# ---- exec_unit_mc ----
==> exec_unit_mc/final_congestion.png <==
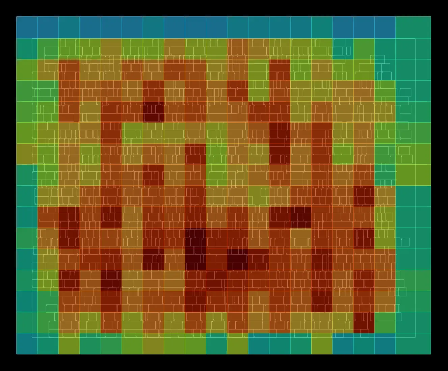

<file path="src/rtl/exec_unit_mc.sv">
// Multi-cycle execute unit: single-cycle ALU/shift ops plus iterative MUL/DIV,
// valid/ready on both sides, registered result and flags for writeback.
module exec_unit_mc #(
    parameter int DATA_W  = 8,
    parameter int SHAMT_W = $clog2(DATA_W)
) (
    input  logic                  clk,
    input  logic                  reset,
    input  logic                  in_valid,
    output logic                  in_ready,
    input  logic [4:0]            opcode,
    input  logic                  am,
    input  logic [DATA_W-1:0]     op_a,
    input  logic [DATA_W-1:0]     reg_b,
    input  logic [DATA_W-1:0]     mem_b,
    input  logic [SHAMT_W-1:0]    shamt,
    output logic                  out_valid,
    input  logic                  out_ready,
    output logic [2*DATA_W-1:0]   result,
    output logic                  zero_flag,
    output logic                  carry_flag,
    output logic                  ac_flag,
    output logic                  parity_flag,
    output logic                  dz_err
);
    localparam logic [4:0] OP_MOV = 5'b00000, OP_ADD = 5'b00001, OP_SUB = 5'b00010,
                           OP_MUL = 5'b00011, OP_DIV = 5'b00100, OP_INC = 5'b00101,
                           OP_DEC = 5'b00110, OP_AND = 5'b00111, OP_OR  = 5'b01000,
                           OP_NOT = 5'b01001, OP_XOR = 5'b01010, OP_ASL = 5'b10000,
                           OP_ASR = 5'b10001, OP_LSL = 5'b10010, OP_LSR = 5'b10011,
                           OP_ROL = 5'b10100, OP_ROR = 5'b10101, OP_CMP = 5'b11001;
    localparam int CNT_W = $clog2(DATA_W);
    localparam int NSTEP = (1 << SHAMT_W) - 1;

    typedef enum logic [1:0] {S_IDLE, S_ITER, S_DONE} state_t;

    state_t              state_reg;
    logic                in_ready_reg, out_valid_reg;
    logic [2*DATA_W-1:0] result_reg;
    logic                zero_reg, carry_reg, ac_reg, parity_reg, dz_reg;
    logic [CNT_W-1:0]    cnt_reg;
    logic [DATA_W-1:0]   acc_hi_reg, acc_lo_reg, opnd_reg;
    logic                is_div_reg;

    logic [DATA_W-1:0] src_u, src_b;
    assign src_u = am ? mem_b : op_a;
    assign src_b = am ? mem_b : reg_b;

    // Shifts/rotates walk one position per step so the carry is the last bit moved out.
    logic [DATA_W-1:0] sh_v;
    logic              sh_c;
    always_comb begin
        sh_v = src_u;
        sh_c = 1'b0;
        for (int i = 0; i < NSTEP; i++) begin
            if (i < int'(shamt)) begin
                case (opcode)
                    OP_ASL, OP_LSL: begin sh_c = sh_v[DATA_W-1]; sh_v = {sh_v[DATA_W-2:0], 1'b0}; end
                    OP_ASR: begin sh_c = sh_v[0]; sh_v = {sh_v[DATA_W-1], sh_v[DATA_W-1:1]}; end
                    OP_LSR: begin sh_c = sh_v[0]; sh_v = {1'b0, sh_v[DATA_W-1:1]}; end
                    OP_ROL: sh_v = {sh_v[DATA_W-2:0], sh_v[DATA_W-1]};
                    OP_ROR: sh_v = {sh_v[0], sh_v[DATA_W-1:1]};
                    default: ;
                endcase
            end
        end
    end

    logic [DATA_W:0]   add_w, sub_w;
    logic [DATA_W-1:0] lo1, hi1;
    logic              c1, ac1, dz1, iter_op;
    assign add_w = {1'b0, op_a} + {1'b0, src_b};
    assign sub_w = {1'b0, op_a} - {1'b0, src_b};
    assign iter_op = (opcode == OP_MUL) || ((opcode == OP_DIV) && (src_b != '0));

    always_comb begin
        lo1 = '0;
        hi1 = '0;
        c1  = 1'b0;
        ac1 = 1'b0;
        dz1 = 1'b0;
        case (opcode)
            OP_MOV: lo1 = src_u;
            OP_ADD: begin
                lo1 = add_w[DATA_W-1:0];
                c1  = add_w[DATA_W];
                ac1 = ({1'b0, op_a[3:0]} + {1'b0, src_b[3:0]}) > 5'd15;
            end
            OP_SUB: begin
                lo1 = sub_w[DATA_W-1:0];
                c1  = sub_w[DATA_W];
                ac1 = op_a[3:0] < src_b[3:0];
            end
            OP_DIV: begin
                // Only reached with a zero divisor; non-zero divisors iterate.
                lo1 = '1;
                hi1 = op_a;
                dz1 = 1'b1;
            end
            OP_INC: begin lo1 = src_u + DATA_W'(1); ac1 = &src_u[3:0]; end
            OP_DEC: begin
                lo1 = src_u - DATA_W'(1);
                c1  = (src_u == '0);
                ac1 = (src_u[3:0] == 4'd0);
            end
            OP_AND: lo1 = op_a & src_b;
            OP_OR:  lo1 = op_a | src_b;
            OP_NOT: lo1 = ~src_u;
            OP_XOR: lo1 = op_a ^ src_b;
            OP_ASL, OP_LSL, OP_ASR, OP_LSR, OP_ROL, OP_ROR: begin lo1 = sh_v; c1 = sh_c; end
            OP_CMP: lo1 = {{(DATA_W-1){1'b0}}, (op_a >= src_b)};
            default: ;
        endcase
    end

    // One iteration step: shift-add multiply or restoring divide on {acc_hi, acc_lo}.
    logic [DATA_W:0]   mul_sum, div_shift;
    logic [DATA_W-1:0] div_rem, step_hi, step_lo;
    logic              div_ge;
    assign mul_sum   = {1'b0, acc_hi_reg} + (acc_lo_reg[0] ? {1'b0, opnd_reg} : '0);
    assign div_shift = {acc_hi_reg, acc_lo_reg[DATA_W-1]};
    assign div_ge    = div_shift >= {1'b0, opnd_reg};
    assign div_rem   = div_shift[DATA_W-1:0] - opnd_reg;
    assign step_hi   = is_div_reg ? (div_ge ? div_rem : div_shift[DATA_W-1:0]) : mul_sum[DATA_W:1];
    assign step_lo   = is_div_reg ? {acc_lo_reg[DATA_W-2:0], div_ge}
                                  : {mul_sum[0], acc_lo_reg[DATA_W-1:1]};

    always_ff @(posedge clk) begin
        if (reset) begin
            state_reg     <= S_IDLE;
            in_ready_reg  <= 1'b1;
            out_valid_reg <= 1'b0;
            result_reg    <= '0;
            zero_reg      <= 1'b0;
            carry_reg     <= 1'b0;
            ac_reg        <= 1'b0;
            parity_reg    <= 1'b0;
            dz_reg        <= 1'b0;
            cnt_reg       <= '0;
            acc_hi_reg    <= '0;
            acc_lo_reg    <= '0;
            opnd_reg      <= '0;
            is_div_reg    <= 1'b0;
        end else begin
            case (state_reg)
                S_IDLE: if (in_valid) begin
                    in_ready_reg <= 1'b0;
                    if (iter_op) begin
                        state_reg  <= S_ITER;
                        cnt_reg    <= CNT_W'(DATA_W - 1);
                        is_div_reg <= (opcode == OP_DIV);
                        acc_hi_reg <= '0;
                        acc_lo_reg <= (opcode == OP_DIV) ? op_a : src_b;
                        opnd_reg   <= (opcode == OP_DIV) ? src_b : op_a;
                    end else begin
                        state_reg     <= S_DONE;
                        out_valid_reg <= 1'b1;
                        result_reg    <= {hi1, lo1};
                        zero_reg      <= (lo1 == '0);
                        carry_reg     <= c1;
                        ac_reg        <= ac1;
                        parity_reg    <= ^lo1;
                        dz_reg        <= dz1;
                    end
                end
                S_ITER: begin
                    acc_hi_reg <= step_hi;
                    acc_lo_reg <= step_lo;
                    cnt_reg    <= cnt_reg - CNT_W'(1);
                    if (cnt_reg == '0) begin
                        state_reg     <= S_DONE;
                        out_valid_reg <= 1'b1;
                        result_reg    <= {step_hi, step_lo};
                        // Division flags cover the quotient only; product flags cover all bits.
                        zero_reg      <= is_div_reg ? (step_lo == '0) : ({step_hi, step_lo} == '0);
                        parity_reg    <= is_div_reg ? ^step_lo : ^{step_hi, step_lo};
                        carry_reg     <= 1'b0;
                        ac_reg        <= 1'b0;
                        dz_reg        <= 1'b0;
                    end
                end
                S_DONE: if (out_ready) begin
                    state_reg     <= S_IDLE;
                    out_valid_reg <= 1'b0;
                    in_ready_reg  <= 1'b1;
                end
                default: state_reg <= S_IDLE;
            endcase
        end
    end

    assign in_ready    = in_ready_reg;
    assign out_valid   = out_valid_reg;
    assign result      = result_reg;
    assign zero_flag   = zero_reg;
    assign carry_flag  = carry_reg;
    assign ac_flag     = ac_reg;
    assign parity_flag = parity_reg;
    assign dz_err      = dz_reg;
endmodule

</file>
<file path="config.mk">
export PLATFORM = sky130hd
export DESIGN_NAME = exec_unit_mc
export DESIGN_NICKNAME = d
export VERILOG_FILES = /design/src/rtl/exec_unit_mc.sv
export SDC_FILE = /design/constraint.sdc
export NUM_CORES = 1
export LEC_CHECK = 0
export CORE_ASPECT_RATIO = 0.8
export CORE_MARGIN = 5
export CORE_UTILIZATION = 60
export DETAILED_ROUTE_END_ITERATION = 10
export PLACE_DENSITY = 0.84
export RECOVER_POWER = 100
export SETUP_SLACK_MARGIN = 0.4
export SYNTH_ARGS = -nofsm -noshare
export SYNTH_HDL_FRONTEND = slang
export SYNTH_SLANG_ARGS = --single-unit
</file>
<file path="constraint.sdc">
create_clock -name clk -period 6 [get_ports clk]
set_input_delay 1.8 -clock clk [delete_from_list [all_inputs] [get_ports clk]]
set_output_delay 1.8 -clock clk [all_outputs]
set_load 0.01 [all_outputs]
</file>
# ---- lfsr_gen_flat ----
--- src/rtl/lfsr_pkg.sv ---
// Shared constants for the lfsr_gen word source: default polynomial/seed and FSM encoding.
package lfsr_pkg;

  // x^128 + x^29 + x^27 + x^2 + 1
  localparam logic [127:0] LFSR_DEF_POLY128 = 128'h28000005;
  localparam logic [127:0] LFSR_DEF_SEED    = 128'h53504402;

  localparam logic [0:0] ST_FILL  = 1'b0;
  localparam logic [0:0] ST_VALID = 1'b1;

  typedef logic [31:0] word_cnt_t;

endpackage

--- src/rtl/lfsr_gen_if.sv ---
// Output handshake and seed-load bundle for lfsr_gen; master = generator, slave = consumer.
interface lfsr_gen_if
  import lfsr_pkg::*;
#(
  parameter int WIDTH = 128
) ();

  logic             seed_load;
  logic [WIDTH-1:0] seed;
  logic             rand_ready;
  logic             rand_valid;
  logic [WIDTH-1:0] rand_data;
  word_cnt_t        word_cnt;
  logic             zero_fault;

  modport master (
    input  seed_load, seed, rand_ready,
    output rand_valid, rand_data, word_cnt, zero_fault
  );

  modport slave (
    output seed_load, seed, rand_ready,
    input  rand_valid, rand_data, word_cnt, zero_fault
  );

endinterface

--- src/rtl/lfsr_adv.sv ---
// Combinational Galois LFSR advance: STEPS single-bit shifts unrolled in one cycle.
module lfsr_adv
  import lfsr_pkg::*;
#(
  parameter int               WIDTH = 128,
  parameter logic [WIDTH-1:0] POLY  = WIDTH'(LFSR_DEF_POLY128),
  parameter int               STEPS = 1
) (
  input  logic [WIDTH-1:0] state_i,
  output logic [WIDTH-1:0] state_o
);

  // Stage 0 always takes the feedback, so bit 0 of POLY is masked off.
  localparam logic [WIDTH-1:0] TAPS = {POLY[WIDTH-1:1], 1'b0};

  logic [WIDTH-1:0] s;
  logic             fb;

  // NOTE: combinational logic uses blocking '=' and assigns every variable up front, so no latch is inferred.
  always_comb begin
    s  = state_i;
    fb = 1'b0;
    for (int k = 0; k < STEPS; k++) begin
      fb = s[WIDTH-1];
      s  = {s[WIDTH-2:0], fb} ^ (TAPS & {WIDTH{fb}});
    end
    state_o = s;
  end

endmodule

--- src/rtl/lfsr_gen.sv ---
// Galois LFSR word source with valid/ready holding register and accepted-word counter.
// Optional all-zero seed guard enabled by defining LFSR_ZERO_GUARD_EN.
module lfsr_gen
  import lfsr_pkg::*;
#(
  parameter int               WIDTH = 128,
  parameter logic [WIDTH-1:0] POLY  = WIDTH'(LFSR_DEF_POLY128),
  parameter logic [WIDTH-1:0] SEED  = WIDTH'(LFSR_DEF_SEED),
  parameter int               STEPS = 1
) (
  input  logic       clk,
  input  logic       rst_n,
  lfsr_gen_if.master bus
);

  logic [WIDTH-1:0] state_q, state_d;
  logic [WIDTH-1:0] data_q,  data_d;
  word_cnt_t        word_cnt_q, word_cnt_d;
  logic [0:0]       fsm_q, fsm_d;
  logic [WIDTH-1:0] state_adv;
  logic [WIDTH-1:0] load_val;

  lfsr_adv #(
    .WIDTH (WIDTH),
    .POLY  (POLY),
    .STEPS (STEPS)
  ) u_adv (
    .state_i (state_q),
    .state_o (state_adv)
  );

`ifdef LFSR_ZERO_GUARD_EN
  logic fault_q, fault_d;
  logic seed_zero;

  // A zero state would lock the LFSR forever, so substitute the default seed.
  assign seed_zero = (bus.seed == '0);
  assign load_val  = seed_zero ? SEED : bus.seed;
  assign fault_d   = fault_q | (bus.seed_load & seed_zero);

  always_ff @(posedge clk or negedge rst_n) begin
    if (!rst_n) fault_q <= 1'b0;
    else        fault_q <= fault_d;
  end

  assign bus.zero_fault = fault_q;
`else
  assign load_val       = bus.seed;
  assign bus.zero_fault = 1'b0;
`endif

  // seed_load outranks everything; a handshake in the same cycle is dropped.
  always_comb begin
    state_d    = state_q;
    data_d     = data_q;
    word_cnt_d = word_cnt_q;
    fsm_d      = fsm_q;
    if (bus.seed_load) begin
      state_d    = load_val;
      word_cnt_d = '0;
      fsm_d      = ST_FILL;
    end else if (fsm_q == ST_FILL) begin
      data_d  = state_q;
      state_d = state_adv;
      fsm_d   = ST_VALID;
    end else if (bus.rand_ready) begin
      data_d     = state_q;
      state_d    = state_adv;
      word_cnt_d = word_cnt_q + 32'd1;
    end
  end

  // NOTE: sequential state uses non-blocking '<=' so all registers update from pre-edge values.
  always_ff @(posedge clk or negedge rst_n) begin
    if (!rst_n) begin
      state_q    <= SEED;
      data_q     <= '0;
      word_cnt_q <= '0;
      fsm_q      <= ST_FILL;
    end else begin
      state_q    <= state_d;
      data_q     <= data_d;
      word_cnt_q <= word_cnt_d;
      fsm_q      <= fsm_d;
    end
  end

  assign bus.rand_valid = (fsm_q == ST_VALID);
  assign bus.rand_data  = data_q;
  assign bus.word_cnt   = word_cnt_q;

endmodule

--- src/flat_wrapper.sv ---
// flat-port wrapper written by rule: the top's interface ports become plain ports
module lfsr_gen_flat import lfsr_pkg::*;
#(
  parameter int               WIDTH = 128,
  parameter logic [WIDTH-1:0] POLY  = WIDTH'(LFSR_DEF_POLY128),
  parameter logic [WIDTH-1:0] SEED  = WIDTH'(LFSR_DEF_SEED),
  parameter int               STEPS = 1
)
  (clk, rst_n, bus_seed_load, bus_seed, bus_rand_ready, bus_rand_valid, bus_rand_data, bus_word_cnt, bus_zero_fault);
  lfsr_gen_if #(.WIDTH(WIDTH)) bus_i ();
  input  logic clk;
  input  logic rst_n;
  input wire logic [$bits(bus_i.seed_load)-1:0] bus_seed_load;
  input wire logic [$bits(bus_i.seed)-1:0] bus_seed;
  input wire logic [$bits(bus_i.rand_ready)-1:0] bus_rand_ready;
  output wire logic [$bits(bus_i.rand_valid)-1:0] bus_rand_valid;
  output wire logic [$bits(bus_i.rand_data)-1:0] bus_rand_data;
  output wire logic [$bits(bus_i.word_cnt)-1:0] bus_word_cnt;
  output wire logic [$bits(bus_i.zero_fault)-1:0] bus_zero_fault;
  assign bus_i.seed_load = bus_seed_load;
  assign bus_i.seed = bus_seed;
  assign bus_i.rand_ready = bus_rand_ready;
  assign bus_rand_valid = bus_i.rand_valid;
  assign bus_rand_data = bus_i.rand_data;
  assign bus_word_cnt = bus_i.word_cnt;
  assign bus_zero_fault = bus_i.zero_fault;
  lfsr_gen #(.WIDTH(WIDTH), .POLY(POLY), .SEED(SEED), .STEPS(STEPS)) u_core (.clk(clk), .rst_n(rst_n), .bus(bus_i));
endmodule
--- config.mk ---
export PLATFORM = sky130hd
export DESIGN_NAME = lfsr_gen_flat
export DESIGN_NICKNAME = d
export VERILOG_FILES = /design/src/rtl/lfsr_pkg.sv /design/src/rtl/lfsr_gen_if.sv /design/src/rtl/lfsr_adv.sv /design/src/rtl/lfsr_gen.sv /design/src/flat_wrapper.sv
export SDC_FILE = /design/constraint.sdc
export NUM_CORES = 1
export LEC_CHECK = 0
export CORE_ASPECT_RATIO = 2
export CORE_UTILIZATION = 35
export CTS_BUF_LIST = sky130_fd_sc_hd__clkbuf_16
export CTS_CLUSTER_SIZE = 25
export DETAILED_ROUTE_END_ITERATION = 8
export PLACE_DENSITY = 0.64
export SYNTH_ARGS = -nofsm -noshare
export SYNTH_HDL_FRONTEND = slang
export SYNTH_SLANG_ARGS = --single-unit
--- constraint.sdc ---
create_clock -name clk -period 2 [get_ports clk]
set_clock_uncertainty 0.05 [all_clocks]
set_input_delay 0.3 -clock clk [delete_from_list [all_inputs] [get_ports clk]]
set_output_delay 0.3 -clock clk [all_outputs]
set_load 0.01 [all_outputs]
# ---- spi_register_file ----
[config.mk]
export PLATFORM = sky130hd
export DESIGN_NAME = spi_register_file
export DESIGN_NICKNAME = d
export VERILOG_FILES = /design/src/rtl/spi_register_file.sv
export SDC_FILE = /design/constraint.sdc
export NUM_CORES = 1
export LEC_CHECK = 0
export CORE_ASPECT_RATIO = 0.75
export CORE_MARGIN = 4
export CORE_UTILIZATION = 49
export DETAILED_ROUTE_END_ITERATION = 6
export PLACE_DENSITY_LB_ADDON = 0.08
export SLEW_MARGIN = 20
export SYNTH_ARGS = -nofsm -noshare
export SYNTH_HDL_FRONTEND = slang
export SYNTH_SLANG_ARGS = --single-unit
[constraint.sdc]
create_clock -name system_clock -period 2.7 [get_ports system_clock]
set_input_delay 0.27 -clock system_clock [delete_from_list [all_inputs] [get_ports system_clock]]
set_output_delay 0.27 -clock system_clock [all_outputs]
set_load 0.01 [all_outputs]
[src/rtl/spi_register_file.sv]
// SPI register/stream endpoint: chip ID, scratch, control, optional stream FIFO (SPI_REGISTER_FILE_FIFO_EN).
// Latency: read data registered 1 cycle after the address rise or a byte strobe is detected.
// Backpressure: none; pushes into a full FIFO are dropped and set a sticky overflow flag.
module spi_register_file #(
    parameter logic [7:0] CHIP_ID    = 8'h81,
    parameter int         FIFO_DEPTH = 16
) (
    input  logic       system_clock,
    input  logic       system_reset,
    input  logic [7:0] subperipheral_address_in,
    input  logic       subperipheral_address_in_valid,
    input  logic [7:0] subperipheral_data_in,
    input  logic       subperipheral_data_in_valid,
    output logic [7:0] subperipheral_data_out,
    output logic       subperipheral_data_out_valid,
    output logic [7:0] control_out,
    input  logic [7:0] fifo_data_in,
    input  logic       fifo_data_in_valid,
    output logic       fifo_full_out
);
    localparam logic [7:0] ADDR_CHIP_ID = 8'hDB;
    localparam logic [7:0] ADDR_SCRATCH = 8'h10;
    localparam logic [7:0] ADDR_CONTROL = 8'h11;
    localparam logic [7:0] ADDR_STREAM  = 8'h20;
    localparam logic [7:0] ADDR_STATUS  = 8'h21;

    typedef enum logic {ST_IDLE, ST_ADDRESSED} state_t;

    state_t     r_state;
    logic       r_addr_vld_d;
    logic       r_data_vld_d;
    logic [7:0] r_addr;
    logic [7:0] r_scratch;
    logic [7:0] r_control;
    logic [7:0] r_data_out;
    logic       r_data_out_vld;

    logic       w_addr_rise;
    logic       w_strobe;
    logic [7:0] w_cur_addr;
    logic [7:0] w_scratch_nxt;
    logic [7:0] w_control_nxt;
    logic [7:0] w_rd_dat;
    logic       w_rd_vld;

    assign w_addr_rise   = subperipheral_address_in_valid & ~r_addr_vld_d;
    assign w_strobe      = (r_state == ST_ADDRESSED) & subperipheral_address_in_valid
                         & subperipheral_data_in_valid & ~r_data_vld_d;
    assign w_cur_addr    = (r_state == ST_IDLE) ? subperipheral_address_in : r_addr;
    assign w_scratch_nxt = (w_strobe && r_addr == ADDR_SCRATCH) ? subperipheral_data_in : r_scratch;
    assign w_control_nxt = (w_strobe && r_addr == ADDR_CONTROL) ? subperipheral_data_in : r_control;

`ifdef SPI_REGISTER_FILE_FIFO_EN
    localparam int AW = $clog2(FIFO_DEPTH);
    localparam int CW = AW + 1;
    localparam logic [CW-1:0] LP_FULL = CW'(FIFO_DEPTH);

    logic [7:0]    r_mem [FIFO_DEPTH];
    logic [AW-1:0] r_rd_ptr;
    logic [AW-1:0] r_wr_ptr;
    logic [CW-1:0] r_count;
    logic          r_ovf;

    logic          w_full;
    logic          w_empty;
    logic          w_push;
    logic          w_pop;
    logic          w_ovf_nxt;
    logic [AW-1:0] w_rd_ptr_nxt;
    logic [CW-1:0] w_count_nxt;
    logic [CW-1:0] w_left;
    logic [7:0]    w_head_nxt;
    logic [7:0]    w_status_nxt;

    // Full/empty come from the registered count, so a pop cannot make room for a same-cycle push.
    assign w_full       = (r_count == LP_FULL);
    assign w_empty      = (r_count == '0);
    assign w_push       = fifo_data_in_valid & ~w_full;
    assign w_pop        = w_strobe & (r_addr == ADDR_STREAM) & ~w_empty;
    assign w_rd_ptr_nxt = r_rd_ptr + AW'(w_pop);
    assign w_left       = r_count - CW'(w_pop);
    assign w_count_nxt  = w_left + CW'(w_push);
    assign w_ovf_nxt    = (fifo_data_in_valid & w_full)
                        | (r_ovf & ~(w_strobe & (r_addr == ADDR_STATUS)));
    // A byte pushed into an empty FIFO is the next head before it is readable from the array.
    assign w_head_nxt   = (w_left != '0) ? r_mem[w_rd_ptr_nxt] : (w_push ? fifo_data_in : 8'h00);
    assign w_status_nxt = {w_ovf_nxt, 7'(w_count_nxt)};
    assign fifo_full_out = w_full;

    always_ff @(posedge system_clock) begin
        if (w_push) r_mem[r_wr_ptr] <= fifo_data_in;
    end

    always_ff @(posedge system_clock) begin
        if (system_reset) begin
            r_rd_ptr <= '0;
            r_wr_ptr <= '0;
            r_count  <= '0;
            r_ovf    <= 1'b0;
        end else begin
            r_rd_ptr <= w_rd_ptr_nxt;
            r_wr_ptr <= r_wr_ptr + AW'(w_push);
            r_count  <= w_count_nxt;
            r_ovf    <= w_ovf_nxt;
        end
    end
`else
    logic w_unused_fifo;
    assign w_unused_fifo = &{1'b0, fifo_data_in, fifo_data_in_valid, FIFO_DEPTH};
    assign fifo_full_out = 1'b0;
`endif

    // Read mux looks at post-update values so the response reflects the strobe just taken.
    always_comb begin
        w_rd_dat = 8'h00;
        w_rd_vld = 1'b0;
        case (w_cur_addr)
            ADDR_CHIP_ID: begin w_rd_dat = CHIP_ID;       w_rd_vld = 1'b1; end
            ADDR_SCRATCH: begin w_rd_dat = w_scratch_nxt; w_rd_vld = 1'b1; end
            ADDR_CONTROL: begin w_rd_dat = w_control_nxt; w_rd_vld = 1'b1; end
`ifdef SPI_REGISTER_FILE_FIFO_EN
            ADDR_STREAM:  begin w_rd_dat = w_head_nxt;    w_rd_vld = 1'b1; end
            ADDR_STATUS:  begin w_rd_dat = w_status_nxt;  w_rd_vld = 1'b1; end
`endif
            default: ;
        endcase
    end

    always_ff @(posedge system_clock) begin
        // Edge history tracks the pins even in reset, so a chip-select held across reset cannot re-trigger.
        r_addr_vld_d <= subperipheral_address_in_valid;
        r_data_vld_d <= subperipheral_data_in_valid;
        if (system_reset) begin
            r_state        <= ST_IDLE;
            r_addr         <= 8'h00;
            r_scratch      <= 8'h00;
            r_control      <= 8'h00;
            r_data_out     <= 8'h00;
            r_data_out_vld <= 1'b0;
        end else begin
            r_scratch <= w_scratch_nxt;
            r_control <= w_control_nxt;
            case (r_state)
                ST_IDLE: begin
                    if (w_addr_rise) begin
                        r_state        <= ST_ADDRESSED;
                        r_addr         <= subperipheral_address_in;
                        r_data_out     <= w_rd_dat;
                        r_data_out_vld <= w_rd_vld;
                    end else begin
                        r_data_out     <= 8'h00;
                        r_data_out_vld <= 1'b0;
                    end
                end
                ST_ADDRESSED: begin
                    if (!subperipheral_address_in_valid) begin
                        r_state        <= ST_IDLE;
                        r_data_out     <= 8'h00;
                        r_data_out_vld <= 1'b0;
                    end else begin
                        r_data_out     <= w_rd_dat;
                        r_data_out_vld <= w_rd_vld;
                    end
                end
                default: r_state <= ST_IDLE;
            endcase
        end
    end

    assign subperipheral_data_out       = r_data_out;
    assign subperipheral_data_out_valid = r_data_out_vld;
    assign control_out                  = r_control;
endmodule

==> exec_unit_mc/met1.png <==
The bar under the picture is 50 um long.
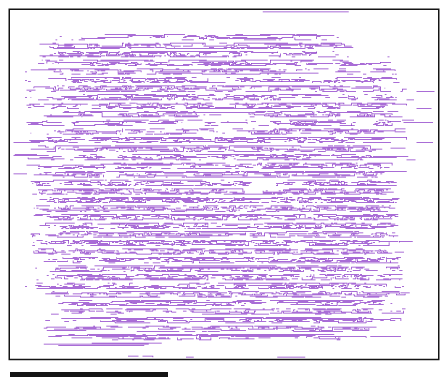
main direction	horizontal
nets with wire on the layer	1217
longest straight run	39.1 um
wire length on this layer	11800 um

## Picture notes: exec_unit_mc/final_congestion.png
met3 GRT Util: 0.0895
Layout Utilization: 0.790
grt met1 use: 0.537

==> results_slide.txt, exec_unit_mc <==
Key Metrics from the Run

Final layout
  • Nets: 1298
  • Most numerous logic cell after layout: buf_4
  • Biggest Area Class: combinational gates
  • Design area: between 9000 and 10000 sq um

Place
  • # port buffers: between 50 and 60

Detailed routing
  • Antenna-violating nets left: 0
  • DR WL met2: approximately 12000 um

Worst setup path
  • CP arrival: approximately 5.8 ns
  • Crit Path Class: input port to flop

Timing
  • Fmax: 177 MHz
  • # setup viols final: 0
  • Setup ws final: about 0.36 ns

Floorplan
  • Core ar.: approximately 12000 sq um
  • Rows: 36

Global route
  • Vias in the first global route: 8544

Outcome
  • Outcome: finished clean

Logic synthesis
  • Xor+xnor area frac: 0.0312
  • Fraction of registers with async set/reset: 0
  • Post-Synthesis Cell Area: between 7000 and 8000 sq um
  • Flip-flops with a built-in enable: 0

Clock tree
  • CTS buffer count: 5

Pwr
  • Comb. pwr: 0.781 mW
## exec_unit_mc: how the worst max path moves through the flow
stage	start	to	slack, ns	cells past startpoint
4_1_cts	opcode[2]	parity_flag$_SDFFE_PP0P_	0.41	20
2_1_floorplan	am	parity_flag$_SDFFE_PP0P_	0.75	20
3_5_place_dp	am	parity_flag$_SDFFE_PP0P_	-0.11	20
6_report	am	parity_flag$_SDFFE_PP0P_	0.36	22
3_3_place_gp	shamt[1]	parity_flag$_SDFFE_PP0P_	-0.002	17
5_1_grt	am	acc_lo_reg[7]$_SDFFE_PP0P_	0.22	15
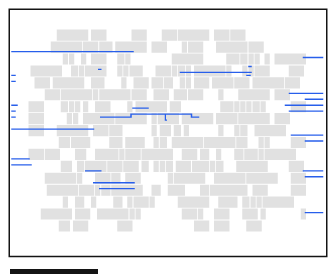
(spi_register_file/met3.png)
The bar under the picture is 20 um long. Cells faint in the background.
wire length on this layer	180 um
share of all routed wire	5.0%
longest straight run	27.6 um
nets with wire on the layer	24

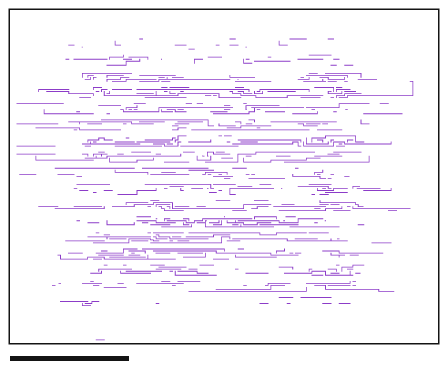
(spi_register_file/met1.png)
The bar under the picture is 20 um long.
main direction	horizontal
longest straight run	19.8 um
share of all routed wire	47%
wire length on this layer	1680 um

==> results_slide.txt, spi_register_file <==
Key Metrics from the Run

Outcome
  • Outcome: finished clean

Place
  • Worst slack, placed: ~0.55 ns
  • # port buffers: 36
  • Placed insts: approximately 230

Pwr
  • Leakage power: 0.782 nW
  • Maximum vdd drop: ~0.35 mV
  • Clock Power: 0.354 mW
  • Comb. pwr: about 0.093 mW

Detailed routing
  • Residual DRC: 0
  • Wire per inst: ~15 um
  • Routed via count: approximately 1300

Clock tree
  • Register clock-pin slew on the reported worst setup and hold paths: approximately 0.070 ns
  • Worst skew pair latency: 0.28 ns

Global route
  • Met3 GRT Util: 0.0505
  • Vias in the first global route: between 1000 and 1500
  • Initial antenna violation count: 0

Floorplan
  • Die Y: about 56 um

Final layout
  • Biggest Area Class: combinational gates
  • Ant diodes: 0
  • CLK BUF: 6
  • Most frequent cells in the layout: 36 x dfxtp_1, 36 x clkdlybuf4s50_1, 34 x nor2_1, 18 x nand2_1, 16 x mux2i_1

Logic synthesis
  • Main area contributors: dfxtp_1 48%, mux2i_1 11%, nor2_1 8.5%
  • #FFs+latches synth: 36

Timing
  • Fmax: 472 MHz
  • RSZ-0062 raised after global routing: false
  • Setup TNS: 0 ns

Worst setup path
  • Critical path cell sequence: and4bb_2, nand4b_1, buf_4, mux2i_1, a21o_1, a21oi_1
  • Sum of buffers and inverters on the critical path: 1

Hold path
  • Endpoint, Worst Hold: r_data_vld_d$_DFF_P_
  • Hold Path Class: input port to flop
-- spi_register_file: cells in the mapped netlist, drive strengths merged --
master	count
buf	5
and4b	1
or4	1
clkbuf	2
or3	1
a31oi	2
o31ai	1
a31o	1
a211oi	1
nor3	3
nor4	2
dfxtp	36
conb	1
o22ai	1
a21oi	11
mux2i	16
nor4b	1
mux2	1
nand2b	1
nor2	35
a21o	1
nand3b	1
nor3b	2
o21ba	1
nand2	18
o221ai	6
and2	1
nand4b	3
and4bb	2
inv	5
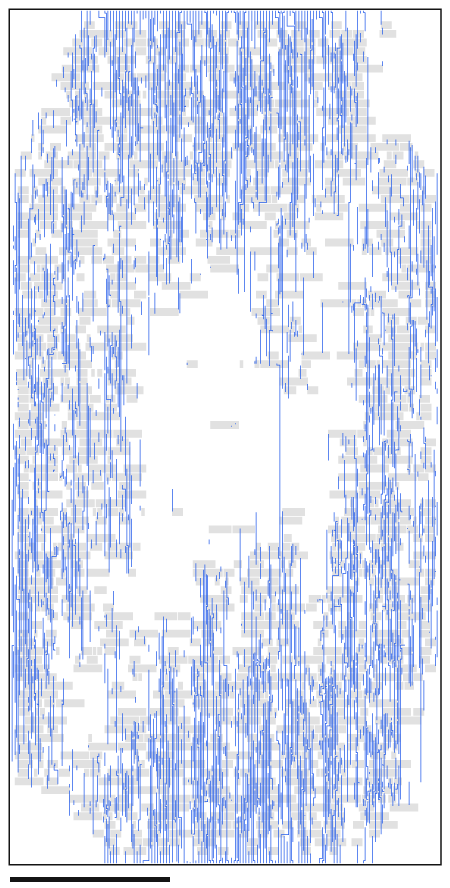
(lfsr_gen_flat/met2.png)
The bar under the picture is 50 um long. Cells faint in the background.
longest straight run	88.2 um
share of all routed wire	57%
drt total wl: 34100 um
routed via count: 9053
M2 GR Usage: 0.370

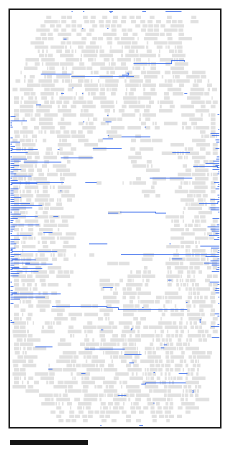
(lfsr_gen_flat/met3.png)
The bar under the picture is 50 um long. Cells faint in the background.
nets with wire on the layer	164
share of all routed wire	3.9%
main direction	horizontal

==> results_slide.txt, lfsr_gen_flat <==
Key Metrics from the Run

Outcome
  • Outcome: finished with violations
  • Failing checks: negative setup slack

Pwr
  • Switching Fraction: 0.259
  • Seq group: approximately 7 mW

Final layout
  • ClkCell Share: 0.0558
  • Layout cells sized above 1: 0.211
  • Seq/total area: 0.416

Detailed routing
  • Residual DRC: 0
  • Antenna-violating nets left: 0
  • Top layer in use: met5

Timing
  • Setup ws final: -0.0124 ns
  • Final hold vios: 0
  • # setup viols final: 2

Global route
  • Vias in the first global route: roughly 9600

Logic synthesis
  • Mux area share: 0.221
## lfsr_gen_flat: worst paths after layout
check / endpoint / slack (ns)
min: u_core.bus.rand_valid$_DFF_PN0_ / 0.21
max reg2reg: u_core.bus.word_cnt[31]$_DFFE_PN0P_ / -0.01
max in group asynchronous: u_core.state_q[10]$_DFFE_PN1P_ / 0.96
min reg2reg: u_core.bus.rand_data[79]$_DFFE_PN0P_ / 0.46
min in group asynchronous: u_core.bus.rand_data[118]$_DFFE_PN0P_ / 0.24
max: u_core.bus.word_cnt[31]$_DFFE_PN0P_ / -0.01

# ---- batch_dispatcher ----
==> batch_dispatcher/met2.png <==
The bar under the picture is 100 um long. Cells faint in the background.
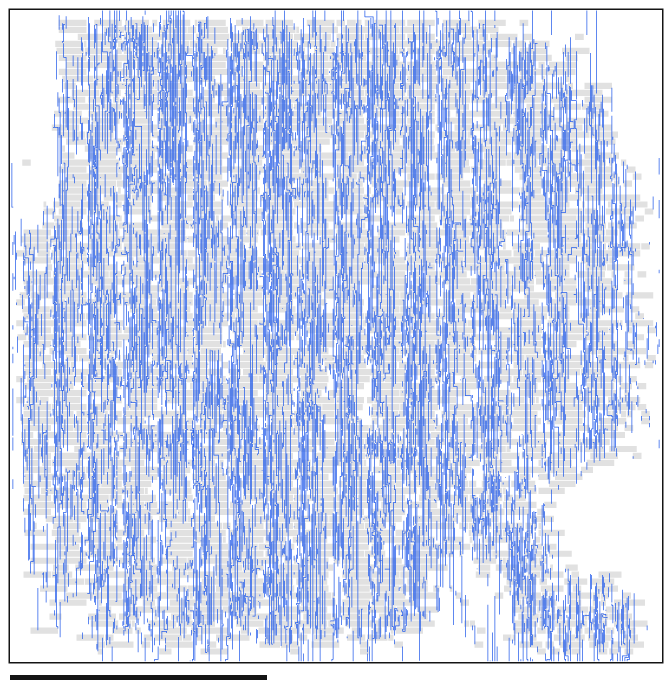

## config.mk

```make
export PLATFORM = sky130hd
export DESIGN_NAME = batch_dispatcher
export DESIGN_NICKNAME = d
export VERILOG_FILES = /design/src/rtl/sched_pkg.sv /design/src/rtl/id_buffer.sv /design/src/rtl/batch_dispatcher.sv
export SDC_FILE = /design/constraint.sdc
export NUM_CORES = 1
export LEC_CHECK = 0
export CORE_MARGIN = 2
export CORE_UTILIZATION = 65
export CTS_BUF_LIST = sky130_fd_sc_hd__clkbuf_8
export DETAILED_ROUTE_END_ITERATION = 8
export PLACE_DENSITY = 0.84
export RECOVER_POWER = 25
export SETUP_SLACK_MARGIN = 0.15
export SYNTH_ARGS = -nofsm -noshare
export SYNTH_HDL_FRONTEND = slang
export SYNTH_HIERARCHICAL = 1
export SYNTH_SLANG_ARGS = --single-unit
```

## constraint.sdc

```tcl
create_clock -name clk -period 10.8 [get_ports clk]
set_input_delay 2.16 -clock clk [delete_from_list [all_inputs] [get_ports clk]]
set_output_delay 2.16 -clock clk [all_outputs]
set_load 0.03 [all_outputs]
```

## src/rtl/sched_pkg.sv

```systemverilog
// Shared types and sizing helpers for the scheduler pipeline stages.
package sched_pkg;

    localparam int DEF_ID_W        = 64;
    localparam int DEF_BATCH_DEPTH = 16;

    typedef enum logic [1:0] {
        COLLECT  = 2'd0,
        DISPATCH = 2'd1,
        CLEAR    = 2'd2
    } disp_state_t;

    // Count width must hold the value BATCH_DEPTH itself, hence the extra bit.
    function automatic int cnt_w(input int depth);
        return $clog2(depth) + 1;
    endfunction

    localparam int CNT_W = cnt_w(DEF_BATCH_DEPTH);

endpackage

```

## src/rtl/id_buffer.sv

```systemverilog
// Batch storage: one write port, one combinational read port.
module id_buffer #(
    parameter int  DEPTH = 16,
    parameter int  W     = 64,
    localparam int AW    = $clog2(DEPTH)
) (
    input  logic          clk,
    input  logic          wr_en,
    input  logic [AW-1:0] wr_idx,
    input  logic [W-1:0]  wr_data,
    input  logic [AW-1:0] rd_idx,
    output logic [W-1:0]  rd_data
);

    // Data storage needs no reset: it is only observed after being written.
    logic [W-1:0] mem [DEPTH];

    always_ff @(posedge clk) begin
        if (wr_en) mem[wr_idx] <= wr_data;
    end

    assign rd_data = mem[rd_idx];

endmodule

```

## src/rtl/batch_dispatcher.sv

```systemverilog
// Collects accepted IDs into a batch, closes on size or timeout, streams it
// to the executor, then pulses batch_clear for the upstream filter.
module batch_dispatcher
    import sched_pkg::*;
#(
    parameter int  ID_W           = DEF_ID_W,
    parameter int  BATCH_DEPTH    = DEF_BATCH_DEPTH,
    parameter int  TIMEOUT_CYCLES = 256,
    localparam int CW             = cnt_w(BATCH_DEPTH)
) (
    input  logic            clk,
    input  logic            rst_n,
    input  logic            transaction_accepted,
    input  logic [ID_W-1:0] inserted_programID,
    output logic            collect_ready,
    output logic            dispatch_valid,
    output logic [ID_W-1:0] dispatch_programID,
    output logic            dispatch_last,
    input  logic            dispatch_ready,
    output logic            batch_clear,
    output logic [CW-1:0]   batch_count,
    output logic [15:0]     drop_count
);

    localparam int AW = CW - 1;
    localparam int TW = $clog2(TIMEOUT_CYCLES);

    disp_state_t     state, state_nxt;
    logic [AW-1:0]   rd_ptr;
    logic [TW-1:0]   timer;
    logic [CW-1:0]   cnt_nxt;
    logic [ID_W-1:0] rd_data;
    logic            wr_en, drop, close, handshake;

    assign collect_ready  = (state == COLLECT) && (batch_count < CW'(BATCH_DEPTH));
    assign dispatch_valid = (state == DISPATCH);
    assign batch_clear    = (state == CLEAR);
    assign dispatch_last  = dispatch_valid && ({1'b0, rd_ptr} == batch_count - CW'(1));
    assign dispatch_programID = dispatch_valid ? rd_data : '0;

    assign wr_en     = transaction_accepted && collect_ready;
    assign drop      = transaction_accepted && !collect_ready;
    assign handshake = dispatch_valid && dispatch_ready;
    assign cnt_nxt   = batch_count + CW'(wr_en);

    // Close on the post-write count so a same-cycle accept joins the batch.
    assign close = (state == COLLECT) &&
                   ((cnt_nxt == CW'(BATCH_DEPTH)) ||
                    ((timer == TW'(TIMEOUT_CYCLES - 1)) && (cnt_nxt != '0)));

    always_comb begin
        state_nxt = state;
        case (state)
            COLLECT:  if (close) state_nxt = DISPATCH;
            DISPATCH: if (handshake && dispatch_last) state_nxt = CLEAR;
            CLEAR:    state_nxt = COLLECT;
            default:  state_nxt = COLLECT;
        endcase
    end

    always_ff @(posedge clk or negedge rst_n) begin
        if (!rst_n) state <= COLLECT;
        else        state <= state_nxt;
    end

    always_ff @(posedge clk or negedge rst_n) begin
        if (!rst_n) begin
            batch_count <= '0;
            rd_ptr      <= '0;
            timer       <= '0;
            drop_count  <= '0;
        end else begin
            if (state == CLEAR)  batch_count <= '0;
            else if (wr_en)      batch_count <= cnt_nxt;

            if (state == CLEAR)                   rd_ptr <= '0;
            else if (handshake && !dispatch_last) rd_ptr <= rd_ptr + AW'(1);

            // Timer runs from the first write until the batch leaves COLLECT.
            if (state != COLLECT || close)          timer <= '0;
            else if (batch_count != '0 || wr_en)    timer <= timer + TW'(1);

            if (drop && drop_count != 16'hFFFF) drop_count <= drop_count + 16'd1;
        end
    end

    id_buffer #(.DEPTH(BATCH_DEPTH), .W(ID_W)) u_buf (
        .clk     (clk),
        .wr_en   (wr_en),
        .wr_idx  (batch_count[AW-1:0]),
        .wr_data (inserted_programID),
        .rd_idx  (rd_ptr),
        .rd_data (rd_data)
    );

endmodule

```

# ---- counter_nbit_up_down ----
`src/rtl/counter_pkg.sv`:
```
// counter_pkg: direction type and width helper for the up/down counter
package counter_pkg;
  typedef enum logic {DIR_UP, DIR_DOWN} dir_t;
  function automatic longint unsigned max_of(input int unsigned w);
    return (64'd1 << w) - 64'd1;
  endfunction
endpackage

```
`src/rtl/updown_dir_ctrl.sv`:
```
// updown_dir_ctrl: turnaround decision and step select for the ping-pong counter
module updown_dir_ctrl
  import counter_pkg::*;
#(
  parameter int WIDTH = 3
) (
  input  logic [WIDTH-1:0] q_i,
  input  dir_t             dir_i,
  input  logic             at_max_i,
  input  logic             at_zero_i,
  output dir_t             dir_o,
  output logic             step_up_o
);
  assign dir_o = (dir_i == DIR_UP) ? (at_max_i ? DIR_DOWN : DIR_UP)
                                   : (at_zero_i ? DIR_UP : DIR_DOWN);
  assign step_up_o = (dir_o == DIR_UP);
  // the endpoint flags must always agree with the count they were derived from
  always_comb assert (at_zero_i == (q_i == '0) && at_max_i == (q_i == WIDTH'(max_of(WIDTH))));
endmodule

```
`src/rtl/counter_nbit_up_down.sv`:
```
// counter_nbit_up_down: free-running ping-pong counter 0..MAX..0 with async reset
module counter_nbit_up_down
  import counter_pkg::*;
#(
  parameter int WIDTH = 3
) (
  input  logic             clock,
  input  logic             resetn,
  output logic [WIDTH-1:0] Q
);
  localparam logic [WIDTH-1:0] MAX = WIDTH'(max_of(WIDTH));
  dir_t dir_q, dir_d;
  logic step_up;
  logic [WIDTH-1:0] q_d;
  updown_dir_ctrl #(.WIDTH(WIDTH)) u_ctrl (
    .q_i       (Q),
    .dir_i     (dir_q),
    .at_max_i  (Q == MAX),
    .at_zero_i (Q == '0),
    .dir_o     (dir_d),
    .step_up_o (step_up)
  );
  assign q_d = step_up ? Q + WIDTH'(1) : Q - WIDTH'(1);
  always_ff @(posedge clock or posedge resetn)
    if (resetn) begin
      Q     <= '0;
      dir_q <= DIR_UP;
    end else begin
      Q     <= q_d;
      dir_q <= dir_d;
    end
endmodule

```
`config.mk`:
```
export PLATFORM = sky130hd
export DESIGN_NAME = counter_nbit_up_down
export DESIGN_NICKNAME = d
export VERILOG_FILES = /design/src/rtl/counter_pkg.sv /design/src/rtl/updown_dir_ctrl.sv /design/src/rtl/counter_nbit_up_down.sv
export SDC_FILE = /design/constraint.sdc
export NUM_CORES = 1
export LEC_CHECK = 0
export CAP_MARGIN = 20
export CORE_AREA = 2 2 39 41
export CTS_CLUSTER_DIAMETER = 120
export DETAILED_ROUTE_END_ITERATION = 16
export DIE_AREA = 0 0 41 43
export GPL_TIMING_DRIVEN = 1
export HOLD_SLACK_MARGIN = 0.05
export PLACE_DENSITY = 0.37
export SYNTH_ARGS = -nofsm -noshare
export SYNTH_HDL_FRONTEND = slang
export SYNTH_SLANG_ARGS = --single-unit
export TNS_END_PERCENT = 100
```
`constraint.sdc`:
```
create_clock -name clock -period 2.25 [get_ports clock]
set_input_delay 0.675 -clock clock [delete_from_list [all_inputs] [get_ports clock]]
set_output_delay 0.675 -clock clock [all_outputs]
set_load 0.02 [all_outputs]
```
# ---- flag_branch_unit_flat ----
File: config.mk
export PLATFORM = sky130hd
export DESIGN_NAME = flag_branch_unit_flat
export DESIGN_NICKNAME = d
export VERILOG_FILES = /design/src/rtl/flag_branch_unit_if.sv /design/src/rtl/flag_branch_unit.sv /design/src/flat_wrapper.sv
export SDC_FILE = /design/constraint.sdc
export NUM_CORES = 1
export LEC_CHECK = 0
export CAP_MARGIN = 15
export CORE_MARGIN = 2
export CORE_UTILIZATION = 45
export CTS_CLUSTER_DIAMETER = 60
export DETAILED_ROUTE_END_ITERATION = 10
export HOLD_SLACK_MARGIN = 0.12
export PLACE_DENSITY = 0.81
export REMOVE_ABC_BUFFERS = 1
export SETUP_SLACK_MARGIN = 0.5
export SLEW_MARGIN = 5
export SYNTH_ARGS = -nofsm -noshare
export SYNTH_HDL_FRONTEND = slang
export SYNTH_SLANG_ARGS = --single-unit
File: constraint.sdc
create_clock -name clk -period 3.5 [get_ports clk]
set_input_delay 0.7 -clock clk [delete_from_list [all_inputs] [get_ports clk]]
set_output_delay 0.7 -clock clk [all_outputs]
set_load 0.005 [all_outputs]
File: src/rtl/flag_branch_unit_if.sv
// EX flag-write / ID branch-resolve bundle for flag_branch_unit.
// master = pipeline side driving EX/ID requests, slave = flag_branch_unit.
interface flag_branch_unit_if #(
  parameter int CNT_W = 16
);
  logic             ex_valid;
  logic             ex_hold;
  logic [3:0]       ex_opcode;
  logic [2:0]       ex_flags;
  logic             flush;
  logic             br_valid;
  logic [2:0]       br_cond;
  logic             br_taken;
  logic             br_stall;
  logic [2:0]       flag_q;
  logic [CNT_W-1:0] stall_cnt;

  modport master (
    output ex_valid, ex_hold, ex_opcode, ex_flags, flush, br_valid, br_cond,
    input  br_taken, br_stall, flag_q, stall_cnt
  );

  modport slave (
    input  ex_valid, ex_hold, ex_opcode, ex_flags, flush, br_valid, br_cond,
    output br_taken, br_stall, flag_q, stall_cnt
  );
endinterface

File: src/rtl/flag_branch_unit.sv
// N/V/Z flag register written from EX, conditional branch resolution in ID with
// flag-hazard stall and saturating stall counter. Define FLAG_BYPASS_EN to bypass instead of stall.
module flag_branch_unit #(
  parameter int CNT_W = 16
) (
  input  logic              clk,
  input  logic              rst_n,
  flag_branch_unit_if.slave bus
);

  typedef enum logic {
    ST_RUN,
    ST_HOLD
  } state_t;

  state_t           r_state;
  logic [2:0]       r_flags;
  logic [CNT_W-1:0] r_stall_cnt;

  logic       w_we;
  logic [2:0] w_mask;
  logic [2:0] w_seen;
  logic       w_cond_true;
  logic       w_stall;
  logic       w_taken;

  // Flag bits are {N,V,Z}
  always_comb begin
    w_mask = 3'b000;
    case (bus.ex_opcode)
      4'h0, 4'h1:             w_mask = 3'b111;
      4'h2, 4'h4, 4'h5, 4'h6: w_mask = 3'b001;
      default:                w_mask = 3'b000;
    endcase
  end

  assign w_we = bus.ex_valid & ~bus.ex_hold & ~bus.flush;

`ifdef FLAG_BYPASS_EN
  assign w_seen  = w_we ? ((bus.ex_flags & w_mask) | (r_flags & ~w_mask)) : r_flags;
  assign w_stall = 1'b0;
`else
  logic w_hazard;
  assign w_hazard = bus.br_valid & ~bus.flush & w_we & (w_mask != 3'b000) &
                    (bus.br_cond != 3'b111);
  assign w_seen   = r_flags;
  // Reset is folded in so an asserted rst_n drops the stall without waiting for a clock
  assign w_stall  = w_hazard & rst_n;
`endif

  always_comb begin
    w_cond_true = 1'b0;
    case (bus.br_cond)
      3'b000:  w_cond_true = ~w_seen[0];
      3'b001:  w_cond_true = w_seen[0];
      3'b010:  w_cond_true = ~w_seen[0] & ~w_seen[2];
      3'b011:  w_cond_true = w_seen[2];
      3'b100:  w_cond_true = w_seen[0] | (~w_seen[0] & ~w_seen[2]);
      3'b101:  w_cond_true = w_seen[2] | w_seen[0];
      3'b110:  w_cond_true = w_seen[1];
      default: w_cond_true = 1'b1;
    endcase
  end

  assign w_taken = rst_n & bus.br_valid & ~bus.flush & ~w_stall & w_cond_true;

  always_ff @(posedge clk or negedge rst_n) begin
    if (!rst_n) begin
      r_flags <= '0;
    end else if (w_we) begin
      r_flags <= (r_flags & ~w_mask) | (bus.ex_flags & w_mask);
    end
  end

  // HOLD re-stalls only if a fresh hazard shows up; both states leave on flush
  always_ff @(posedge clk or negedge rst_n) begin
    if (!rst_n) begin
      r_state <= ST_RUN;
    end else if (bus.flush) begin
      r_state <= ST_RUN;
    end else begin
      case (r_state)
        ST_RUN:  r_state <= w_stall ? ST_HOLD : ST_RUN;
        ST_HOLD: r_state <= w_stall ? ST_HOLD : ST_RUN;
        default: r_state <= ST_RUN;
      endcase
    end
  end

  always_ff @(posedge clk or negedge rst_n) begin
    if (!rst_n) begin
      r_stall_cnt <= '0;
    end else if (w_stall && (r_stall_cnt != '1)) begin
      r_stall_cnt <= r_stall_cnt + 1'b1;
    end
  end

  assign bus.br_stall  = w_stall;
  assign bus.br_taken  = w_taken;
  assign bus.flag_q    = r_flags;
  assign bus.stall_cnt = r_stall_cnt;

endmodule
File: src/flat_wrapper.sv
// flat-port wrapper written by rule: the top's interface ports become plain ports
module flag_branch_unit_flat 
#(
  parameter int CNT_W = 16
)
  (clk, rst_n, bus_ex_valid, bus_ex_hold, bus_ex_opcode, bus_ex_flags, bus_flush, bus_br_valid, bus_br_cond, bus_br_taken, bus_br_stall, bus_flag_q, bus_stall_cnt);
  flag_branch_unit_if #(.CNT_W(CNT_W)) bus_i ();
  input  logic clk;
  input  logic rst_n;
  input wire logic [$bits(bus_i.ex_valid)-1:0] bus_ex_valid;
  input wire logic [$bits(bus_i.ex_hold)-1:0] bus_ex_hold;
  input wire logic [$bits(bus_i.ex_opcode)-1:0] bus_ex_opcode;
  input wire logic [$bits(bus_i.ex_flags)-1:0] bus_ex_flags;
  input wire logic [$bits(bus_i.flush)-1:0] bus_flush;
  input wire logic [$bits(bus_i.br_valid)-1:0] bus_br_valid;
  input wire logic [$bits(bus_i.br_cond)-1:0] bus_br_cond;
  output wire logic [$bits(bus_i.br_taken)-1:0] bus_br_taken;
  output wire logic [$bits(bus_i.br_stall)-1:0] bus_br_stall;
  output wire logic [$bits(bus_i.flag_q)-1:0] bus_flag_q;
  output wire logic [$bits(bus_i.stall_cnt)-1:0] bus_stall_cnt;
  assign bus_i.ex_valid = bus_ex_valid;
  assign bus_i.ex_hold = bus_ex_hold;
  assign bus_i.ex_opcode = bus_ex_opcode;
  assign bus_i.ex_flags = bus_ex_flags;
  assign bus_i.flush = bus_flush;
  assign bus_i.br_valid = bus_br_valid;
  assign bus_i.br_cond = bus_br_cond;
  assign bus_br_taken = bus_i.br_taken;
  assign bus_br_stall = bus_i.br_stall;
  assign bus_flag_q = bus_i.flag_q;
  assign bus_stall_cnt = bus_i.stall_cnt;
  flag_branch_unit #(.CNT_W(CNT_W)) u_core (.clk(clk), .rst_n(rst_n), .bus(bus_i));
endmodule
==> flag_branch_unit_flat/final_congestion.png <==
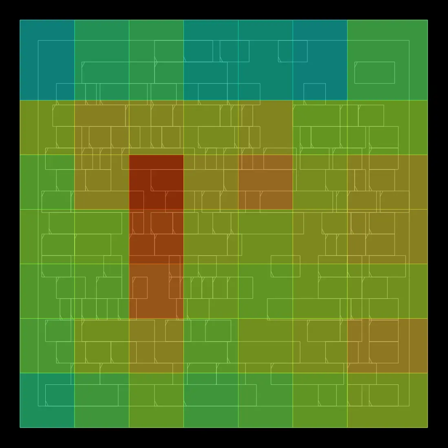
met3 GRT Util: 0.0489
Top Usage Layer GRT: met2
Layout Utilization: 0.667
GRT Overall Usage: 0.207

==> results_slide.txt, flag_branch_unit_flat <==
Key Metrics from the Run

Outcome
  • Outcome: finished clean

Logic synthesis
  • Distinct lib cells: 28
  • Yosys warning count: 0
  • Mean Syn Cell Area: ~10 sq um

Timing
  • Setup TNS: 0 ns
  • Fmax: around 340 MHz

Place
  • Placement Cell Area: ~1400 sq um
  • Placed insts: approximately 160

Final layout
  • Storage cell area: around 480 sq um
  • ClkCell Share: 0.0182
  • Design area: 1450 sq um

Global route
  • Largest net degree at the start of global routing: 20

Detailed routing
  • Drt total wl: roughly 2500 um

Floorplan
  • Taps Inserted: 28

Clock tree
  • Register clock-pin slew on the reported worst setup and hold paths: around 0.11 ns
flag_branch_unit_flat: critical path: stages:
cell and delay, ns:
clkdlybuf4s50_1 0.40, or4b_4 0.55, and4bb_4 0.35, dlygate4sd2_1 0.23
flag_branch_unit_flat: cell families (layout without fill, tap and decap cells):
family | count (synthesis) | count (layout) | synth area share
simple gates | 45 | 45 | 0.253
flops | 19 | 19 | 0.467
xor+xnor | 13 | 13 | 0.112
mux | 7 | 7 | 0.0750
compound gates | 6 | 6 | 0.0504
buf+inv | 6 | 46 | 0.0295
fa+ha+maj | 1 | 1 | 0.0123
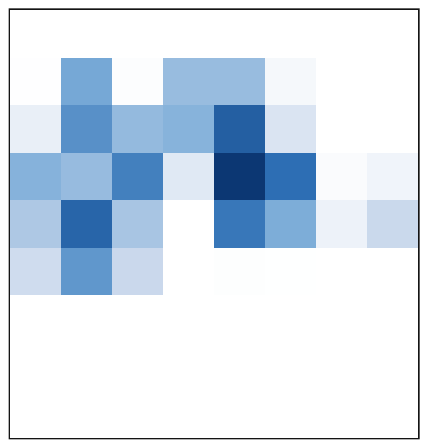
(counter_nbit_up_down/density.png)
8 x 9 tiles, from white (low) to dark blue (high), 0 to 100% covered.
tiles over 75% full	5.6%
mean over tiles	16%
fullest tile	97%
nearly empty tiles	61%
densest ninth of the die	left middle
Layout Utilization: 0.217
Init Core Util: 0.157
Core ar.: 1380 sq um

==> results_slide.txt, counter_nbit_up_down <==
Key Metrics from the Run

Outcome
  • Outcome: finished clean

Global route
  • Vias in the first global route: about 160
  • Met3 GRT Util: 0.0628
  • Largest net degree at the start of global routing: 11

Hold path
  • Start point of the worst hold path: Q[0]$_DFF_PP0_

Logic synthesis
  • Synth Net Count: 25
  • Main area contributors: dfrtp_1 46%, o21ai_0 11%, a2111oi_2 6.9%
  • Compound Share, Synth: 0.259
  • Post-synth seq share: 0.460
  • #FFs+latches synth: 4
  • Top FF cell, synth: dfrtp_1

Detailed routing
  • Top layer in use: met3
  • Antenna-violating nets left: 0

Timing
  • Worst hold slack: a little under 0.6 ns

Worst setup path
  • Worst setup endpoint: Q[0]
  • Critical path cell sequence: clkdlybuf4s50_1
  • Delay-heaviest family, CP: buffers and inverters
  • Sum of buffers and inverters on the critical path: 1

Floorplan
  • Rows: 14

Clock tree
  • Worst skew pair latency: 0.23 ns
  • Post-CTS Resized: 0
[counter_nbit_up_down: final cells by class]
| cell class | instances | area [sq um] |
|---|---|---|
| inverter | 3 | 11.3 |
| tap | 16 | 20.0 |
| fill | 146 | 1080 |
| sequential | 4 | 100 |
| multi-input combinational | 15 | 106 |
| clock buffer | 3 | 22.5 |
| timing repair buffer | 4 | 40.0 |
[counter_nbit_up_down: sequential cells by signal, summed over array words and instances (netlist names)]
register / count
Q: 3
dir_q: 1
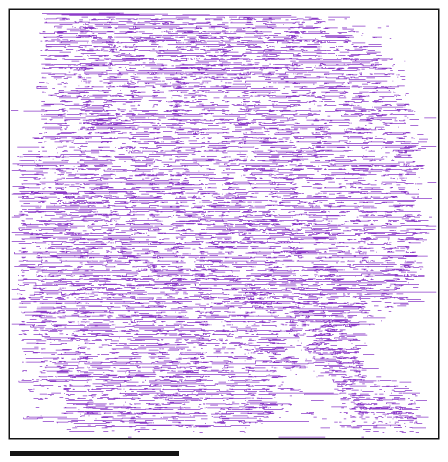
(batch_dispatcher/met1.png)
The bar under the picture is 100 um long.
longest straight run	82.3 um
nets with wire on the layer	2084
share of all routed wire	36%
wire length on this layer	32.9 mm
main direction	horizontal
drt total wl: 91700 um
grt met1 use: 0.395
routed via count: 20300

About batch_dispatcher/met2.png:
share of all routed wire	51%
main direction	vertical
wire length on this layer	46.6 mm
longest straight run	76.7 um
nets with wire on the layer	2026
M2 GR Usage: 0.475

==> results_slide.txt, batch_dispatcher <==
Key Metrics from the Run

Pwr
  • PwrDens: around 250 nW/um^2
  • Clock Power: 3.00 mW
  • Largest power group: registers

Run
  • Max Cap Viol: 1

Final layout
  • Invs w/o clock: 10
  • CLK BUF: ~160
  • ClkCell Share: 0.0632
  • Synthesis-to-finish area growth: 13.5%
  • Area occupied by multi-input gates: around 8600 sq um
  • Fill cells: around 3200
  • Multi-input gate share of total cell area: 0.186

Hold path
  • Hold depth: 1

Floorplan
  • Init Core Util: 0.658

Clock tree
  • CTS Hold Bufs: 0

Outcome
  • Outcome: finished with violations
  • Failing checks: max-capacitance violations, max-slew violations

Timing
  • Final min period: approximately 6.6 ns
  • Slew Viols, Final: 36
  • Final period utilization: 0.608
  • Fmax: roughly 150 MHz

Logic synthesis
  • Fraction of registers with async set/reset: 0.0331
  • Post-Synthesis Cell Area: between 40000 and 50000 sq um
  • Yosys warning count: 6
  • Mean Syn Cell Area: roughly 22 sq um

Worst setup path
  • CP Launch Point: rd_ptr[2]$_DFFE_PN0P_
  • R2R Setup Slk: 6.88 ns
  • CP required: slightly below 9 ns

Detailed routing
  • Met3 Wirelength: between 9000 and 10000 um
-- batch_dispatcher: flip-flops by register name, summed over array words and instances, names as in the netlist --
register and count:
u_buf/mem 1024, timer 8, drop_count 16, batch_count 5
rd_ptr 4, state 2
-- batch_dispatcher: critical path: stages, from the launching register on --
cell and delay (ns):
dfrtp_1 0.63, nor2b_4 0.92, buf_4 0.71, a22oi_1 0.21, nand2_1 0.13, and2_1 0.22, clkdlybuf4s50_1 0.70

==> gallery <==
Metal 3.
image #1
The bar under the picture is 20 um long. Cells faint in the background.
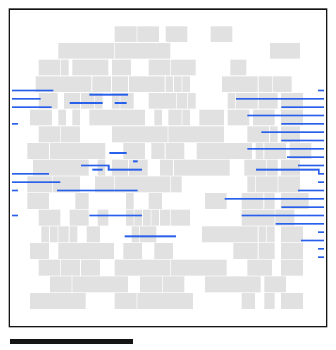
image #2
The bar under the picture is 100 um long. Cells faint in the background.
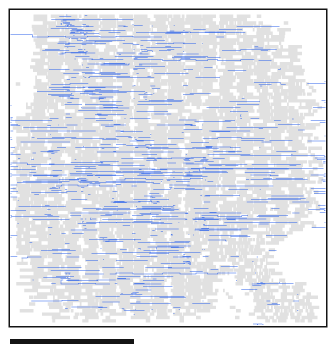
image #3
The bar under the picture is 10 um long. Cells faint in the background.
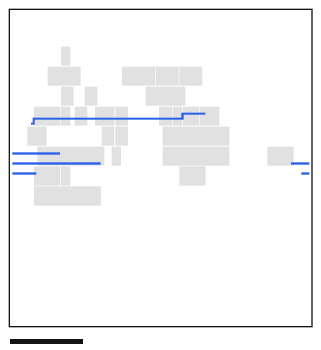
- image #1 = flag_branch_unit_flat
- image #2 = batch_dispatcher
- image #3 = counter_nbit_up_down
The one with the largest die is image #2.

Key to image #1:
nets with wire on the layer	35
wire length on this layer	232 um


# ---- cube_color_controller ----
==> cube_color_controller/met2.png <==
The bar under the picture is 20 um long. Cells faint in the background.
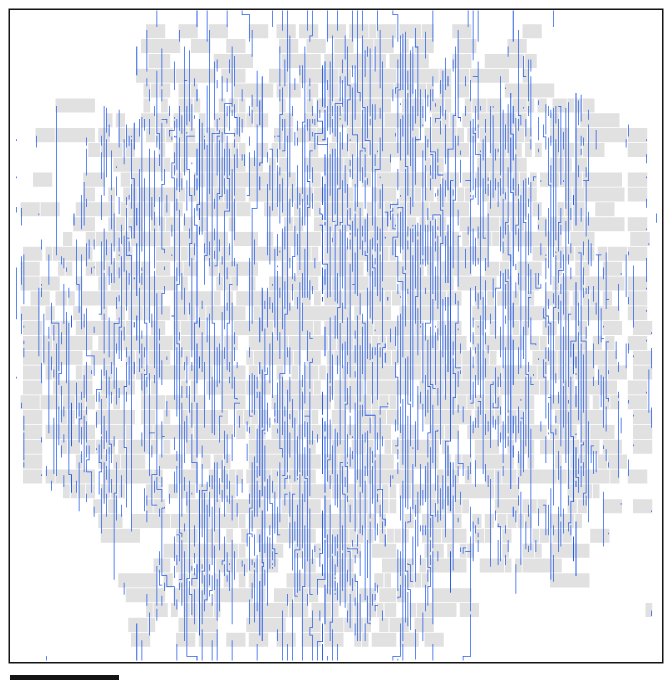

<file path="config.mk">
export PLATFORM = sky130hd
export DESIGN_NAME = cube_color_controller
export DESIGN_NICKNAME = d
export VERILOG_FILES = /design/src/rtl/qbert_map_pkg.sv /design/src/rtl/cube_flash_timer.sv /design/src/rtl/cube_color_controller.sv
export SDC_FILE = /design/constraint.sdc
export NUM_CORES = 1
export LEC_CHECK = 0
export ABC_AREA = 1
export CORE_MARGIN = 1.5
export CORE_UTILIZATION = 50
export DETAILED_ROUTE_END_ITERATION = 7
export GPL_ROUTABILITY_DRIVEN = 0
export PLACE_DENSITY = 0.78
export SLEW_MARGIN = 20
export SYNTH_ARGS = -nofsm -noshare
export SYNTH_HDL_FRONTEND = slang
export SYNTH_SLANG_ARGS = --single-unit
</file>
<file path="constraint.sdc">
create_clock -name CLK_33 -period 5.3 [get_ports CLK_33]
set_clock_uncertainty 0.2 [all_clocks]
set_input_delay 0.53 -clock CLK_33 [delete_from_list [all_inputs] [get_ports CLK_33]]
set_output_delay 0.53 -clock CLK_33 [all_outputs]
set_load 0.02 [all_outputs]
</file>
<file path="src/rtl/qbert_map_pkg.sv">
// Shared definitions for the Qbert pyramid map colour logic: controller FSM
// states, colour-rule encodings and the default cube count.
package qbert_map_pkg;

  localparam int N_CUBE_DEF = 28;

  typedef enum logic [2:0] {
    ST_IDLE   = 3'd0,
    ST_PLAY   = 3'd1,
    ST_LATCH  = 3'd2,
    ST_UPDATE = 3'd3,
    ST_CHECK  = 3'd4,
    ST_WIN    = 3'd5,
    ST_DONE   = 3'd6
  } ctrl_state_e;

  typedef enum logic [1:0] {
    MODE_ONE_HIT = 2'd0,
    MODE_TWO_HIT = 2'd1,
    MODE_TOGGLE  = 2'd2,
    MODE_RSVD    = 2'd3
  } color_mode_e;

endpackage

</file>
<file path="src/rtl/cube_flash_timer.sv">
// Win flash timer: toggles flash every FLASH_HALF cycles and pulses done on the
// FLASH_TOGGLES-th toggle, leaving flash low. Only built with CUBE_WIN_FLASH_EN.
module cube_flash_timer #(
  parameter int unsigned FLASH_HALF    = 32'd1_650_000,
  parameter int unsigned FLASH_TOGGLES = 8
) (
  input  logic clk,
  input  logic reset,
  input  logic start,
  input  logic pause,
  output logic flash,
  output logic done
);

  localparam int              TW        = $clog2(FLASH_TOGGLES + 1);
  localparam logic [31:0]     HALF_LAST = 32'(FLASH_HALF - 1);
  localparam logic [TW-1:0]   TOG_LAST  = TW'(FLASH_TOGGLES - 1);

  logic          active_q, active_d;
  logic [31:0]   cnt_q, cnt_d;
  logic [TW-1:0] tog_q, tog_d;
  logic          flash_q, flash_d;

  always_comb begin
    active_d = active_q;
    cnt_d    = cnt_q;
    tog_d    = tog_q;
    flash_d  = flash_q;
    done     = 1'b0;
    if (start) begin
      active_d = 1'b1;
      cnt_d    = '0;
      tog_d    = '0;
      flash_d  = 1'b0;
    end else if (active_q && !pause) begin
      if (cnt_q == HALF_LAST) begin
        cnt_d = '0;
        // The last toggle always lands flash at 0 and ends the sequence.
        if (tog_q == TOG_LAST) begin
          active_d = 1'b0;
          tog_d    = '0;
          flash_d  = 1'b0;
          done     = 1'b1;
        end else begin
          tog_d   = tog_q + 1'b1;
          flash_d = ~flash_q;
        end
      end else begin
        cnt_d = cnt_q + 32'd1;
      end
    end
  end

  always_ff @(posedge clk) begin
    if (reset) begin
      active_q <= 1'b0;
      cnt_q    <= '0;
      tog_q    <= '0;
      flash_q  <= 1'b0;
    end else begin
      active_q <= active_d;
      cnt_q    <= cnt_d;
      tog_q    <= tog_d;
      flash_q  <= flash_d;
    end
  end

  assign flash = flash_q;

endmodule

</file>
<file path="src/rtl/cube_color_controller.sv">
// Cube colour controller: applies Qbert landings to per-cube colour state and
// detects level completion. Win flash sequence is built under CUBE_WIN_FLASH_EN.
module cube_color_controller
  import qbert_map_pkg::*;
#(
  parameter int          N_CUBE        = N_CUBE_DEF,
  parameter int unsigned FLASH_HALF    = 32'd1_650_000,
  parameter int unsigned FLASH_TOGGLES = 8
) (
  input  logic              CLK_33,
  input  logic              reset,
  input  logic              e_start_qb,
  input  logic              e_pause_qb,
  input  logic              done_move,
  input  logic [N_CUBE-1:0] position_qb,
  input  logic [1:0]        e_mode,
  output logic [N_CUBE-1:0] color_state,
  output logic [N_CUBE-1:0] color_mid,
  output logic [4:0]        cubes_left,
  output logic              level_done,
  output logic              land_err,
  output logic              flash,
  output logic [2:0]        ctrl_state
);

  localparam logic [4:0] LEFT_FULL = 5'(N_CUBE);

  ctrl_state_e       state_q, state_d;
  color_mode_e       mode;
  logic              done_move_q;
  logic              pending_q, pending_d;
  logic [N_CUBE-1:0] pos_q, pos_d;
  logic [N_CUBE-1:0] color_q, color_d;
  logic [N_CUBE-1:0] mid_q, mid_d;
  logic [4:0]        left_q, left_d;
  logic              level_done_q, level_done_d;
  logic              land_err_q, land_err_d;
  logic              edge_det, hit_color, hit_mid;
  logic [4:0]        left_dec, left_inc;
  logic              win_start, win_done;

  assign mode      = color_mode_e'(e_mode);
  assign edge_det  = done_move & ~done_move_q;
  assign hit_color = |(color_q & pos_q);
  assign hit_mid   = |(mid_q & pos_q);
  assign left_dec  = (left_q == 5'd0) ? 5'd0 : left_q - 5'd1;
  assign left_inc  = (left_q >= LEFT_FULL) ? LEFT_FULL : left_q + 5'd1;

  always_comb begin
    state_d      = state_q;
    pending_d    = pending_q;
    pos_d        = pos_q;
    color_d      = color_q;
    mid_d        = mid_q;
    left_d       = left_q;
    level_done_d = 1'b0;
    land_err_d   = 1'b0;
    win_start    = 1'b0;
    if (e_pause_qb) begin
      // Frozen: only remember that a landing happened.
      if (edge_det) pending_d = 1'b1;
    end else if (e_start_qb) begin
      state_d   = ST_PLAY;
      pending_d = 1'b0;
      color_d   = '0;
      mid_d     = '0;
      left_d    = LEFT_FULL;
    end else begin
      if (edge_det && (state_q == ST_LATCH || state_q == ST_UPDATE ||
                       state_q == ST_CHECK)) begin
        pending_d = 1'b1;
      end
      case (state_q)
        ST_IDLE, ST_DONE: state_d = state_q;
        ST_PLAY: begin
          if (pending_q || edge_det) begin
            state_d   = ST_LATCH;
            pending_d = 1'b0;
          end
        end
        ST_LATCH: begin
          pos_d   = position_qb;
          state_d = ST_UPDATE;
        end
        ST_UPDATE: begin
          state_d = ST_CHECK;
          if (!$onehot(pos_q)) begin
            land_err_d = 1'b1;
          end else begin
            case (mode)
              MODE_TWO_HIT: begin
                if (!hit_color) begin
                  if (hit_mid) begin
                    color_d = color_q | pos_q;
                    mid_d   = mid_q & ~pos_q;
                    left_d  = left_dec;
                  end else begin
                    mid_d = mid_q | pos_q;
                  end
                end
              end
              MODE_TOGGLE: begin
                color_d = color_q ^ pos_q;
                left_d  = hit_color ? left_inc : left_dec;
              end
              default: begin
                if (!hit_color) begin
                  color_d = color_q | pos_q;
                  left_d  = left_dec;
                end
              end
            endcase
          end
        end
        ST_CHECK: begin
          if (left_q == 5'd0) begin
            state_d      = ST_WIN;
            level_done_d = 1'b1;
            win_start    = 1'b1;
          end else begin
            state_d = ST_PLAY;
          end
        end
        ST_WIN:  if (win_done) state_d = ST_DONE;
        default: state_d = ST_IDLE;
      endcase
    end
  end

  always_ff @(posedge CLK_33) begin
    if (reset) begin
      state_q      <= ST_IDLE;
      done_move_q  <= 1'b0;
      pending_q    <= 1'b0;
      pos_q        <= '0;
      color_q      <= '0;
      mid_q        <= '0;
      left_q       <= LEFT_FULL;
      level_done_q <= 1'b0;
      land_err_q   <= 1'b0;
    end else begin
      state_q      <= state_d;
      done_move_q  <= done_move;
      pending_q    <= pending_d;
      pos_q        <= pos_d;
      color_q      <= color_d;
      mid_q        <= mid_d;
      left_q       <= left_d;
      level_done_q <= level_done_d;
      land_err_q   <= land_err_d;
    end
  end

`ifdef CUBE_WIN_FLASH_EN
  logic timer_pause, timer_flash, timer_done;

  // Timer only advances while the FSM sits in WIN and the game is running.
  assign timer_pause = e_pause_qb | (state_q != ST_WIN);

  cube_flash_timer #(
    .FLASH_HALF    (FLASH_HALF),
    .FLASH_TOGGLES (FLASH_TOGGLES)
  ) u_flash_timer (
    .clk   (CLK_33),
    .reset (reset),
    .start (win_start),
    .pause (timer_pause),
    .flash (timer_flash),
    .done  (timer_done)
  );

  assign win_done = timer_done;
  assign flash    = timer_flash & (state_q == ST_WIN);
`else
  logic unused_flash_cfg;

  assign unused_flash_cfg = ^{win_start, FLASH_HALF[0], FLASH_TOGGLES[0]};
  assign win_done         = 1'b1;
  assign flash            = 1'b0;
`endif

  assign color_state = color_q;
  assign color_mid   = mid_q;
  assign cubes_left  = left_q;
  assign level_done  = level_done_q;
  assign land_err    = land_err_q;
  assign ctrl_state  = state_q;

endmodule
</file>
# ---- fpu_add_sequencer ----
--- src/rtl/float_types_pkg.sv ---
// Shared single-precision FPU types: operand status codes, add/sub sequencer
// states and basic field widths.
// Latency: n/a (types only). Backpressure: n/a.
package float_types_pkg;

  localparam int MANT_W = 24;  // mantissa width including hidden bit
  localparam int EXP_W  = 8;

  // OK_state is the all-zero code so a cleared status register reads "normal".
  typedef enum logic [1:0] {
    OK_state   = 2'b00,
    ZERO_res   = 2'b01,
    NAN_or_INF = 2'b10
  } num_status_e;

  typedef enum logic [2:0] {
    IDLE  = 3'd0,
    FETCH = 3'd1,
    ALIGN = 3'd2,
    EXEC  = 3'd3,
    NORM  = 3'd4,
    DONE  = 3'd5
  } fpu_seq_state_e;

endpackage

--- src/rtl/fpu_add_sequencer.sv ---
// Control FSM for the FPU add/sub datapath: FETCH -> ALIGN -> EXEC -> NORM -> DONE.
// Latency accept->res_valid_o: 2 on special-operand bypass, else 3 + ALIGN + NORM cycles.
// Backpressure: one request in flight; req_ready_o only in IDLE, result held until res_ready_i.
// Ports:
//   clk_i/rst_ni                       clock, async active-low reset
//   req_valid_i/req_ready_o/op_sub_i   request handshake and captured operation
//   fetch_valid_o, num_status_i, exp_diff_i         fetch stage control/status
//   align_en_o/align_shift_o, exec_en_o/exec_sub_o, norm_en_o/norm_done_i  stage control
//   res_valid_o/res_ready_i/res_status_o            result handshake and status
//   err_o (sticky NORM timeout), busy_o (not IDLE)
module fpu_add_sequencer
  import float_types_pkg::*;
#(
  parameter int SHIFT_PER_CYCLE = 4,
  parameter int NORM_MAX_CYCLES = 26,
  parameter int MANT_W          = float_types_pkg::MANT_W
) (
  input  logic        clk_i,
  input  logic        rst_ni,
  input  logic        req_valid_i,
  output logic        req_ready_o,
  input  logic        op_sub_i,
  output logic        fetch_valid_o,
  input  num_status_e num_status_i,
  input  logic [7:0]  exp_diff_i,
  output logic        align_en_o,
  output logic [4:0]  align_shift_o,
  output logic        exec_en_o,
  output logic        exec_sub_o,
  output logic        norm_en_o,
  input  logic        norm_done_i,
  output logic        res_valid_o,
  input  logic        res_ready_i,
  output num_status_e res_status_o,
  output logic        err_o,
  output logic        busy_o
);

  localparam int NC_W = $clog2(NORM_MAX_CYCLES + 1);
  // Shifting by MANT_W+1 already pushes every bit (incl. guard) out, so larger
  // exponent differences are equivalent and are clamped there.
  localparam logic [7:0]      SAT_E   = 8'(MANT_W + 1);
  localparam logic [4:0]      SAT_R   = 5'(MANT_W + 1);
  localparam logic [4:0]      SPC     = 5'(SHIFT_PER_CYCLE);
  localparam logic [NC_W-1:0] NC_LAST = NC_W'(NORM_MAX_CYCLES - 1);

  fpu_seq_state_e    r_state, w_state_nxt;
  logic [4:0]        r_rem, w_rem_nxt;
  logic [NC_W-1:0]   r_ncnt, w_ncnt_nxt;
  logic              r_err, w_err_nxt;
  logic              r_op_sub, w_op_sub_nxt;
  num_status_e       r_status, w_status_nxt;
  logic [4:0]        w_sat;
  logic [4:0]        w_shift;

  assign w_sat = (exp_diff_i > SAT_E) ? SAT_R : exp_diff_i[4:0];

  always_ff @(posedge clk_i or negedge rst_ni) begin
    if (!rst_ni) begin
      r_state  <= IDLE;
      r_rem    <= '0;
      r_ncnt   <= '0;
      r_err    <= 1'b0;
      r_op_sub <= 1'b0;
      r_status <= OK_state;
    end else begin
      r_state  <= w_state_nxt;
      r_rem    <= w_rem_nxt;
      r_ncnt   <= w_ncnt_nxt;
      r_err    <= w_err_nxt;
      r_op_sub <= w_op_sub_nxt;
      r_status <= w_status_nxt;
    end
  end

  always_comb begin
    w_state_nxt   = r_state;
    w_rem_nxt     = r_rem;
    w_ncnt_nxt    = r_ncnt;
    w_err_nxt     = r_err;
    w_op_sub_nxt  = r_op_sub;
    w_status_nxt  = r_status;
    w_shift       = '0;
    req_ready_o   = 1'b0;
    fetch_valid_o = 1'b0;
    align_en_o    = 1'b0;
    exec_en_o     = 1'b0;
    norm_en_o     = 1'b0;
    res_valid_o   = 1'b0;

    case (r_state)
      IDLE: begin
        req_ready_o = 1'b1;
        if (req_valid_i) begin
          w_op_sub_nxt = op_sub_i;
          w_err_nxt    = 1'b0;
          w_state_nxt  = FETCH;
        end
      end
      FETCH: begin
        fetch_valid_o = 1'b1;
        w_status_nxt  = num_status_i;
        w_rem_nxt     = w_sat;
        if (num_status_i != OK_state) w_state_nxt = DONE;
        else if (w_sat == '0)         w_state_nxt = EXEC;
        else                          w_state_nxt = ALIGN;
      end
      ALIGN: begin
        align_en_o = 1'b1;
        w_shift    = (r_rem > SPC) ? SPC : r_rem;
        w_rem_nxt  = r_rem - w_shift;
        // Leave on the cycle that issues the final partial shift.
        if (r_rem == w_shift) w_state_nxt = EXEC;
      end
      EXEC: begin
        exec_en_o   = 1'b1;
        w_ncnt_nxt  = '0;
        w_state_nxt = NORM;
      end
      NORM: begin
        norm_en_o = 1'b1;
        // A done on the last permitted cycle still counts as success.
        if (norm_done_i) begin
          w_state_nxt = DONE;
        end else if (r_ncnt == NC_LAST) begin
          w_err_nxt   = 1'b1;
          w_state_nxt = DONE;
        end else begin
          w_ncnt_nxt = r_ncnt + NC_W'(1);
        end
      end
      DONE: begin
        res_valid_o = 1'b1;
        if (res_ready_i) w_state_nxt = IDLE;
      end
      default: w_state_nxt = IDLE;
    endcase
  end

  assign align_shift_o = w_shift;
  assign exec_sub_o    = r_op_sub;
  assign res_status_o  = r_status;
  assign err_o         = r_err;
  assign busy_o        = (r_state != IDLE);

endmodule

--- config.mk ---
export PLATFORM = sky130hd
export DESIGN_NAME = fpu_add_sequencer
export DESIGN_NICKNAME = d
export VERILOG_FILES = /design/src/rtl/float_types_pkg.sv /design/src/rtl/fpu_add_sequencer.sv
export SDC_FILE = /design/constraint.sdc
export NUM_CORES = 1
export LEC_CHECK = 0
export ABC_AREA = 1
export ABC_CLOCK_PERIOD_IN_PS = 1700
export CAP_MARGIN = 20
export CORE_AREA = 2 2 68 70
export CTS_BUF_LIST = sky130_fd_sc_hd__clkbuf_16
export DETAILED_ROUTE_END_ITERATION = 16
export DIE_AREA = 0 0 70 72
export PLACE_DENSITY = 0.49
export SLEW_MARGIN = 20
export SYNTH_ARGS = -nofsm -noshare
export SYNTH_HDL_FRONTEND = slang
export SYNTH_SLANG_ARGS = --single-unit
--- constraint.sdc ---
create_clock -name clk_i -period 1.7 [get_ports clk_i]
set_input_delay 0.34 -clock clk_i [delete_from_list [all_inputs] [get_ports clk_i]]
set_output_delay 0.34 -clock clk_i [all_outputs]
set_load 0.05 [all_outputs]
==> fpu_add_sequencer/met1.png <==
The bar under the picture is 20 um long.
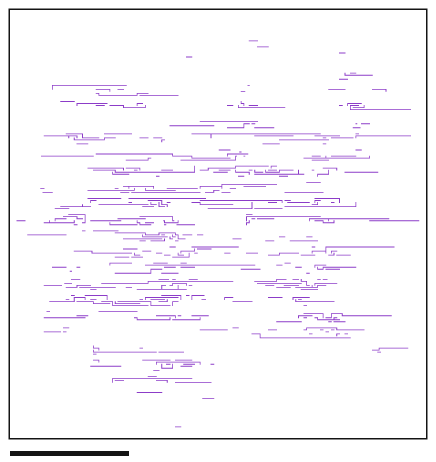
share of all routed wire	45%
longest straight run	21.6 um
grt met1 use: 0.145
drt total wl: 2670 um
routed via count: 1081

==> results_slide.txt, fpu_add_sequencer <==
Key Metrics from the Run

Outcome
  • Outcome: finished clean

Detailed routing
  • Residual DRC: 0

Clock tree
  • Register clock-pin slew on the reported worst setup and hold paths: 0.05 ns
  • Post-CTS Resized: 7
  • Clock Tree Buf Depth: 2
  • Worst skew pair latency: around 0.25 ns
  • CTS tree: done

Place
  • GPL Wtd Cong: between 0.7 and 0.8

Logic synthesis
  • Post-synth top area share: 0.381
  • Post-synthesis chip area from yosys: between 1000 and 1500 sq um

Final layout
  • CLK BUF: 3
  • Comb gates: 112
  • Synthesis-to-finish area growth: 56.1%
  • Seq/total area: 0.247
  • Biggest Area Class: combinational gates
  • Layout Utilization: 0.409
  • Biggest regs: r_ncnt x5, r_rem x5, r_state x3

Worst setup path
  • Crit end category: output port

Floorplan
  • Die Wd: 70 um
  • Die Y: 72 um
  • Rows: 24
  • Init Core Util: 0.262

Timing
  • RSZ-0062 raised after global routing: true

Pwr
  • Seq group: ~0.74 mW

Global route
  • Total gr overflow: 0
  • First-pass GRT wire length: 4690 um
## fpu_add_sequencer: logic make-up (layout without fill, tap and decap cells)
logic type / Yosys count / in the layout / share of synthesized area
fa+ha+maj: 3 / 3 / 0.0336
mux: 1 / 1 / 0.00896
other cells: 2 / 3 / 0.00672
flops: 17 / 17 / 0.381
xor+xnor: 2 / 2 / 0.0157
buf+inv: 26 / 63 / 0.0997
compound gates: 15 / 15 / 0.0806
simple gates: 88 / 88 / 0.374
## fpu_add_sequencer: worst max-delay path, delay by kind of cell (launching register included)
family,cells,cell delay [ns]
simple gates,3,0.49
buf+inv,1,0.16
flops,1,0.44
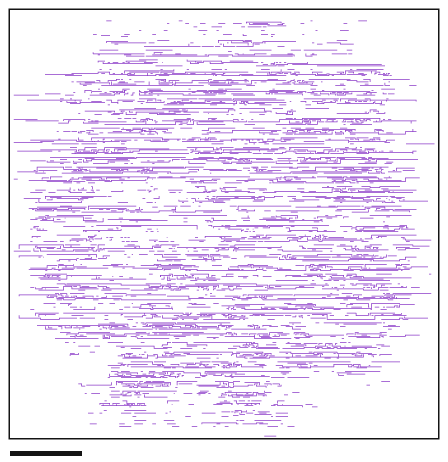
(cube_color_controller/met1.png)
The bar under the picture is 20 um long.
share of all routed wire	43%
longest straight run	41.4 um
main direction	horizontal
wire length on this layer	8470 um
nets with wire on the layer	1083
drt total wl: 19900 um
routed via count: 6749

Notes on cube_color_controller/met2.png above:
nets with wire on the layer	932
share of all routed wire	47%
main direction	vertical
M2 GR Usage: 0.433

==> results_slide.txt, cube_color_controller <==
Key Metrics from the Run

Final layout
  • Most numerous logic cell after layout: nand2_1
  • Biggest Area Class: combinational gates

Floorplan
  • Die Wd: 119 um

Clock tree
  • CTS tree: done

Logic synthesis
  • Post-synth seq share: 0.283

Worst setup path
  • Reg-to-reg startpoint: pos_q[23]$_SDFFE_PP0P_
  • Crit-path max cell delay: around 0.54 ns
  • Crit-path max FO: 6

Detailed routing
  • Antenna-violating nets left: 0
  • Drt first-iter violations: between 600 and 700

Global route
  • Vias in the first global route: roughly 6000
  • Initial antenna violation count: 0

Timing
  • # setup viols final: around 61
  • Final min period: 5.65 ns
  • Setup ws final: -0.350 ns

Outcome
  • Outcome: finished with violations
  • Failing checks: negative setup slack
-- cube_color_controller: critical path, delay by kind of cell (launching register included) --
family	cells	cell delay, ns
fa+ha+maj	8	3.50
simple gates	10	0.93
buf+inv	7	0.58
flops	1	0.33
-- cube_color_controller: logic make-up (layout without fill, tap and decap cells) --
family	count (synthesis)	count (layout)	share of synthesized area
AOI/OAI and AO/OA	187	187	0.140
buffers and inverters	179	300	0.115
adders and majority gates	88	88	0.184
xor gates and xnor gates	3	3	0.00387
DFF	96	96	0.283
other	1	1	0.000553
and+or+nand+nor	417	417	0.273

==> screenshots <==
Metal 3.
The bar under the picture is 20 um long. Cells faint in the background.
picture 1
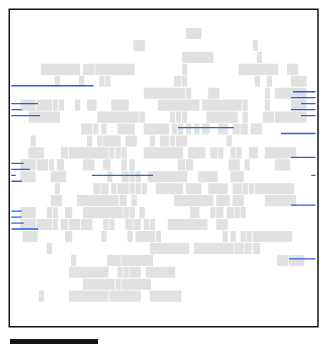
picture 2
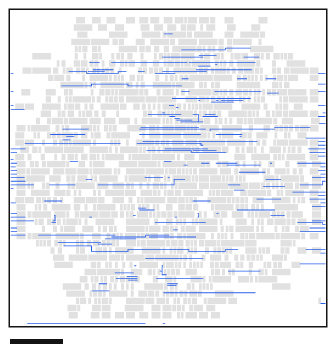
fpu_add_sequencer -> picture 1
cube_color_controller -> picture 2
Of these, largest die: picture 2

Key to picture 2:
wire length on this layer	1440 um
share of all routed wire	7.2%
main direction	horizontal
longest straight run	44.4 um
nets with wire on the layer	126


# ---- alu_seq_unit ----
==> alu_seq_unit/met3.png <==
The bar under the picture is 20 um long. Cells faint in the background.
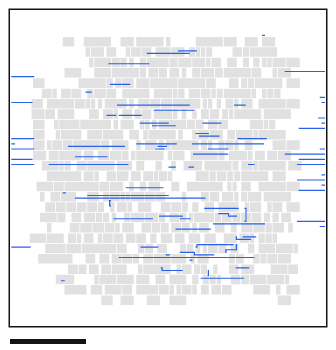

$ cat config.mk
export PLATFORM = sky130hd
export DESIGN_NAME = alu_seq_unit
export DESIGN_NICKNAME = d
export VERILOG_FILES = /design/src/rtl/alu_seq_unit.sv
export SDC_FILE = /design/constraint.sdc
export NUM_CORES = 1
export LEC_CHECK = 0
export CORE_MARGIN = 5
export CORE_UTILIZATION = 50
export CTS_CLUSTER_DIAMETER = 30
export CTS_CLUSTER_SIZE = 25
export DETAILED_ROUTE_END_ITERATION = 8
export PLACE_DENSITY = 0.77
export SLEW_MARGIN = 25
export SYNTH_ARGS = -nofsm -noshare
export SYNTH_HDL_FRONTEND = slang
export SYNTH_SLANG_ARGS = --single-unit
$ cat constraint.sdc
create_clock -name clk -period 2.4 [get_ports clk]
set_input_delay 0.36 -clock clk [delete_from_list [all_inputs] [get_ports clk]]
set_output_delay 0.36 -clock clk [all_outputs]
set_load 0.02 [all_outputs]
$ cat src/rtl/alu_seq_unit.sv
// alu_seq_unit: handshaked ALU with registered result and NZCV flags.
// Add, sub and logic ops finish in one cycle. Shifts run on an iterative
// datapath that moves one bit per cycle.
// Optional build macro ALU_ACC_EN adds the acc_sel port and an internal
// accumulator. When acc_sel is set at input fire, the accumulator replaces
// in_a as operand A.
//
// state  | meaning
// -------+-------------------------------------------------------------
// IDLE   | waiting for an operation; in_ready high
// SHIFT  | iterative shift in progress, one bit per cycle; busy high
// DONE   | result/flags valid and held until out_ready

module alu_seq_unit #(
   parameter int WIDTH = 8
) (
   input  logic             clk,
   input  logic             rst,
   input  logic             in_valid,
   output logic             in_ready,
   input  logic [WIDTH-1:0] in_a,
   input  logic [WIDTH-1:0] in_b,
   input  logic [2:0]       control,
   output logic             out_valid,
   input  logic             out_ready,
   output logic [WIDTH-1:0] result,
   output logic [3:0]       flags,
   output logic             busy
`ifdef ALU_ACC_EN
   ,
   input  logic             acc_sel
`endif
);

   localparam int SHW = $clog2(WIDTH);

   localparam logic [2:0] OP_ADD = 3'b000;
   localparam logic [2:0] OP_SUB = 3'b001;
   localparam logic [2:0] OP_AND = 3'b010;
   localparam logic [2:0] OP_OR  = 3'b011;
   localparam logic [2:0] OP_XOR = 3'b100;
   localparam logic [2:0] OP_ASR = 3'b101;
   localparam logic [2:0] OP_LSR = 3'b110;

   typedef enum logic [1:0] {
      S_IDLE  = 2'd0,
      S_SHIFT = 2'd1,
      S_DONE  = 2'd2
   } state_t;

   state_t           state;
   logic [WIDTH-1:0] sh_reg;
   logic [SHW-1:0]   sh_cnt;
   logic             sh_asr;

   logic             in_fire;
   logic             out_fire;
   logic [WIDTH-1:0] op_a;
   logic [SHW-1:0]   sh_amt;
   logic             is_shift;
   logic [WIDTH:0]   add_full;
   logic [WIDTH-1:0] diff;
   logic [WIDTH-1:0] alu_res;
   logic             alu_c;
   logic             alu_v;
   logic [WIDTH-1:0] sh_next;

`ifdef ALU_ACC_EN
   logic [WIDTH-1:0] acc;
`endif

   // Acceptance is gated by reset so nothing is taken while reset is asserted.
   assign in_ready = (state == S_IDLE) && !rst;
   assign in_fire  = in_valid && in_ready;
   assign out_fire = out_valid && out_ready;

`ifdef ALU_ACC_EN
   assign op_a = acc_sel ? acc : in_a;
`else
   assign op_a = in_a;
`endif

   // Upper bits of in_b are ignored for shifts.
   assign sh_amt   = in_b[SHW-1:0];
   assign is_shift = (control == OP_ASR) || (control == OP_LSR);

   // Single-cycle datapath; a shift by zero passes operand A through.
   always_comb begin
      add_full = {1'b0, op_a} + {1'b0, in_b};
      diff     = op_a - in_b;
      alu_res  = '0;
      alu_c    = 1'b0;
      alu_v    = 1'b0;
      case (control)
         OP_ADD: begin
            alu_res = add_full[WIDTH-1:0];
            alu_c   = add_full[WIDTH];
            alu_v   = (op_a[WIDTH-1] == in_b[WIDTH-1]) &&
                      (add_full[WIDTH-1] != op_a[WIDTH-1]);
         end
         OP_SUB: begin
            alu_res = diff;
            alu_c   = (op_a < in_b);
            alu_v   = (op_a[WIDTH-1] != in_b[WIDTH-1]) &&
                      (diff[WIDTH-1] != op_a[WIDTH-1]);
         end
         OP_AND:  alu_res = op_a & in_b;
         OP_OR:   alu_res = op_a | in_b;
         OP_XOR:  alu_res = op_a ^ in_b;
         OP_ASR:  alu_res = op_a;
         OP_LSR:  alu_res = op_a;
         default: alu_res = '0;
      endcase
   end

   // One-bit shift step: asr replicates the sign bit, lsr fills with zero.
   always_comb begin
      sh_next = {sh_asr & sh_reg[WIDTH-1], sh_reg[WIDTH-1:1]};
   end

   // Sequencer FSM with registered result, flags and handshake outputs.
   always_ff @(posedge clk) begin
      if (rst) begin
         state     <= S_IDLE;
         result    <= '0;
         flags     <= '0;
         out_valid <= 1'b0;
         busy      <= 1'b0;
         sh_reg    <= '0;
         sh_cnt    <= '0;
         sh_asr    <= 1'b0;
`ifdef ALU_ACC_EN
         acc       <= '0;
`endif
      end else begin
         case (state)
            S_IDLE: begin
               if (in_fire) begin
                  if (is_shift && (sh_amt != '0)) begin
                     sh_reg <= op_a;
                     sh_cnt <= sh_amt;
                     sh_asr <= (control == OP_ASR);
                     busy   <= 1'b1;
                     state  <= S_SHIFT;
                  end else begin
                     result    <= alu_res;
                     flags     <= {alu_res[WIDTH-1], (alu_res == '0), alu_c, alu_v};
                     out_valid <= 1'b1;
                     state     <= S_DONE;
                  end
               end
            end
            S_SHIFT: begin
               sh_reg <= sh_next;
               sh_cnt <= sh_cnt - SHW'(1);
               // Last step: publish the shifted value directly so latency is 1+k.
               if (sh_cnt == SHW'(1)) begin
                  result    <= sh_next;
                  flags     <= {sh_next[WIDTH-1], (sh_next == '0), 2'b00};
                  busy      <= 1'b0;
                  out_valid <= 1'b1;
                  state     <= S_DONE;
               end
            end
            S_DONE: begin
               if (out_fire) begin
                  out_valid <= 1'b0;
                  state     <= S_IDLE;
`ifdef ALU_ACC_EN
                  acc       <= result;
`endif
               end
            end
            default: begin
               busy      <= 1'b0;
               out_valid <= 1'b0;
               state     <= S_IDLE;
            end
         endcase
      end
   end

endmodule

# ---- cordic_rotation_sequencer_flat ----
`src/rtl/cordic_rotation_sequencer_if.sv`:
```
// Signal bundle between the CORDIC sequencer (slave) and its environment (master):
// two requesters, the result consumer and the iterative rotation engine.
interface cordic_rotation_sequencer_if #(
    parameter int unsigned DATA_WIDTH = 18
);
    logic                  i_a_valid;
    logic                  o_a_ready;
    logic [DATA_WIDTH-1:0] i_a_phase;
    logic                  i_b_valid;
    logic                  o_b_ready;
    logic [DATA_WIDTH-1:0] i_b_phase;

    logic                  o_valid;
    logic                  i_ready;
    logic [DATA_WIDTH-1:0] o_cos;
    logic [DATA_WIDTH-1:0] o_sin;
    logic                  o_id;

    logic                  o_eng_rst_n;
    logic                  o_eng_valid;
    logic [DATA_WIDTH-1:0] o_eng_x;
    logic [DATA_WIDTH-1:0] o_eng_y;
    logic [DATA_WIDTH-1:0] o_eng_alpha;
    logic [DATA_WIDTH-1:0] o_eng_atan;
    logic [1:0]            o_eng_quadrant;
    logic                  i_eng_valid;
    logic [DATA_WIDTH-1:0] i_eng_x;
    logic [DATA_WIDTH-1:0] i_eng_y;

    modport slave (
        input  i_a_valid, i_a_phase, i_b_valid, i_b_phase, i_ready,
        input  i_eng_valid, i_eng_x, i_eng_y,
        output o_a_ready, o_b_ready, o_valid, o_cos, o_sin, o_id,
        output o_eng_rst_n, o_eng_valid, o_eng_x, o_eng_y, o_eng_alpha, o_eng_atan,
        output o_eng_quadrant
    );

    modport master (
        output i_a_valid, i_a_phase, i_b_valid, i_b_phase, i_ready,
        output i_eng_valid, i_eng_x, i_eng_y,
        input  o_a_ready, o_b_ready, o_valid, o_cos, o_sin, o_id,
        input  o_eng_rst_n, o_eng_valid, o_eng_x, o_eng_y, o_eng_alpha, o_eng_atan,
        input  o_eng_quadrant
    );
endinterface

```
`src/rtl/cordic_rotation_sequencer.sv`:
```
// Front-end for an iterative CORDIC rotation engine: arbitrates two requesters, reduces the
// phase to a first-quadrant residual, streams atan constants in lock-step, corrects the result.
module cordic_rotation_sequencer #(
    parameter int unsigned DATA_WIDTH = 18,
    parameter int unsigned N_PE       = 16,
    parameter int unsigned K_INIT     = 39797
) (
    input logic                        i_clk,
    input logic                        i_rst,
    cordic_rotation_sequencer_if.slave bus
);
    localparam int unsigned      IDX_W    = $clog2(N_PE + 1);
    localparam logic [IDX_W-1:0] IDX_LAST = IDX_W'(N_PE);

    typedef enum logic [1:0] {StIdle, StLaunch, StRun, StHold} state_e;

    state_e                state_q, state_d;
    logic                  pri_q, pri_d;
    logic [IDX_W-1:0]      idx_q, idx_d;
    logic [DATA_WIDTH-3:0] resid_q, resid_d;
    logic [1:0]            quad_q, quad_d;
    logic                  id_q, id_d;
    logic                  valid_q, valid_d;
    logic [DATA_WIDTH-1:0] cos_q, cos_d;
    logic [DATA_WIDTH-1:0] sin_q, sin_d;
    logic [1:0]            eng_rst_q, eng_rst_d;

    logic                         a_ready, b_ready;
    logic [DATA_WIDTH-1:0]        req_phase;
    logic                         eng_valid;
    logic [DATA_WIDTH-1:0]        eng_x, eng_y, eng_alpha, eng_atan;
    logic signed [DATA_WIDTH-1:0] res_x, res_y;
    logic [DATA_WIDTH-1:0]        corr_cos, corr_sin;

    // atan(2^-k) with a full circle of 2^18; constants assume DATA_WIDTH = 18.
    function automatic logic [DATA_WIDTH-1:0] atan_lut(input int k);
        logic [31:0] v;
        case (k)
            0:       v = 32'd32768;
            1:       v = 32'd19344;
            2:       v = 32'd10221;
            3:       v = 32'd5188;
            4:       v = 32'd2604;
            5:       v = 32'd1303;
            6:       v = 32'd652;
            7:       v = 32'd326;
            8:       v = 32'd163;
            9:       v = 32'd81;
            10:      v = 32'd41;
            11:      v = 32'd20;
            12:      v = 32'd10;
            13:      v = 32'd5;
            14:      v = 32'd3;
            15:      v = 32'd1;
            16:      v = 32'd1;
            default: v = 32'd0;
        endcase
        return v[DATA_WIDTH-1:0];
    endfunction

    // pri_q = 0 favours A on a tie; nothing is granted while the engine is held in reset.
    always_comb begin
        a_ready = 1'b0;
        b_ready = 1'b0;
        if (state_q == StIdle && eng_rst_q[1]) begin
            a_ready = bus.i_a_valid & (~bus.i_b_valid | ~pri_q);
            b_ready = bus.i_b_valid & (~bus.i_a_valid | pri_q);
        end
    end

    always_comb begin
        res_x    = signed'(bus.i_eng_x);
        res_y    = signed'(bus.i_eng_y);
        corr_cos = res_x;
        corr_sin = res_y;
        unique case (quad_q)
            2'd0: begin
                corr_cos = res_x;
                corr_sin = res_y;
            end
            2'd1: begin
                corr_cos = -res_y;
                corr_sin = res_x;
            end
            2'd2: begin
                corr_cos = -res_x;
                corr_sin = -res_y;
            end
            2'd3: begin
                corr_cos = res_y;
                corr_sin = -res_x;
            end
        endcase
    end

    assign req_phase = b_ready ? bus.i_b_phase : bus.i_a_phase;
    assign eng_rst_d = {eng_rst_q[0], 1'b1};

    always_comb begin
        state_d   = state_q;
        pri_d     = pri_q;
        idx_d     = idx_q;
        resid_d   = resid_q;
        quad_d    = quad_q;
        id_d      = id_q;
        valid_d   = valid_q;
        cos_d     = cos_q;
        sin_d     = sin_q;
        eng_valid = 1'b0;
        eng_x     = '0;
        eng_y     = '0;
        eng_alpha = '0;
        eng_atan  = '0;
        unique case (state_q)
            StIdle: begin
                if (a_ready || b_ready) begin
                    resid_d = req_phase[DATA_WIDTH-3:0];
                    quad_d  = req_phase[DATA_WIDTH-1:DATA_WIDTH-2];
                    id_d    = b_ready;
                    pri_d   = ~b_ready;
                    state_d = StLaunch;
                end
            end
            StLaunch: begin
                eng_valid = 1'b1;
                eng_x     = DATA_WIDTH'(K_INIT);
                eng_alpha = {2'b00, resid_q};
                eng_atan  = atan_lut(0);
                idx_d     = IDX_W'(1);
                state_d   = StRun;
            end
            StRun: begin
                eng_atan = (idx_q < IDX_LAST) ? atan_lut(int'(idx_q)) : '0;
                if (idx_q != IDX_LAST) begin
                    idx_d = idx_q + 1'b1;
                end
                if (bus.i_eng_valid) begin
                    cos_d   = corr_cos;
                    sin_d   = corr_sin;
                    valid_d = 1'b1;
                    idx_d   = '0;
                    state_d = StHold;
                end
            end
            StHold: begin
                if (bus.i_ready) begin
                    valid_d = 1'b0;
                    state_d = StIdle;
                end
            end
            default: state_d = StIdle;
        endcase
    end

    always_ff @(posedge i_clk or posedge i_rst) begin
        if (i_rst) begin
            state_q   <= StIdle;
            pri_q     <= 1'b0;
            idx_q     <= '0;
            resid_q   <= '0;
            quad_q    <= '0;
            id_q      <= 1'b0;
            valid_q   <= 1'b0;
            cos_q     <= '0;
            sin_q     <= '0;
            eng_rst_q <= '0;
        end else begin
            state_q   <= state_d;
            pri_q     <= pri_d;
            idx_q     <= idx_d;
            resid_q   <= resid_d;
            quad_q    <= quad_d;
            id_q      <= id_d;
            valid_q   <= valid_d;
            cos_q     <= cos_d;
            sin_q     <= sin_d;
            eng_rst_q <= eng_rst_d;
        end
    end

    assign bus.o_a_ready      = a_ready;
    assign bus.o_b_ready      = b_ready;
    assign bus.o_valid        = valid_q;
    assign bus.o_cos          = cos_q;
    assign bus.o_sin          = sin_q;
    assign bus.o_id           = id_q;
    assign bus.o_eng_rst_n    = eng_rst_q[1];
    assign bus.o_eng_valid    = eng_valid;
    assign bus.o_eng_x        = eng_x;
    assign bus.o_eng_y        = eng_y;
    assign bus.o_eng_alpha    = eng_alpha;
    assign bus.o_eng_atan     = eng_atan;
    assign bus.o_eng_quadrant = quad_q;
endmodule

```
`src/flat_wrapper.sv`:
```
// flat-port wrapper written by rule: the top's interface ports become plain ports
module cordic_rotation_sequencer_flat 
#(
    parameter int unsigned DATA_WIDTH = 18,
    parameter int unsigned N_PE       = 16,
    parameter int unsigned K_INIT     = 39797
)
  (i_clk, i_rst, bus_i_a_valid, bus_i_a_phase, bus_i_b_valid, bus_i_b_phase, bus_i_ready, bus_i_eng_valid, bus_i_eng_x, bus_i_eng_y, bus_o_a_ready, bus_o_b_ready, bus_o_valid, bus_o_cos, bus_o_sin, bus_o_id, bus_o_eng_rst_n, bus_o_eng_valid, bus_o_eng_x, bus_o_eng_y, bus_o_eng_alpha, bus_o_eng_atan, bus_o_eng_quadrant);
  cordic_rotation_sequencer_if #(.DATA_WIDTH(DATA_WIDTH)) bus_i ();
  input logic i_clk;
  input logic i_rst;
  input wire logic [$bits(bus_i.i_a_valid)-1:0] bus_i_a_valid;
  input wire logic [$bits(bus_i.i_a_phase)-1:0] bus_i_a_phase;
  input wire logic [$bits(bus_i.i_b_valid)-1:0] bus_i_b_valid;
  input wire logic [$bits(bus_i.i_b_phase)-1:0] bus_i_b_phase;
  input wire logic [$bits(bus_i.i_ready)-1:0] bus_i_ready;
  input wire logic [$bits(bus_i.i_eng_valid)-1:0] bus_i_eng_valid;
  input wire logic [$bits(bus_i.i_eng_x)-1:0] bus_i_eng_x;
  input wire logic [$bits(bus_i.i_eng_y)-1:0] bus_i_eng_y;
  output wire logic [$bits(bus_i.o_a_ready)-1:0] bus_o_a_ready;
  output wire logic [$bits(bus_i.o_b_ready)-1:0] bus_o_b_ready;
  output wire logic [$bits(bus_i.o_valid)-1:0] bus_o_valid;
  output wire logic [$bits(bus_i.o_cos)-1:0] bus_o_cos;
  output wire logic [$bits(bus_i.o_sin)-1:0] bus_o_sin;
  output wire logic [$bits(bus_i.o_id)-1:0] bus_o_id;
  output wire logic [$bits(bus_i.o_eng_rst_n)-1:0] bus_o_eng_rst_n;
  output wire logic [$bits(bus_i.o_eng_valid)-1:0] bus_o_eng_valid;
  output wire logic [$bits(bus_i.o_eng_x)-1:0] bus_o_eng_x;
  output wire logic [$bits(bus_i.o_eng_y)-1:0] bus_o_eng_y;
  output wire logic [$bits(bus_i.o_eng_alpha)-1:0] bus_o_eng_alpha;
  output wire logic [$bits(bus_i.o_eng_atan)-1:0] bus_o_eng_atan;
  output wire logic [$bits(bus_i.o_eng_quadrant)-1:0] bus_o_eng_quadrant;
  assign bus_i.i_a_valid = bus_i_a_valid;
  assign bus_i.i_a_phase = bus_i_a_phase;
  assign bus_i.i_b_valid = bus_i_b_valid;
  assign bus_i.i_b_phase = bus_i_b_phase;
  assign bus_i.i_ready = bus_i_ready;
  assign bus_i.i_eng_valid = bus_i_eng_valid;
  assign bus_i.i_eng_x = bus_i_eng_x;
  assign bus_i.i_eng_y = bus_i_eng_y;
  assign bus_o_a_ready = bus_i.o_a_ready;
  assign bus_o_b_ready = bus_i.o_b_ready;
  assign bus_o_valid = bus_i.o_valid;
  assign bus_o_cos = bus_i.o_cos;
  assign bus_o_sin = bus_i.o_sin;
  assign bus_o_id = bus_i.o_id;
  assign bus_o_eng_rst_n = bus_i.o_eng_rst_n;
  assign bus_o_eng_valid = bus_i.o_eng_valid;
  assign bus_o_eng_x = bus_i.o_eng_x;
  assign bus_o_eng_y = bus_i.o_eng_y;
  assign bus_o_eng_alpha = bus_i.o_eng_alpha;
  assign bus_o_eng_atan = bus_i.o_eng_atan;
  assign bus_o_eng_quadrant = bus_i.o_eng_quadrant;
  cordic_rotation_sequencer #(.DATA_WIDTH(DATA_WIDTH), .N_PE(N_PE), .K_INIT(K_INIT)) u_core (.i_clk(i_clk), .i_rst(i_rst), .bus(bus_i));
endmodule
```
`config.mk`:
```
export PLATFORM = sky130hd
export DESIGN_NAME = cordic_rotation_sequencer_flat
export DESIGN_NICKNAME = d
export VERILOG_FILES = /design/src/rtl/cordic_rotation_sequencer_if.sv /design/src/rtl/cordic_rotation_sequencer.sv /design/src/flat_wrapper.sv
export SDC_FILE = /design/constraint.sdc
export NUM_CORES = 1
export LEC_CHECK = 0
export CAP_MARGIN = 20
export CORE_MARGIN = 2
export CORE_UTILIZATION = 38
export DETAILED_ROUTE_END_ITERATION = 10
export PLACE_DENSITY = 0.7
export SLEW_MARGIN = 30
export SYNTH_ARGS = -nofsm -noshare
export SYNTH_HDL_FRONTEND = slang
export SYNTH_SLANG_ARGS = --single-unit
```
`constraint.sdc`:
```
create_clock -name i_clk -period 5.4 [get_ports i_clk]
set_input_delay 1.62 -clock i_clk [delete_from_list [all_inputs] [get_ports i_clk]]
set_output_delay 1.62 -clock i_clk [all_outputs]
set_load 0.005 [all_outputs]
```
# ---- disp_share_arbiter ----
<file path="config.mk">
export PLATFORM = sky130hd
export DESIGN_NAME = disp_share_arbiter
export DESIGN_NICKNAME = d
export VERILOG_FILES = /design/src/rtl/disp_share_arbiter.sv
export SDC_FILE = /design/constraint.sdc
export NUM_CORES = 1
export LEC_CHECK = 0
export CORE_AREA = 2 2 90 92
export DETAILED_ROUTE_END_ITERATION = 8
export DIE_AREA = 0 0 92 94
export SYNTH_ARGS = -nofsm -noshare
export SYNTH_HDL_FRONTEND = slang
export SYNTH_SLANG_ARGS = --single-unit
</file>
<file path="constraint.sdc">
create_clock -name Clk -period 2.3 [get_ports Clk]
set_input_delay 0.345 -clock Clk [delete_from_list [all_inputs] [get_ports Clk]]
set_output_delay 0.345 -clock Clk [all_outputs]
set_load 0.005 [all_outputs]
</file>
<file path="src/rtl/disp_share_arbiter.sv">
// Round-robin owner selection for the shared 2-digit display scanner.
// Grants are held for at least MIN_MS ticks and may be preempted after MAX_MS ticks.
module disp_share_arbiter #(
    parameter int          MCNT_TICK = 50000 - 1,
    parameter int          MIN_MS    = 500,
    parameter int          MAX_MS    = 2000,
    parameter logic [7:0]  IDLE_DATA = 8'h00
) (
    input  logic        Clk,
    input  logic        Reset_n,
    input  logic [2:0]  Req,
    input  logic [23:0] Req_Data,
    output logic [2:0]  Gnt,
    output logic [1:0]  Owner,
    output logic        Busy,
    output logic [7:0]  Disp_Data
);

    localparam int TW = (MCNT_TICK < 1) ? 1 : $clog2(MCNT_TICK + 1);

    typedef enum logic [1:0] {
        S_IDLE   = 2'd0,
        S_GRANT  = 2'd1,
        S_SWITCH = 2'd2
    } state_t;

    state_t        state;
    logic [TW-1:0] tick_cnt;
    logic [15:0]   hold_cnt;
    logic [1:0]    rr_last;

    logic          tick;
    logic [1:0]    win;
    logic          req_cur;
    logic          other_req;
    logic          min_done;
    logic          max_done;

    function automatic logic [7:0] sel_data(input logic [1:0] idx, input logic [23:0] data);
        case (idx)
            2'd0:    return data[7:0];
            2'd1:    return data[15:8];
            default: return data[23:16];
        endcase
    endfunction

    assign tick      = (tick_cnt == TW'(MCNT_TICK));
    assign other_req = |(Req & ~Gnt);
    assign min_done  = (hold_cnt >= 16'(MIN_MS));
    assign max_done  = (hold_cnt >= 16'(MAX_MS));
    assign Busy      = (state != S_IDLE);

    // Scan starts one past the previous owner, wrapping mod 3.
    always_comb begin
        win = 2'd0;
        case (rr_last)
            2'd0:    win = Req[1] ? 2'd1 : (Req[2] ? 2'd2 : 2'd0);
            2'd1:    win = Req[2] ? 2'd2 : (Req[0] ? 2'd0 : 2'd1);
            default: win = Req[0] ? 2'd0 : (Req[1] ? 2'd1 : 2'd2);
        endcase
    end

    always_comb begin
        req_cur = 1'b0;
        case (Owner)
            2'd0:    req_cur = Req[0];
            2'd1:    req_cur = Req[1];
            2'd2:    req_cur = Req[2];
            default: req_cur = 1'b0;
        endcase
    end

    always_ff @(posedge Clk or negedge Reset_n) begin
        if (!Reset_n) begin
            state     <= S_IDLE;
            tick_cnt  <= '0;
            hold_cnt  <= '0;
            rr_last   <= 2'd2;
            Gnt       <= 3'b000;
            Owner     <= 2'b11;
            Disp_Data <= IDLE_DATA;
        end else begin
            tick_cnt <= tick ? '0 : tick_cnt + 1'b1;
            case (state)
                S_IDLE: begin
                    Disp_Data <= IDLE_DATA;
                    if (|Req) begin
                        state     <= S_GRANT;
                        Gnt       <= 3'b001 << win;
                        Owner     <= win;
                        rr_last   <= win;
                        Disp_Data <= sel_data(win, Req_Data);
                        tick_cnt  <= '0;
                        hold_cnt  <= '0;
                    end
                end
                S_GRANT: begin
                    if (tick && hold_cnt != 16'hFFFF)
                        hold_cnt <= hold_cnt + 16'd1;
                    // A dropped request freezes the last captured byte.
                    if (req_cur)
                        Disp_Data <= sel_data(Owner, Req_Data);
                    if ((min_done && !req_cur) || (max_done && other_req)) begin
                        state <= S_SWITCH;
                        Gnt   <= 3'b000;
                        Owner <= 2'b11;
                    end
                end
                S_SWITCH: begin
                    state     <= S_IDLE;
                    Disp_Data <= IDLE_DATA;
                end
                default: begin
                    state <= S_IDLE;
                    Gnt   <= 3'b000;
                    Owner <= 2'b11;
                end
            endcase
        end
    end

endmodule

</file>
# ---- wb_stage ----
--- src/rtl/wb_stage.sv ---
// Writeback stage: holds one retiring instruction, waits for load data when needed,
// formats it, and hands rd/wdata/wen/next_pc to the register file. Optional macro: WB_INSTRET_EN.
module wb_stage #(
  parameter int          ADDR_WIDTH = 5,
  parameter int          DATA_WIDTH = 32,
  parameter logic [31:0] RESET_PC   = 32'h3000_0000
) (
  input  logic                  clock,
  input  logic                  reset,
  input  logic                  in_valid,
  output logic                  in_ready,
  input  logic [ADDR_WIDTH-1:0] in_rd,
  input  logic                  in_wen,
  input  logic [DATA_WIDTH-1:0] in_result,
  input  logic [31:0]           in_next_pc,
  input  logic                  in_is_load,
  input  logic [2:0]            in_load_fmt,
  input  logic [1:0]            in_addr_lo,
  input  logic                  mem_rvalid,
  input  logic [DATA_WIDTH-1:0] mem_rdata,
  output logic                  rd_valid,
  input  logic                  rd_ready,
  output logic [ADDR_WIDTH-1:0] wb_waddr,
  output logic [DATA_WIDTH-1:0] wb_wdata,
  output logic                  wb_wen,
  output logic [31:0]           wb_next_pc,
  output logic                  busy,
  output logic [63:0]           minstret
);

  typedef enum logic [1:0] {
    IDLE     = 2'd0,
    WAIT_MEM = 2'd1,
    SEND     = 2'd2
  } state_t;

  state_t     state;
  logic [2:0] fmt_q;
  logic [1:0] addr_lo_q;

  // Byte/halfword extraction after shifting the addressed byte down to bit 0;
  // a halfword at offset 3 picks up zeros above the last byte.
  function automatic logic [DATA_WIDTH-1:0] format_load(
    input logic [2:0]            fmt,
    input logic [1:0]            lo,
    input logic [DATA_WIDTH-1:0] raw
  );
    logic [DATA_WIDTH-1:0] s;
    s = raw >> {lo, 3'b000};
    case (fmt)
      3'b000:  format_load = {{(DATA_WIDTH-8){s[7]}}, s[7:0]};
      3'b001:  format_load = {{(DATA_WIDTH-16){s[15]}}, s[15:0]};
      3'b100:  format_load = {{(DATA_WIDTH-8){1'b0}}, s[7:0]};
      3'b101:  format_load = {{(DATA_WIDTH-16){1'b0}}, s[15:0]};
      default: format_load = raw;
    endcase
  endfunction

  // NOTE: sequential state uses non-blocking assignments so every flop samples
  // pre-edge values regardless of statement order.
  always_ff @(posedge clock) begin
    if (reset) begin
      state      <= IDLE;
      in_ready   <= 1'b1;
      rd_valid   <= 1'b0;
      wb_waddr   <= '0;
      wb_wdata   <= '0;
      wb_wen     <= 1'b0;
      wb_next_pc <= RESET_PC;
      fmt_q      <= '0;
      addr_lo_q  <= '0;
    end else begin
      case (state)
        IDLE: begin
          if (in_valid) begin
            wb_waddr   <= in_rd;
            wb_wen     <= in_wen && (in_rd != '0);
            wb_next_pc <= in_next_pc;
            fmt_q      <= in_load_fmt;
            addr_lo_q  <= in_addr_lo;
            in_ready   <= 1'b0;
            if (in_is_load) begin
              state <= WAIT_MEM;
            end else begin
              wb_wdata <= in_result;
              rd_valid <= 1'b1;
              state    <= SEND;
            end
          end
        end
        WAIT_MEM: begin
          if (mem_rvalid) begin
            wb_wdata <= format_load(fmt_q, addr_lo_q, mem_rdata);
            rd_valid <= 1'b1;
            state    <= SEND;
          end
        end
        SEND: begin
          if (rd_ready) begin
            rd_valid <= 1'b0;
            in_ready <= 1'b1;
            state    <= IDLE;
          end
        end
        default: begin
          rd_valid <= 1'b0;
          in_ready <= 1'b1;
          state    <= IDLE;
        end
      endcase
    end
  end

  assign busy = (state != IDLE);

`ifdef WB_INSTRET_EN
  logic [63:0] instret_q;

  always_ff @(posedge clock) begin
    if (reset) begin
      instret_q <= '0;
    end else if (rd_valid && rd_ready) begin
      instret_q <= instret_q + 64'd1;
    end
  end

  assign minstret = instret_q;
`else
  assign minstret = '0;
`endif

endmodule
--- config.mk ---
export PLATFORM = sky130hd
export DESIGN_NAME = wb_stage
export DESIGN_NICKNAME = d
export VERILOG_FILES = /design/src/rtl/wb_stage.sv
export SDC_FILE = /design/constraint.sdc
export NUM_CORES = 1
export LEC_CHECK = 0
export CAP_MARGIN = 40
export CORE_UTILIZATION = 30
export CTS_CLUSTER_SIZE = 40
export DETAILED_ROUTE_END_ITERATION = 16
export PLACE_DENSITY = 0.65
export SLEW_MARGIN = 20
export SYNTH_ARGS = -nofsm -noshare
export SYNTH_HDL_FRONTEND = slang
export SYNTH_SLANG_ARGS = --single-unit
--- constraint.sdc ---
create_clock -name clock -period 1.9 [get_ports clock]
set_input_delay 0.38 -clock clock [delete_from_list [all_inputs] [get_ports clock]]
set_output_delay 0.38 -clock clock [all_outputs]
set_load 0.1 [all_outputs]

==> screenshots <==
M1 wires.
The bar under the picture is 20 um long.
panel A
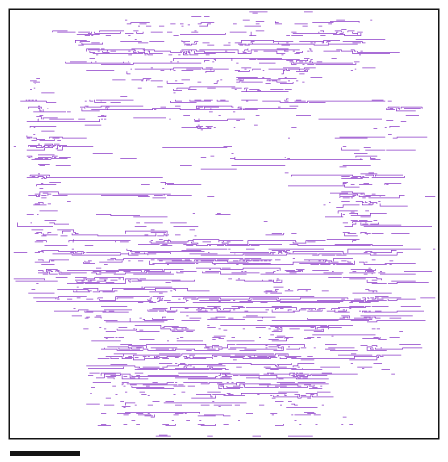
panel B
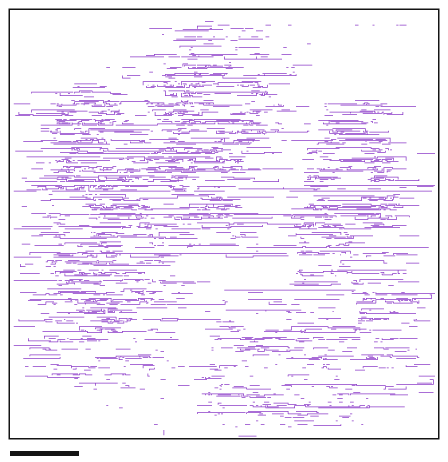
panel C
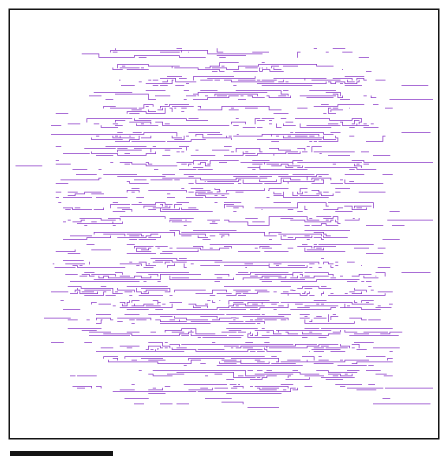
panel D
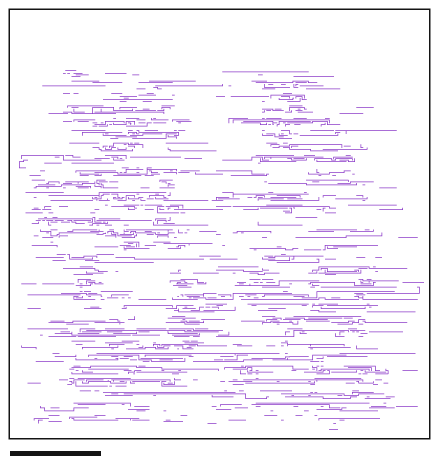
Of these, smallest die: panel C
For disp_share_arbiter, see panel D.
For wb_stage, see panel A.
For alu_seq_unit, see panel C.
For cordic_rotation_sequencer_flat, see panel B.

==> wb_stage/met2.png <==
The bar under the picture is 20 um long. Cells faint in the background.
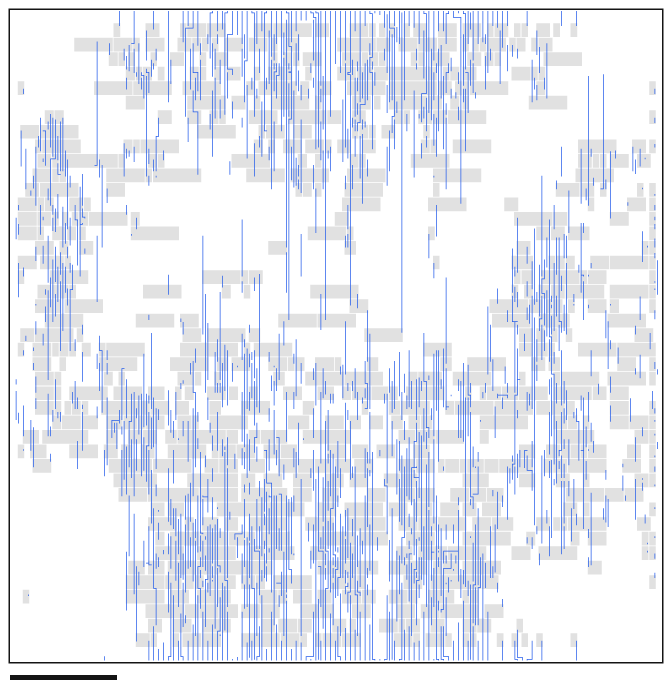
share of all routed wire	49%
main direction	vertical
longest straight run	59.8 um
nets with wire on the layer	713
drt total wl: 14300 um
M2 GR Usage: 0.302

==> results_slide.txt, wb_stage <==
Key Metrics from the Run

Final layout
  • Final cell count without fillers: 893
  • Most frequent cells in the layout: 106 x clkdlybuf4s50_1, 91 x nand2_1, 85 x buf_4, 78 x dfxtp_1, 64 x conb_1
  • Fill cells: 1327

Worst setup path
  • R2r endpoint: wb_wdata[16]$_SDFFE_PP0P_
  • Worst setup endpoint: wb_wdata[16]$_SDFFE_PP0P_
  • CP Launch Point: addr_lo_q[0]$_SDFFE_PP0P_

Logic synthesis
  • Mean Syn Cell Area: roughly 8.3 sq um
  • Fraction of registers with async set/reset: 0
  • Post-Synthesis Cell Area: approximately 4300 sq um

Clock tree
  • Root buffer cell: clkbuf_16
  • CTS Hold Bufs: 0
  • CTS H-Tree Depth: 3

Pwr
  • Internal: around 3.7 mW
  • Clock Power: 1.73 mW
  • Maximum vdd drop: 0.393 mV

Outcome
  • Outcome: finished clean

Timing
  • Final min period: ~1.9 ns
  • # setup viols final: 0

Global route
  • Initial antenna violation count: 0

Floorplan
  • Rows: between 40 and 50
==> wb_stage: registers in the layout, indices dropped and copies added, names as in the netlist <==
register,count
addr_lo_q,2
fmt_q,3
in_ready,1
rd_valid,1
state,2
wb_next_pc,32
wb_waddr,5
wb_wdata,32
wb_wen,1
==> wb_stage: per-layer routing <==
metal / vias up / part of all wire / track usage
li1: 2110 / - / -
met1: 2085 / 0.41 / 0.244
met2: 175 / 0.49 / 0.302
met3: 21 / 0.076 / 0.0510
met4: 0 / 0.020 / 0.0816
met5: - / 0 / 0
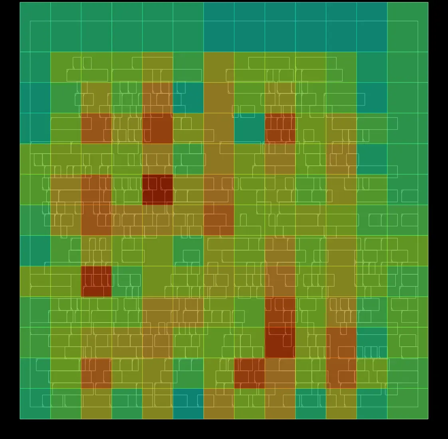
(disp_share_arbiter/final_congestion.png)
grt met1 use: 0.248
wire per inst: 14.7 um
GRT Overall Usage: 0.184
Layout Utilization: 0.503
M2 GR Usage: 0.313

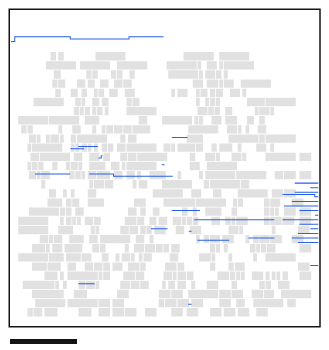
(disp_share_arbiter/met3.png)
The bar under the picture is 20 um long. Cells faint in the background.
wire length on this layer	246 um
share of all routed wire	3.2%
nets with wire on the layer	27
main direction	horizontal
drt total wl: 7570 um
routed via count: 2782
met3 GRT Util: 0.0289

==> results_slide.txt, disp_share_arbiter <==
Key Metrics from the Run

Worst setup path
  • Crit-path slowest cell: or4_4
  • CP Launch Point: state[0]$_DFFE_PN0P_
  • Worst Setup Start Kind: flop
  • Critical path cell sequence: inv_1, ha_2, nor4b_1, or2_1, or4_4, or4_1, nand2_1

Run
  • Tool warnings: 32

Timing
  • # setup viols final: 0
  • Worst hold slack: between 0.1 and 0.15 ns
  • Final hold vios: 0

Pwr
  • Total power: around 3.9 mW
  • Seq group: between 1 and 1.5 mW

Outcome
  • Outcome: finished clean

Final layout
  • CLK BUF: 5
  • Biggest regs: hold_cnt x16, tick_cnt x16, Disp_Data x8
  • Multi-input gate share of total cell area: 0.445
  • Layout cells sized above 1: 0.138
  • Fill cells: between 700 and 800

Clock tree
  • Worst skew pair latency: 0.31 ns

Global route
  • First-pass GRT wire length: approximately 13000 um

Logic synthesis
  • Adder Share, Synth: 0.0332
  • Yosys warning count: 0
  • Cell taking the most area after synthesis: dfrtp_1

Detailed routing
  • Total iterations of the first detailed-routing run: 4
## disp_share_arbiter: cells in the final DEF, fill, tap and decap left out, drive strengths merged, types with 2 or more instances in the layout
cell type and n:
a21oi 17, a31oi 2, a32o 2, and3 5, buf 31, clkbuf 5, clkdlybuf4s50 41, dfrtp 46
dfstp 3, ha 8, inv 11, mux2 6, mux2i 10, nand2 38, nand2b 2, nand3 16
nand4 10, nor2 45, nor2b 5, nor3 4, nor4 2, nor4b 3, nor4bb 2, o211ai 2
o21a 9, o21ai 32, o22a 2, o22ai 2, o311ai 7, o31ai 5, or2 2, or3 5
or4 11, xnor2 7, xor2 7
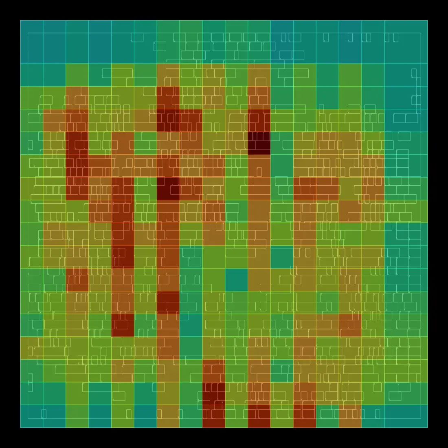
(cordic_rotation_sequencer_flat/final_congestion.png)
wire per inst: 16.3 um
met3 GRT Util: 0.0424
grt met1 use: 0.268
GRT Overall Usage: 0.208

==> results_slide.txt, cordic_rotation_sequencer_flat <==
Key Metrics from the Run

Outcome
  • Outcome: finished clean

Final layout
  • Design area: about 7200 sq um
  • ClkCell Share: 0.0418
  • CLK BUF: 9
  • Seq/total area: 0.228
  • Synthesis-to-finish area growth: 33.5%
  • Plain + repair buffers: 171

Timing
  • Setup ws final: between 0.7 and 0.8 ns
  • RSZ-0062 raised after global routing: false
  • Final period utilization: 0.853

Logic synthesis
  • Post-synth top area share: 0.304
  • Fraction of registers with async set/reset: 1.00
  • Post-synthesis chip area from yosys: between 5000 and 6000 sq um
  • Cell taking the most area after synthesis: dfrtp_1
  • Post-Synthesis Cell Area: 5430 sq um
  • Mean Syn Cell Area: roughly 8.3 sq um
  • Yosys cell count: about 650

Detailed routing
  • Post-DR vias/cell: 5.51
  • Routed length on met1: roughly 6700 um

Clock tree
  • CTS tree: done
  • CTS buffer count: 9
  • Register clock-pin slew on the reported worst setup and hold paths: 0.06 ns
  • CTS H-Tree Depth: 3

Worst setup path
  • Crit-path max cell delay: 0.48 ns
  • Delay-heaviest family, CP: buffers and inverters
  • Sum of buffers and inverters on the critical path: 4
  • CP required: between 3 and 4 ns

Pwr
  • Comb power frac: 0.549
[cordic_rotation_sequencer_flat: power groups by stage]
| stage | sequential (mW) | combinational, mW | clock (mW) |
|---|---|---|---|
| 2_1_floorplan | 0.847 | 1.12 | 0 |
| 3_3_place_gp | 0.894 | 1.78 | 0 |
| 3_5_place_dp | 0.903 | 1.81 | 0 |
| 4_1_cts | 0.896 | 1.82 | 0.613 |
| 5_1_grt | 0.929 | 2.00 | 0.632 |
| 6_report | 0.890 | 1.81 | 0.593 |
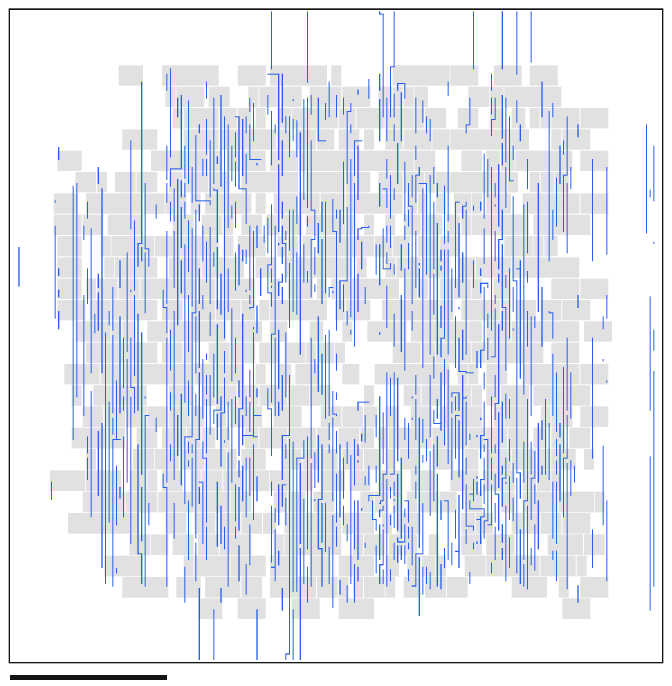
(alu_seq_unit/met2.png)
The bar under the picture is 20 um long. Cells faint in the background.
longest straight run	32.3 um
wire length on this layer	4090 um
nets with wire on the layer	415
main direction	vertical
share of all routed wire	49%

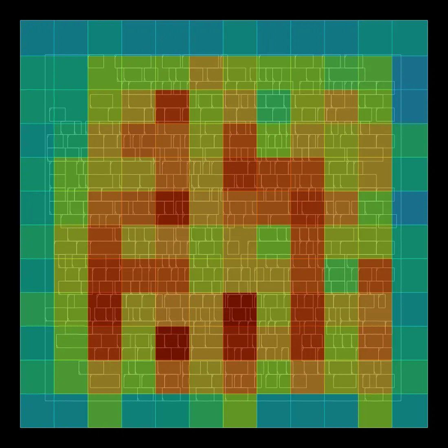
(alu_seq_unit/final_congestion.png)
wire per inst: 16.2 um
M2 GR Usage: 0.397
Top Usage Layer GRT: met2
grt met1 use: 0.291

Notes on alu_seq_unit/met3.png above:
wire length on this layer	531 um
main direction	horizontal
drt total wl: 8290 um
met3 GRT Util: 0.0396

==> results_slide.txt, alu_seq_unit <==
Key Metrics from the Run

Timing
  • Final hold vios: 0
  • Worst Clk Skew: approximately 0.0048 ns
  • Setup TNS: 0 ns
  • Fmax: ~420 MHz

Final layout
  • Storage cell area: 520 sq um
  • Max reg flops: 8
  • Flop count: 26
  • ClkCell Share: 0.0146
  • Most frequent cells in the layout: 69 x buf_4, 34 x nor2_1, 34 x nand2_1, 27 x a21oi_1, 27 x clkdlybuf4s50_1
  • Design area: approximately 3800 sq um

Logic synthesis
  • Post-synthesis chip area from yosys: around 2700 sq um
  • Post-Synthesis Cell Area: between 2000 and 3000 sq um
  • Flip-flops with a built-in enable: 0

Pwr
  • Comb power frac: 0.518
  • Sequential Power Share: 0.311
  • Comb. pwr: 0.857 mW

Global route
  • Largest net degree at the start of global routing: 19

Floorplan
  • Init Core Util: 0.521
  • Rows: 26

Outcome
  • Outcome: finished clean

Clock tree
  • CTS Hold Bufs: 0
  • CTS tree: done

Place
  • # port buffers: 37
## alu_seq_unit: final timing paths
kind / end / depth (start not counted) / slack [ns] / startpoint
hold reg to reg: flags[0]$_SDFFE_PP0P_ / 2 / 0.47 / flags[0]$_SDFFE_PP0P_
setup / recovery: flags[2]$_SDFFE_PP0P_ / 9 / 0.02 / in_b[0]
hold / removal: flags[0]$_SDFFE_PP0P_ / 2 / 0.47 / flags[0]$_SDFFE_PP0P_
setup reg to reg: flags[1]$_SDFFE_PP0P_ / 8 / 0.50 / sh_cnt[0]$_SDFFE_PP0P_


## Gallery

Local utilization.
(a)
7 x 6 tiles, from white (low) to dark blue (high), 0 to 100% covered.
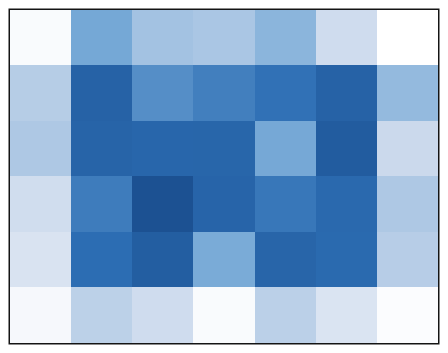
(b)
10 x 10 tiles, from white (low) to dark blue (high), 0 to 100% covered.
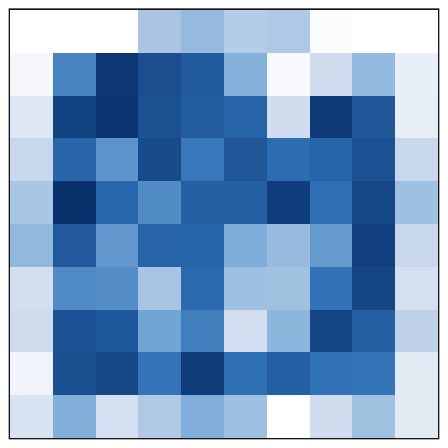
(c)
9 x 9 tiles, from white (low) to dark blue (high), 0 to 100% covered.
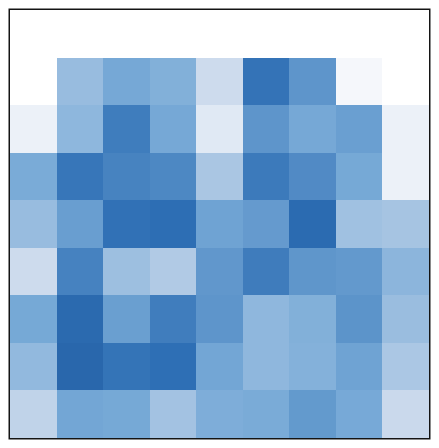
(d)
7 x 7 tiles, from white (low) to dark blue (high), 0 to 100% covered.
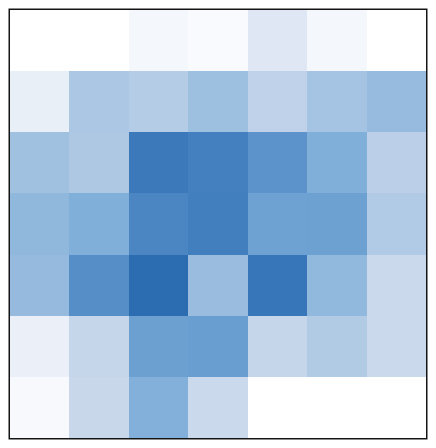
| picture | from |
|---|---|
| (c) | disp_share_arbiter |
| (d) | fpu_add_sequencer |
| (b) | flag_branch_unit_flat |
| (a) | spi_register_file |

Key to (a):
densest ninth of the die	middle
nearly empty tiles	4.8%
tiles over 75% full	31%
mean over tiles	48%
fullest tile	87%


==> screenshots <==
M2 wires.
shot_01.png
The bar under the picture is 50 um long. Cells faint in the background.
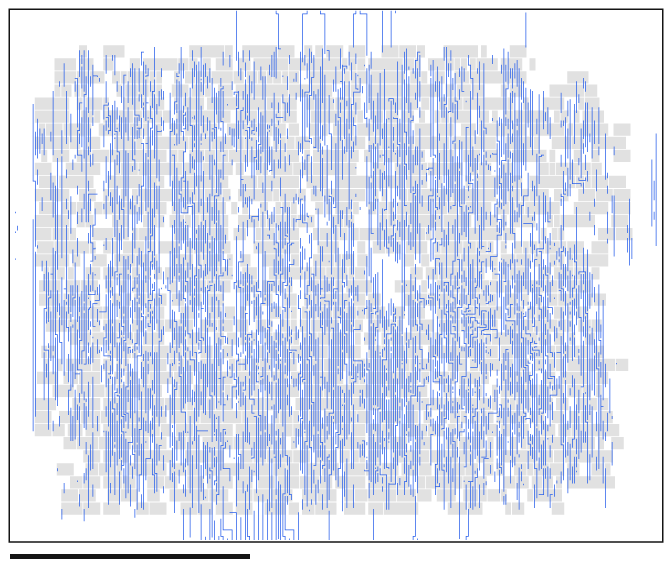
shot_02.png
The bar under the picture is 10 um long. Cells faint in the background.
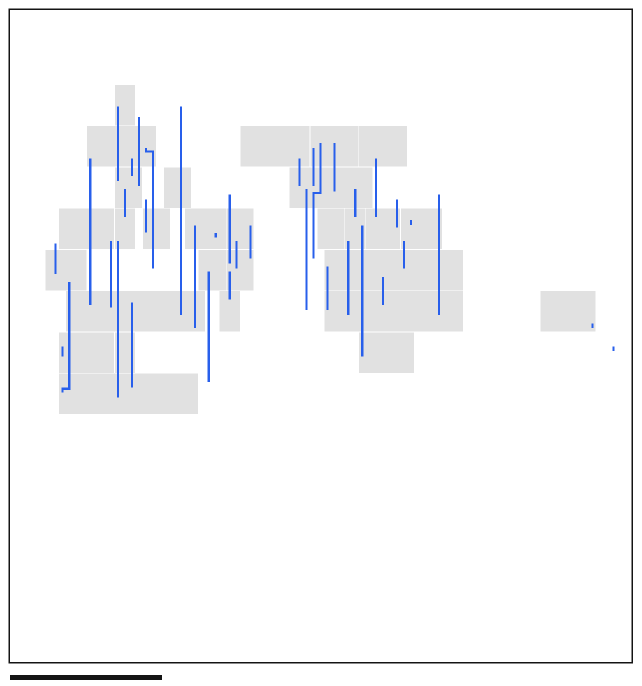
shot_03.png
The bar under the picture is 20 um long. Cells faint in the background.
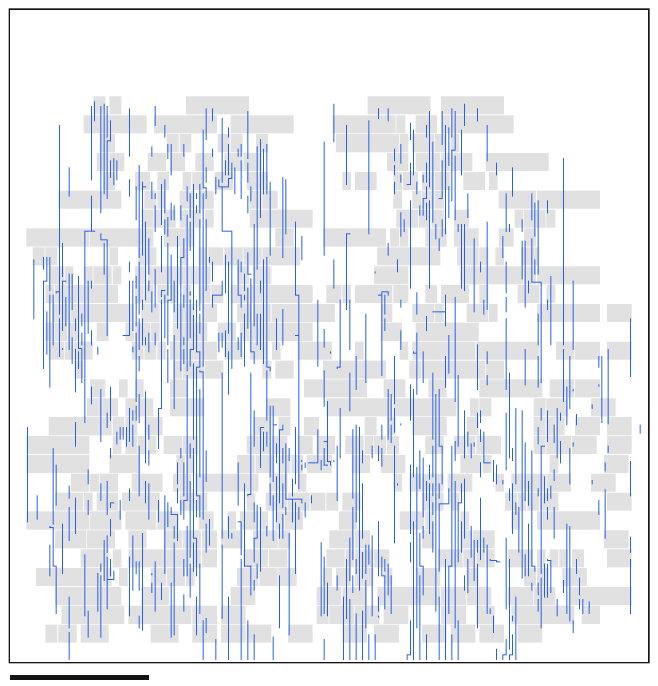
shot_04.png
The bar under the picture is 20 um long. Cells faint in the background.
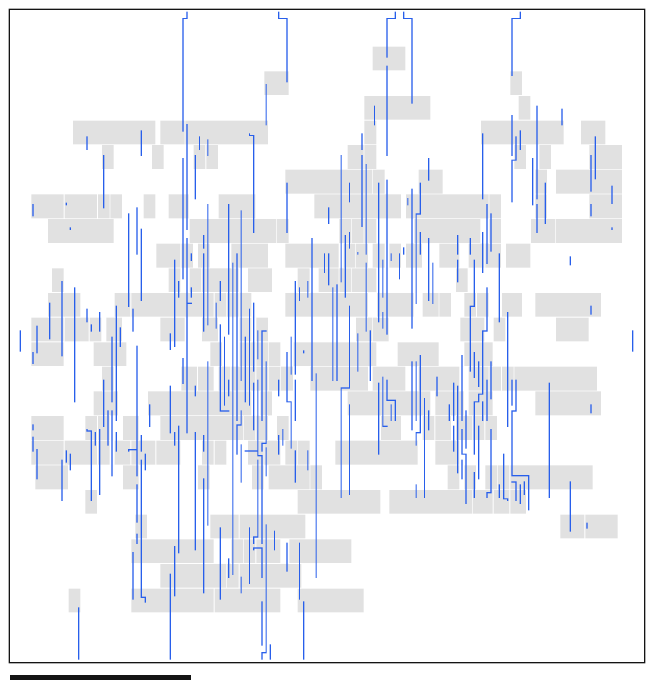
shot_05.png
The bar under the picture is 20 um long. Cells faint in the background.
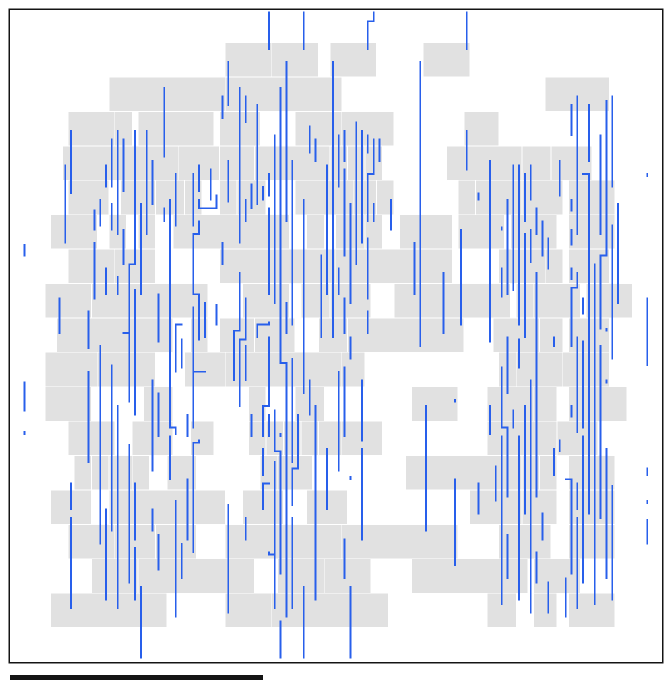
shot_06.png
The bar under the picture is 20 um long. Cells faint in the background.
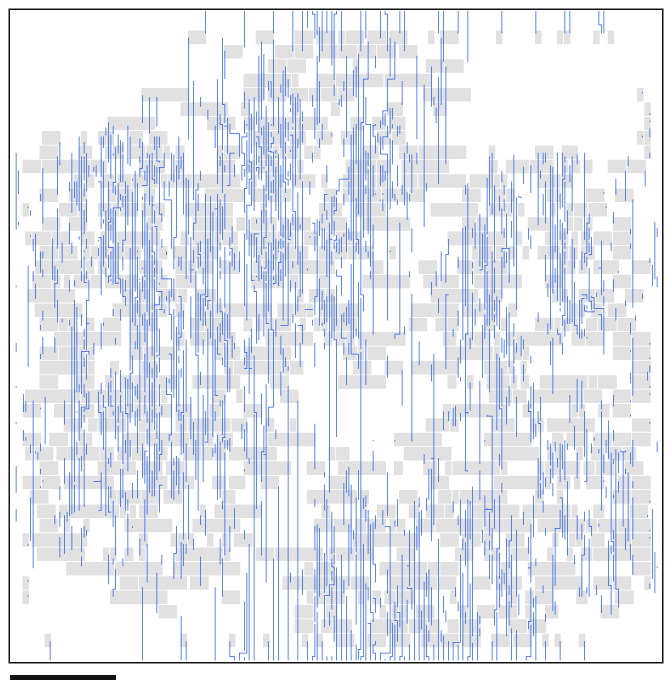
shot_02.png -> counter_nbit_up_down
shot_03.png -> disp_share_arbiter
shot_04.png -> fpu_add_sequencer
shot_01.png -> exec_unit_mc
shot_05.png -> flag_branch_unit_flat
shot_06.png -> cordic_rotation_sequencer_flat
- smallest die: shot_02.png

No activity file was given, so power comes from the tool's default toggle rates.
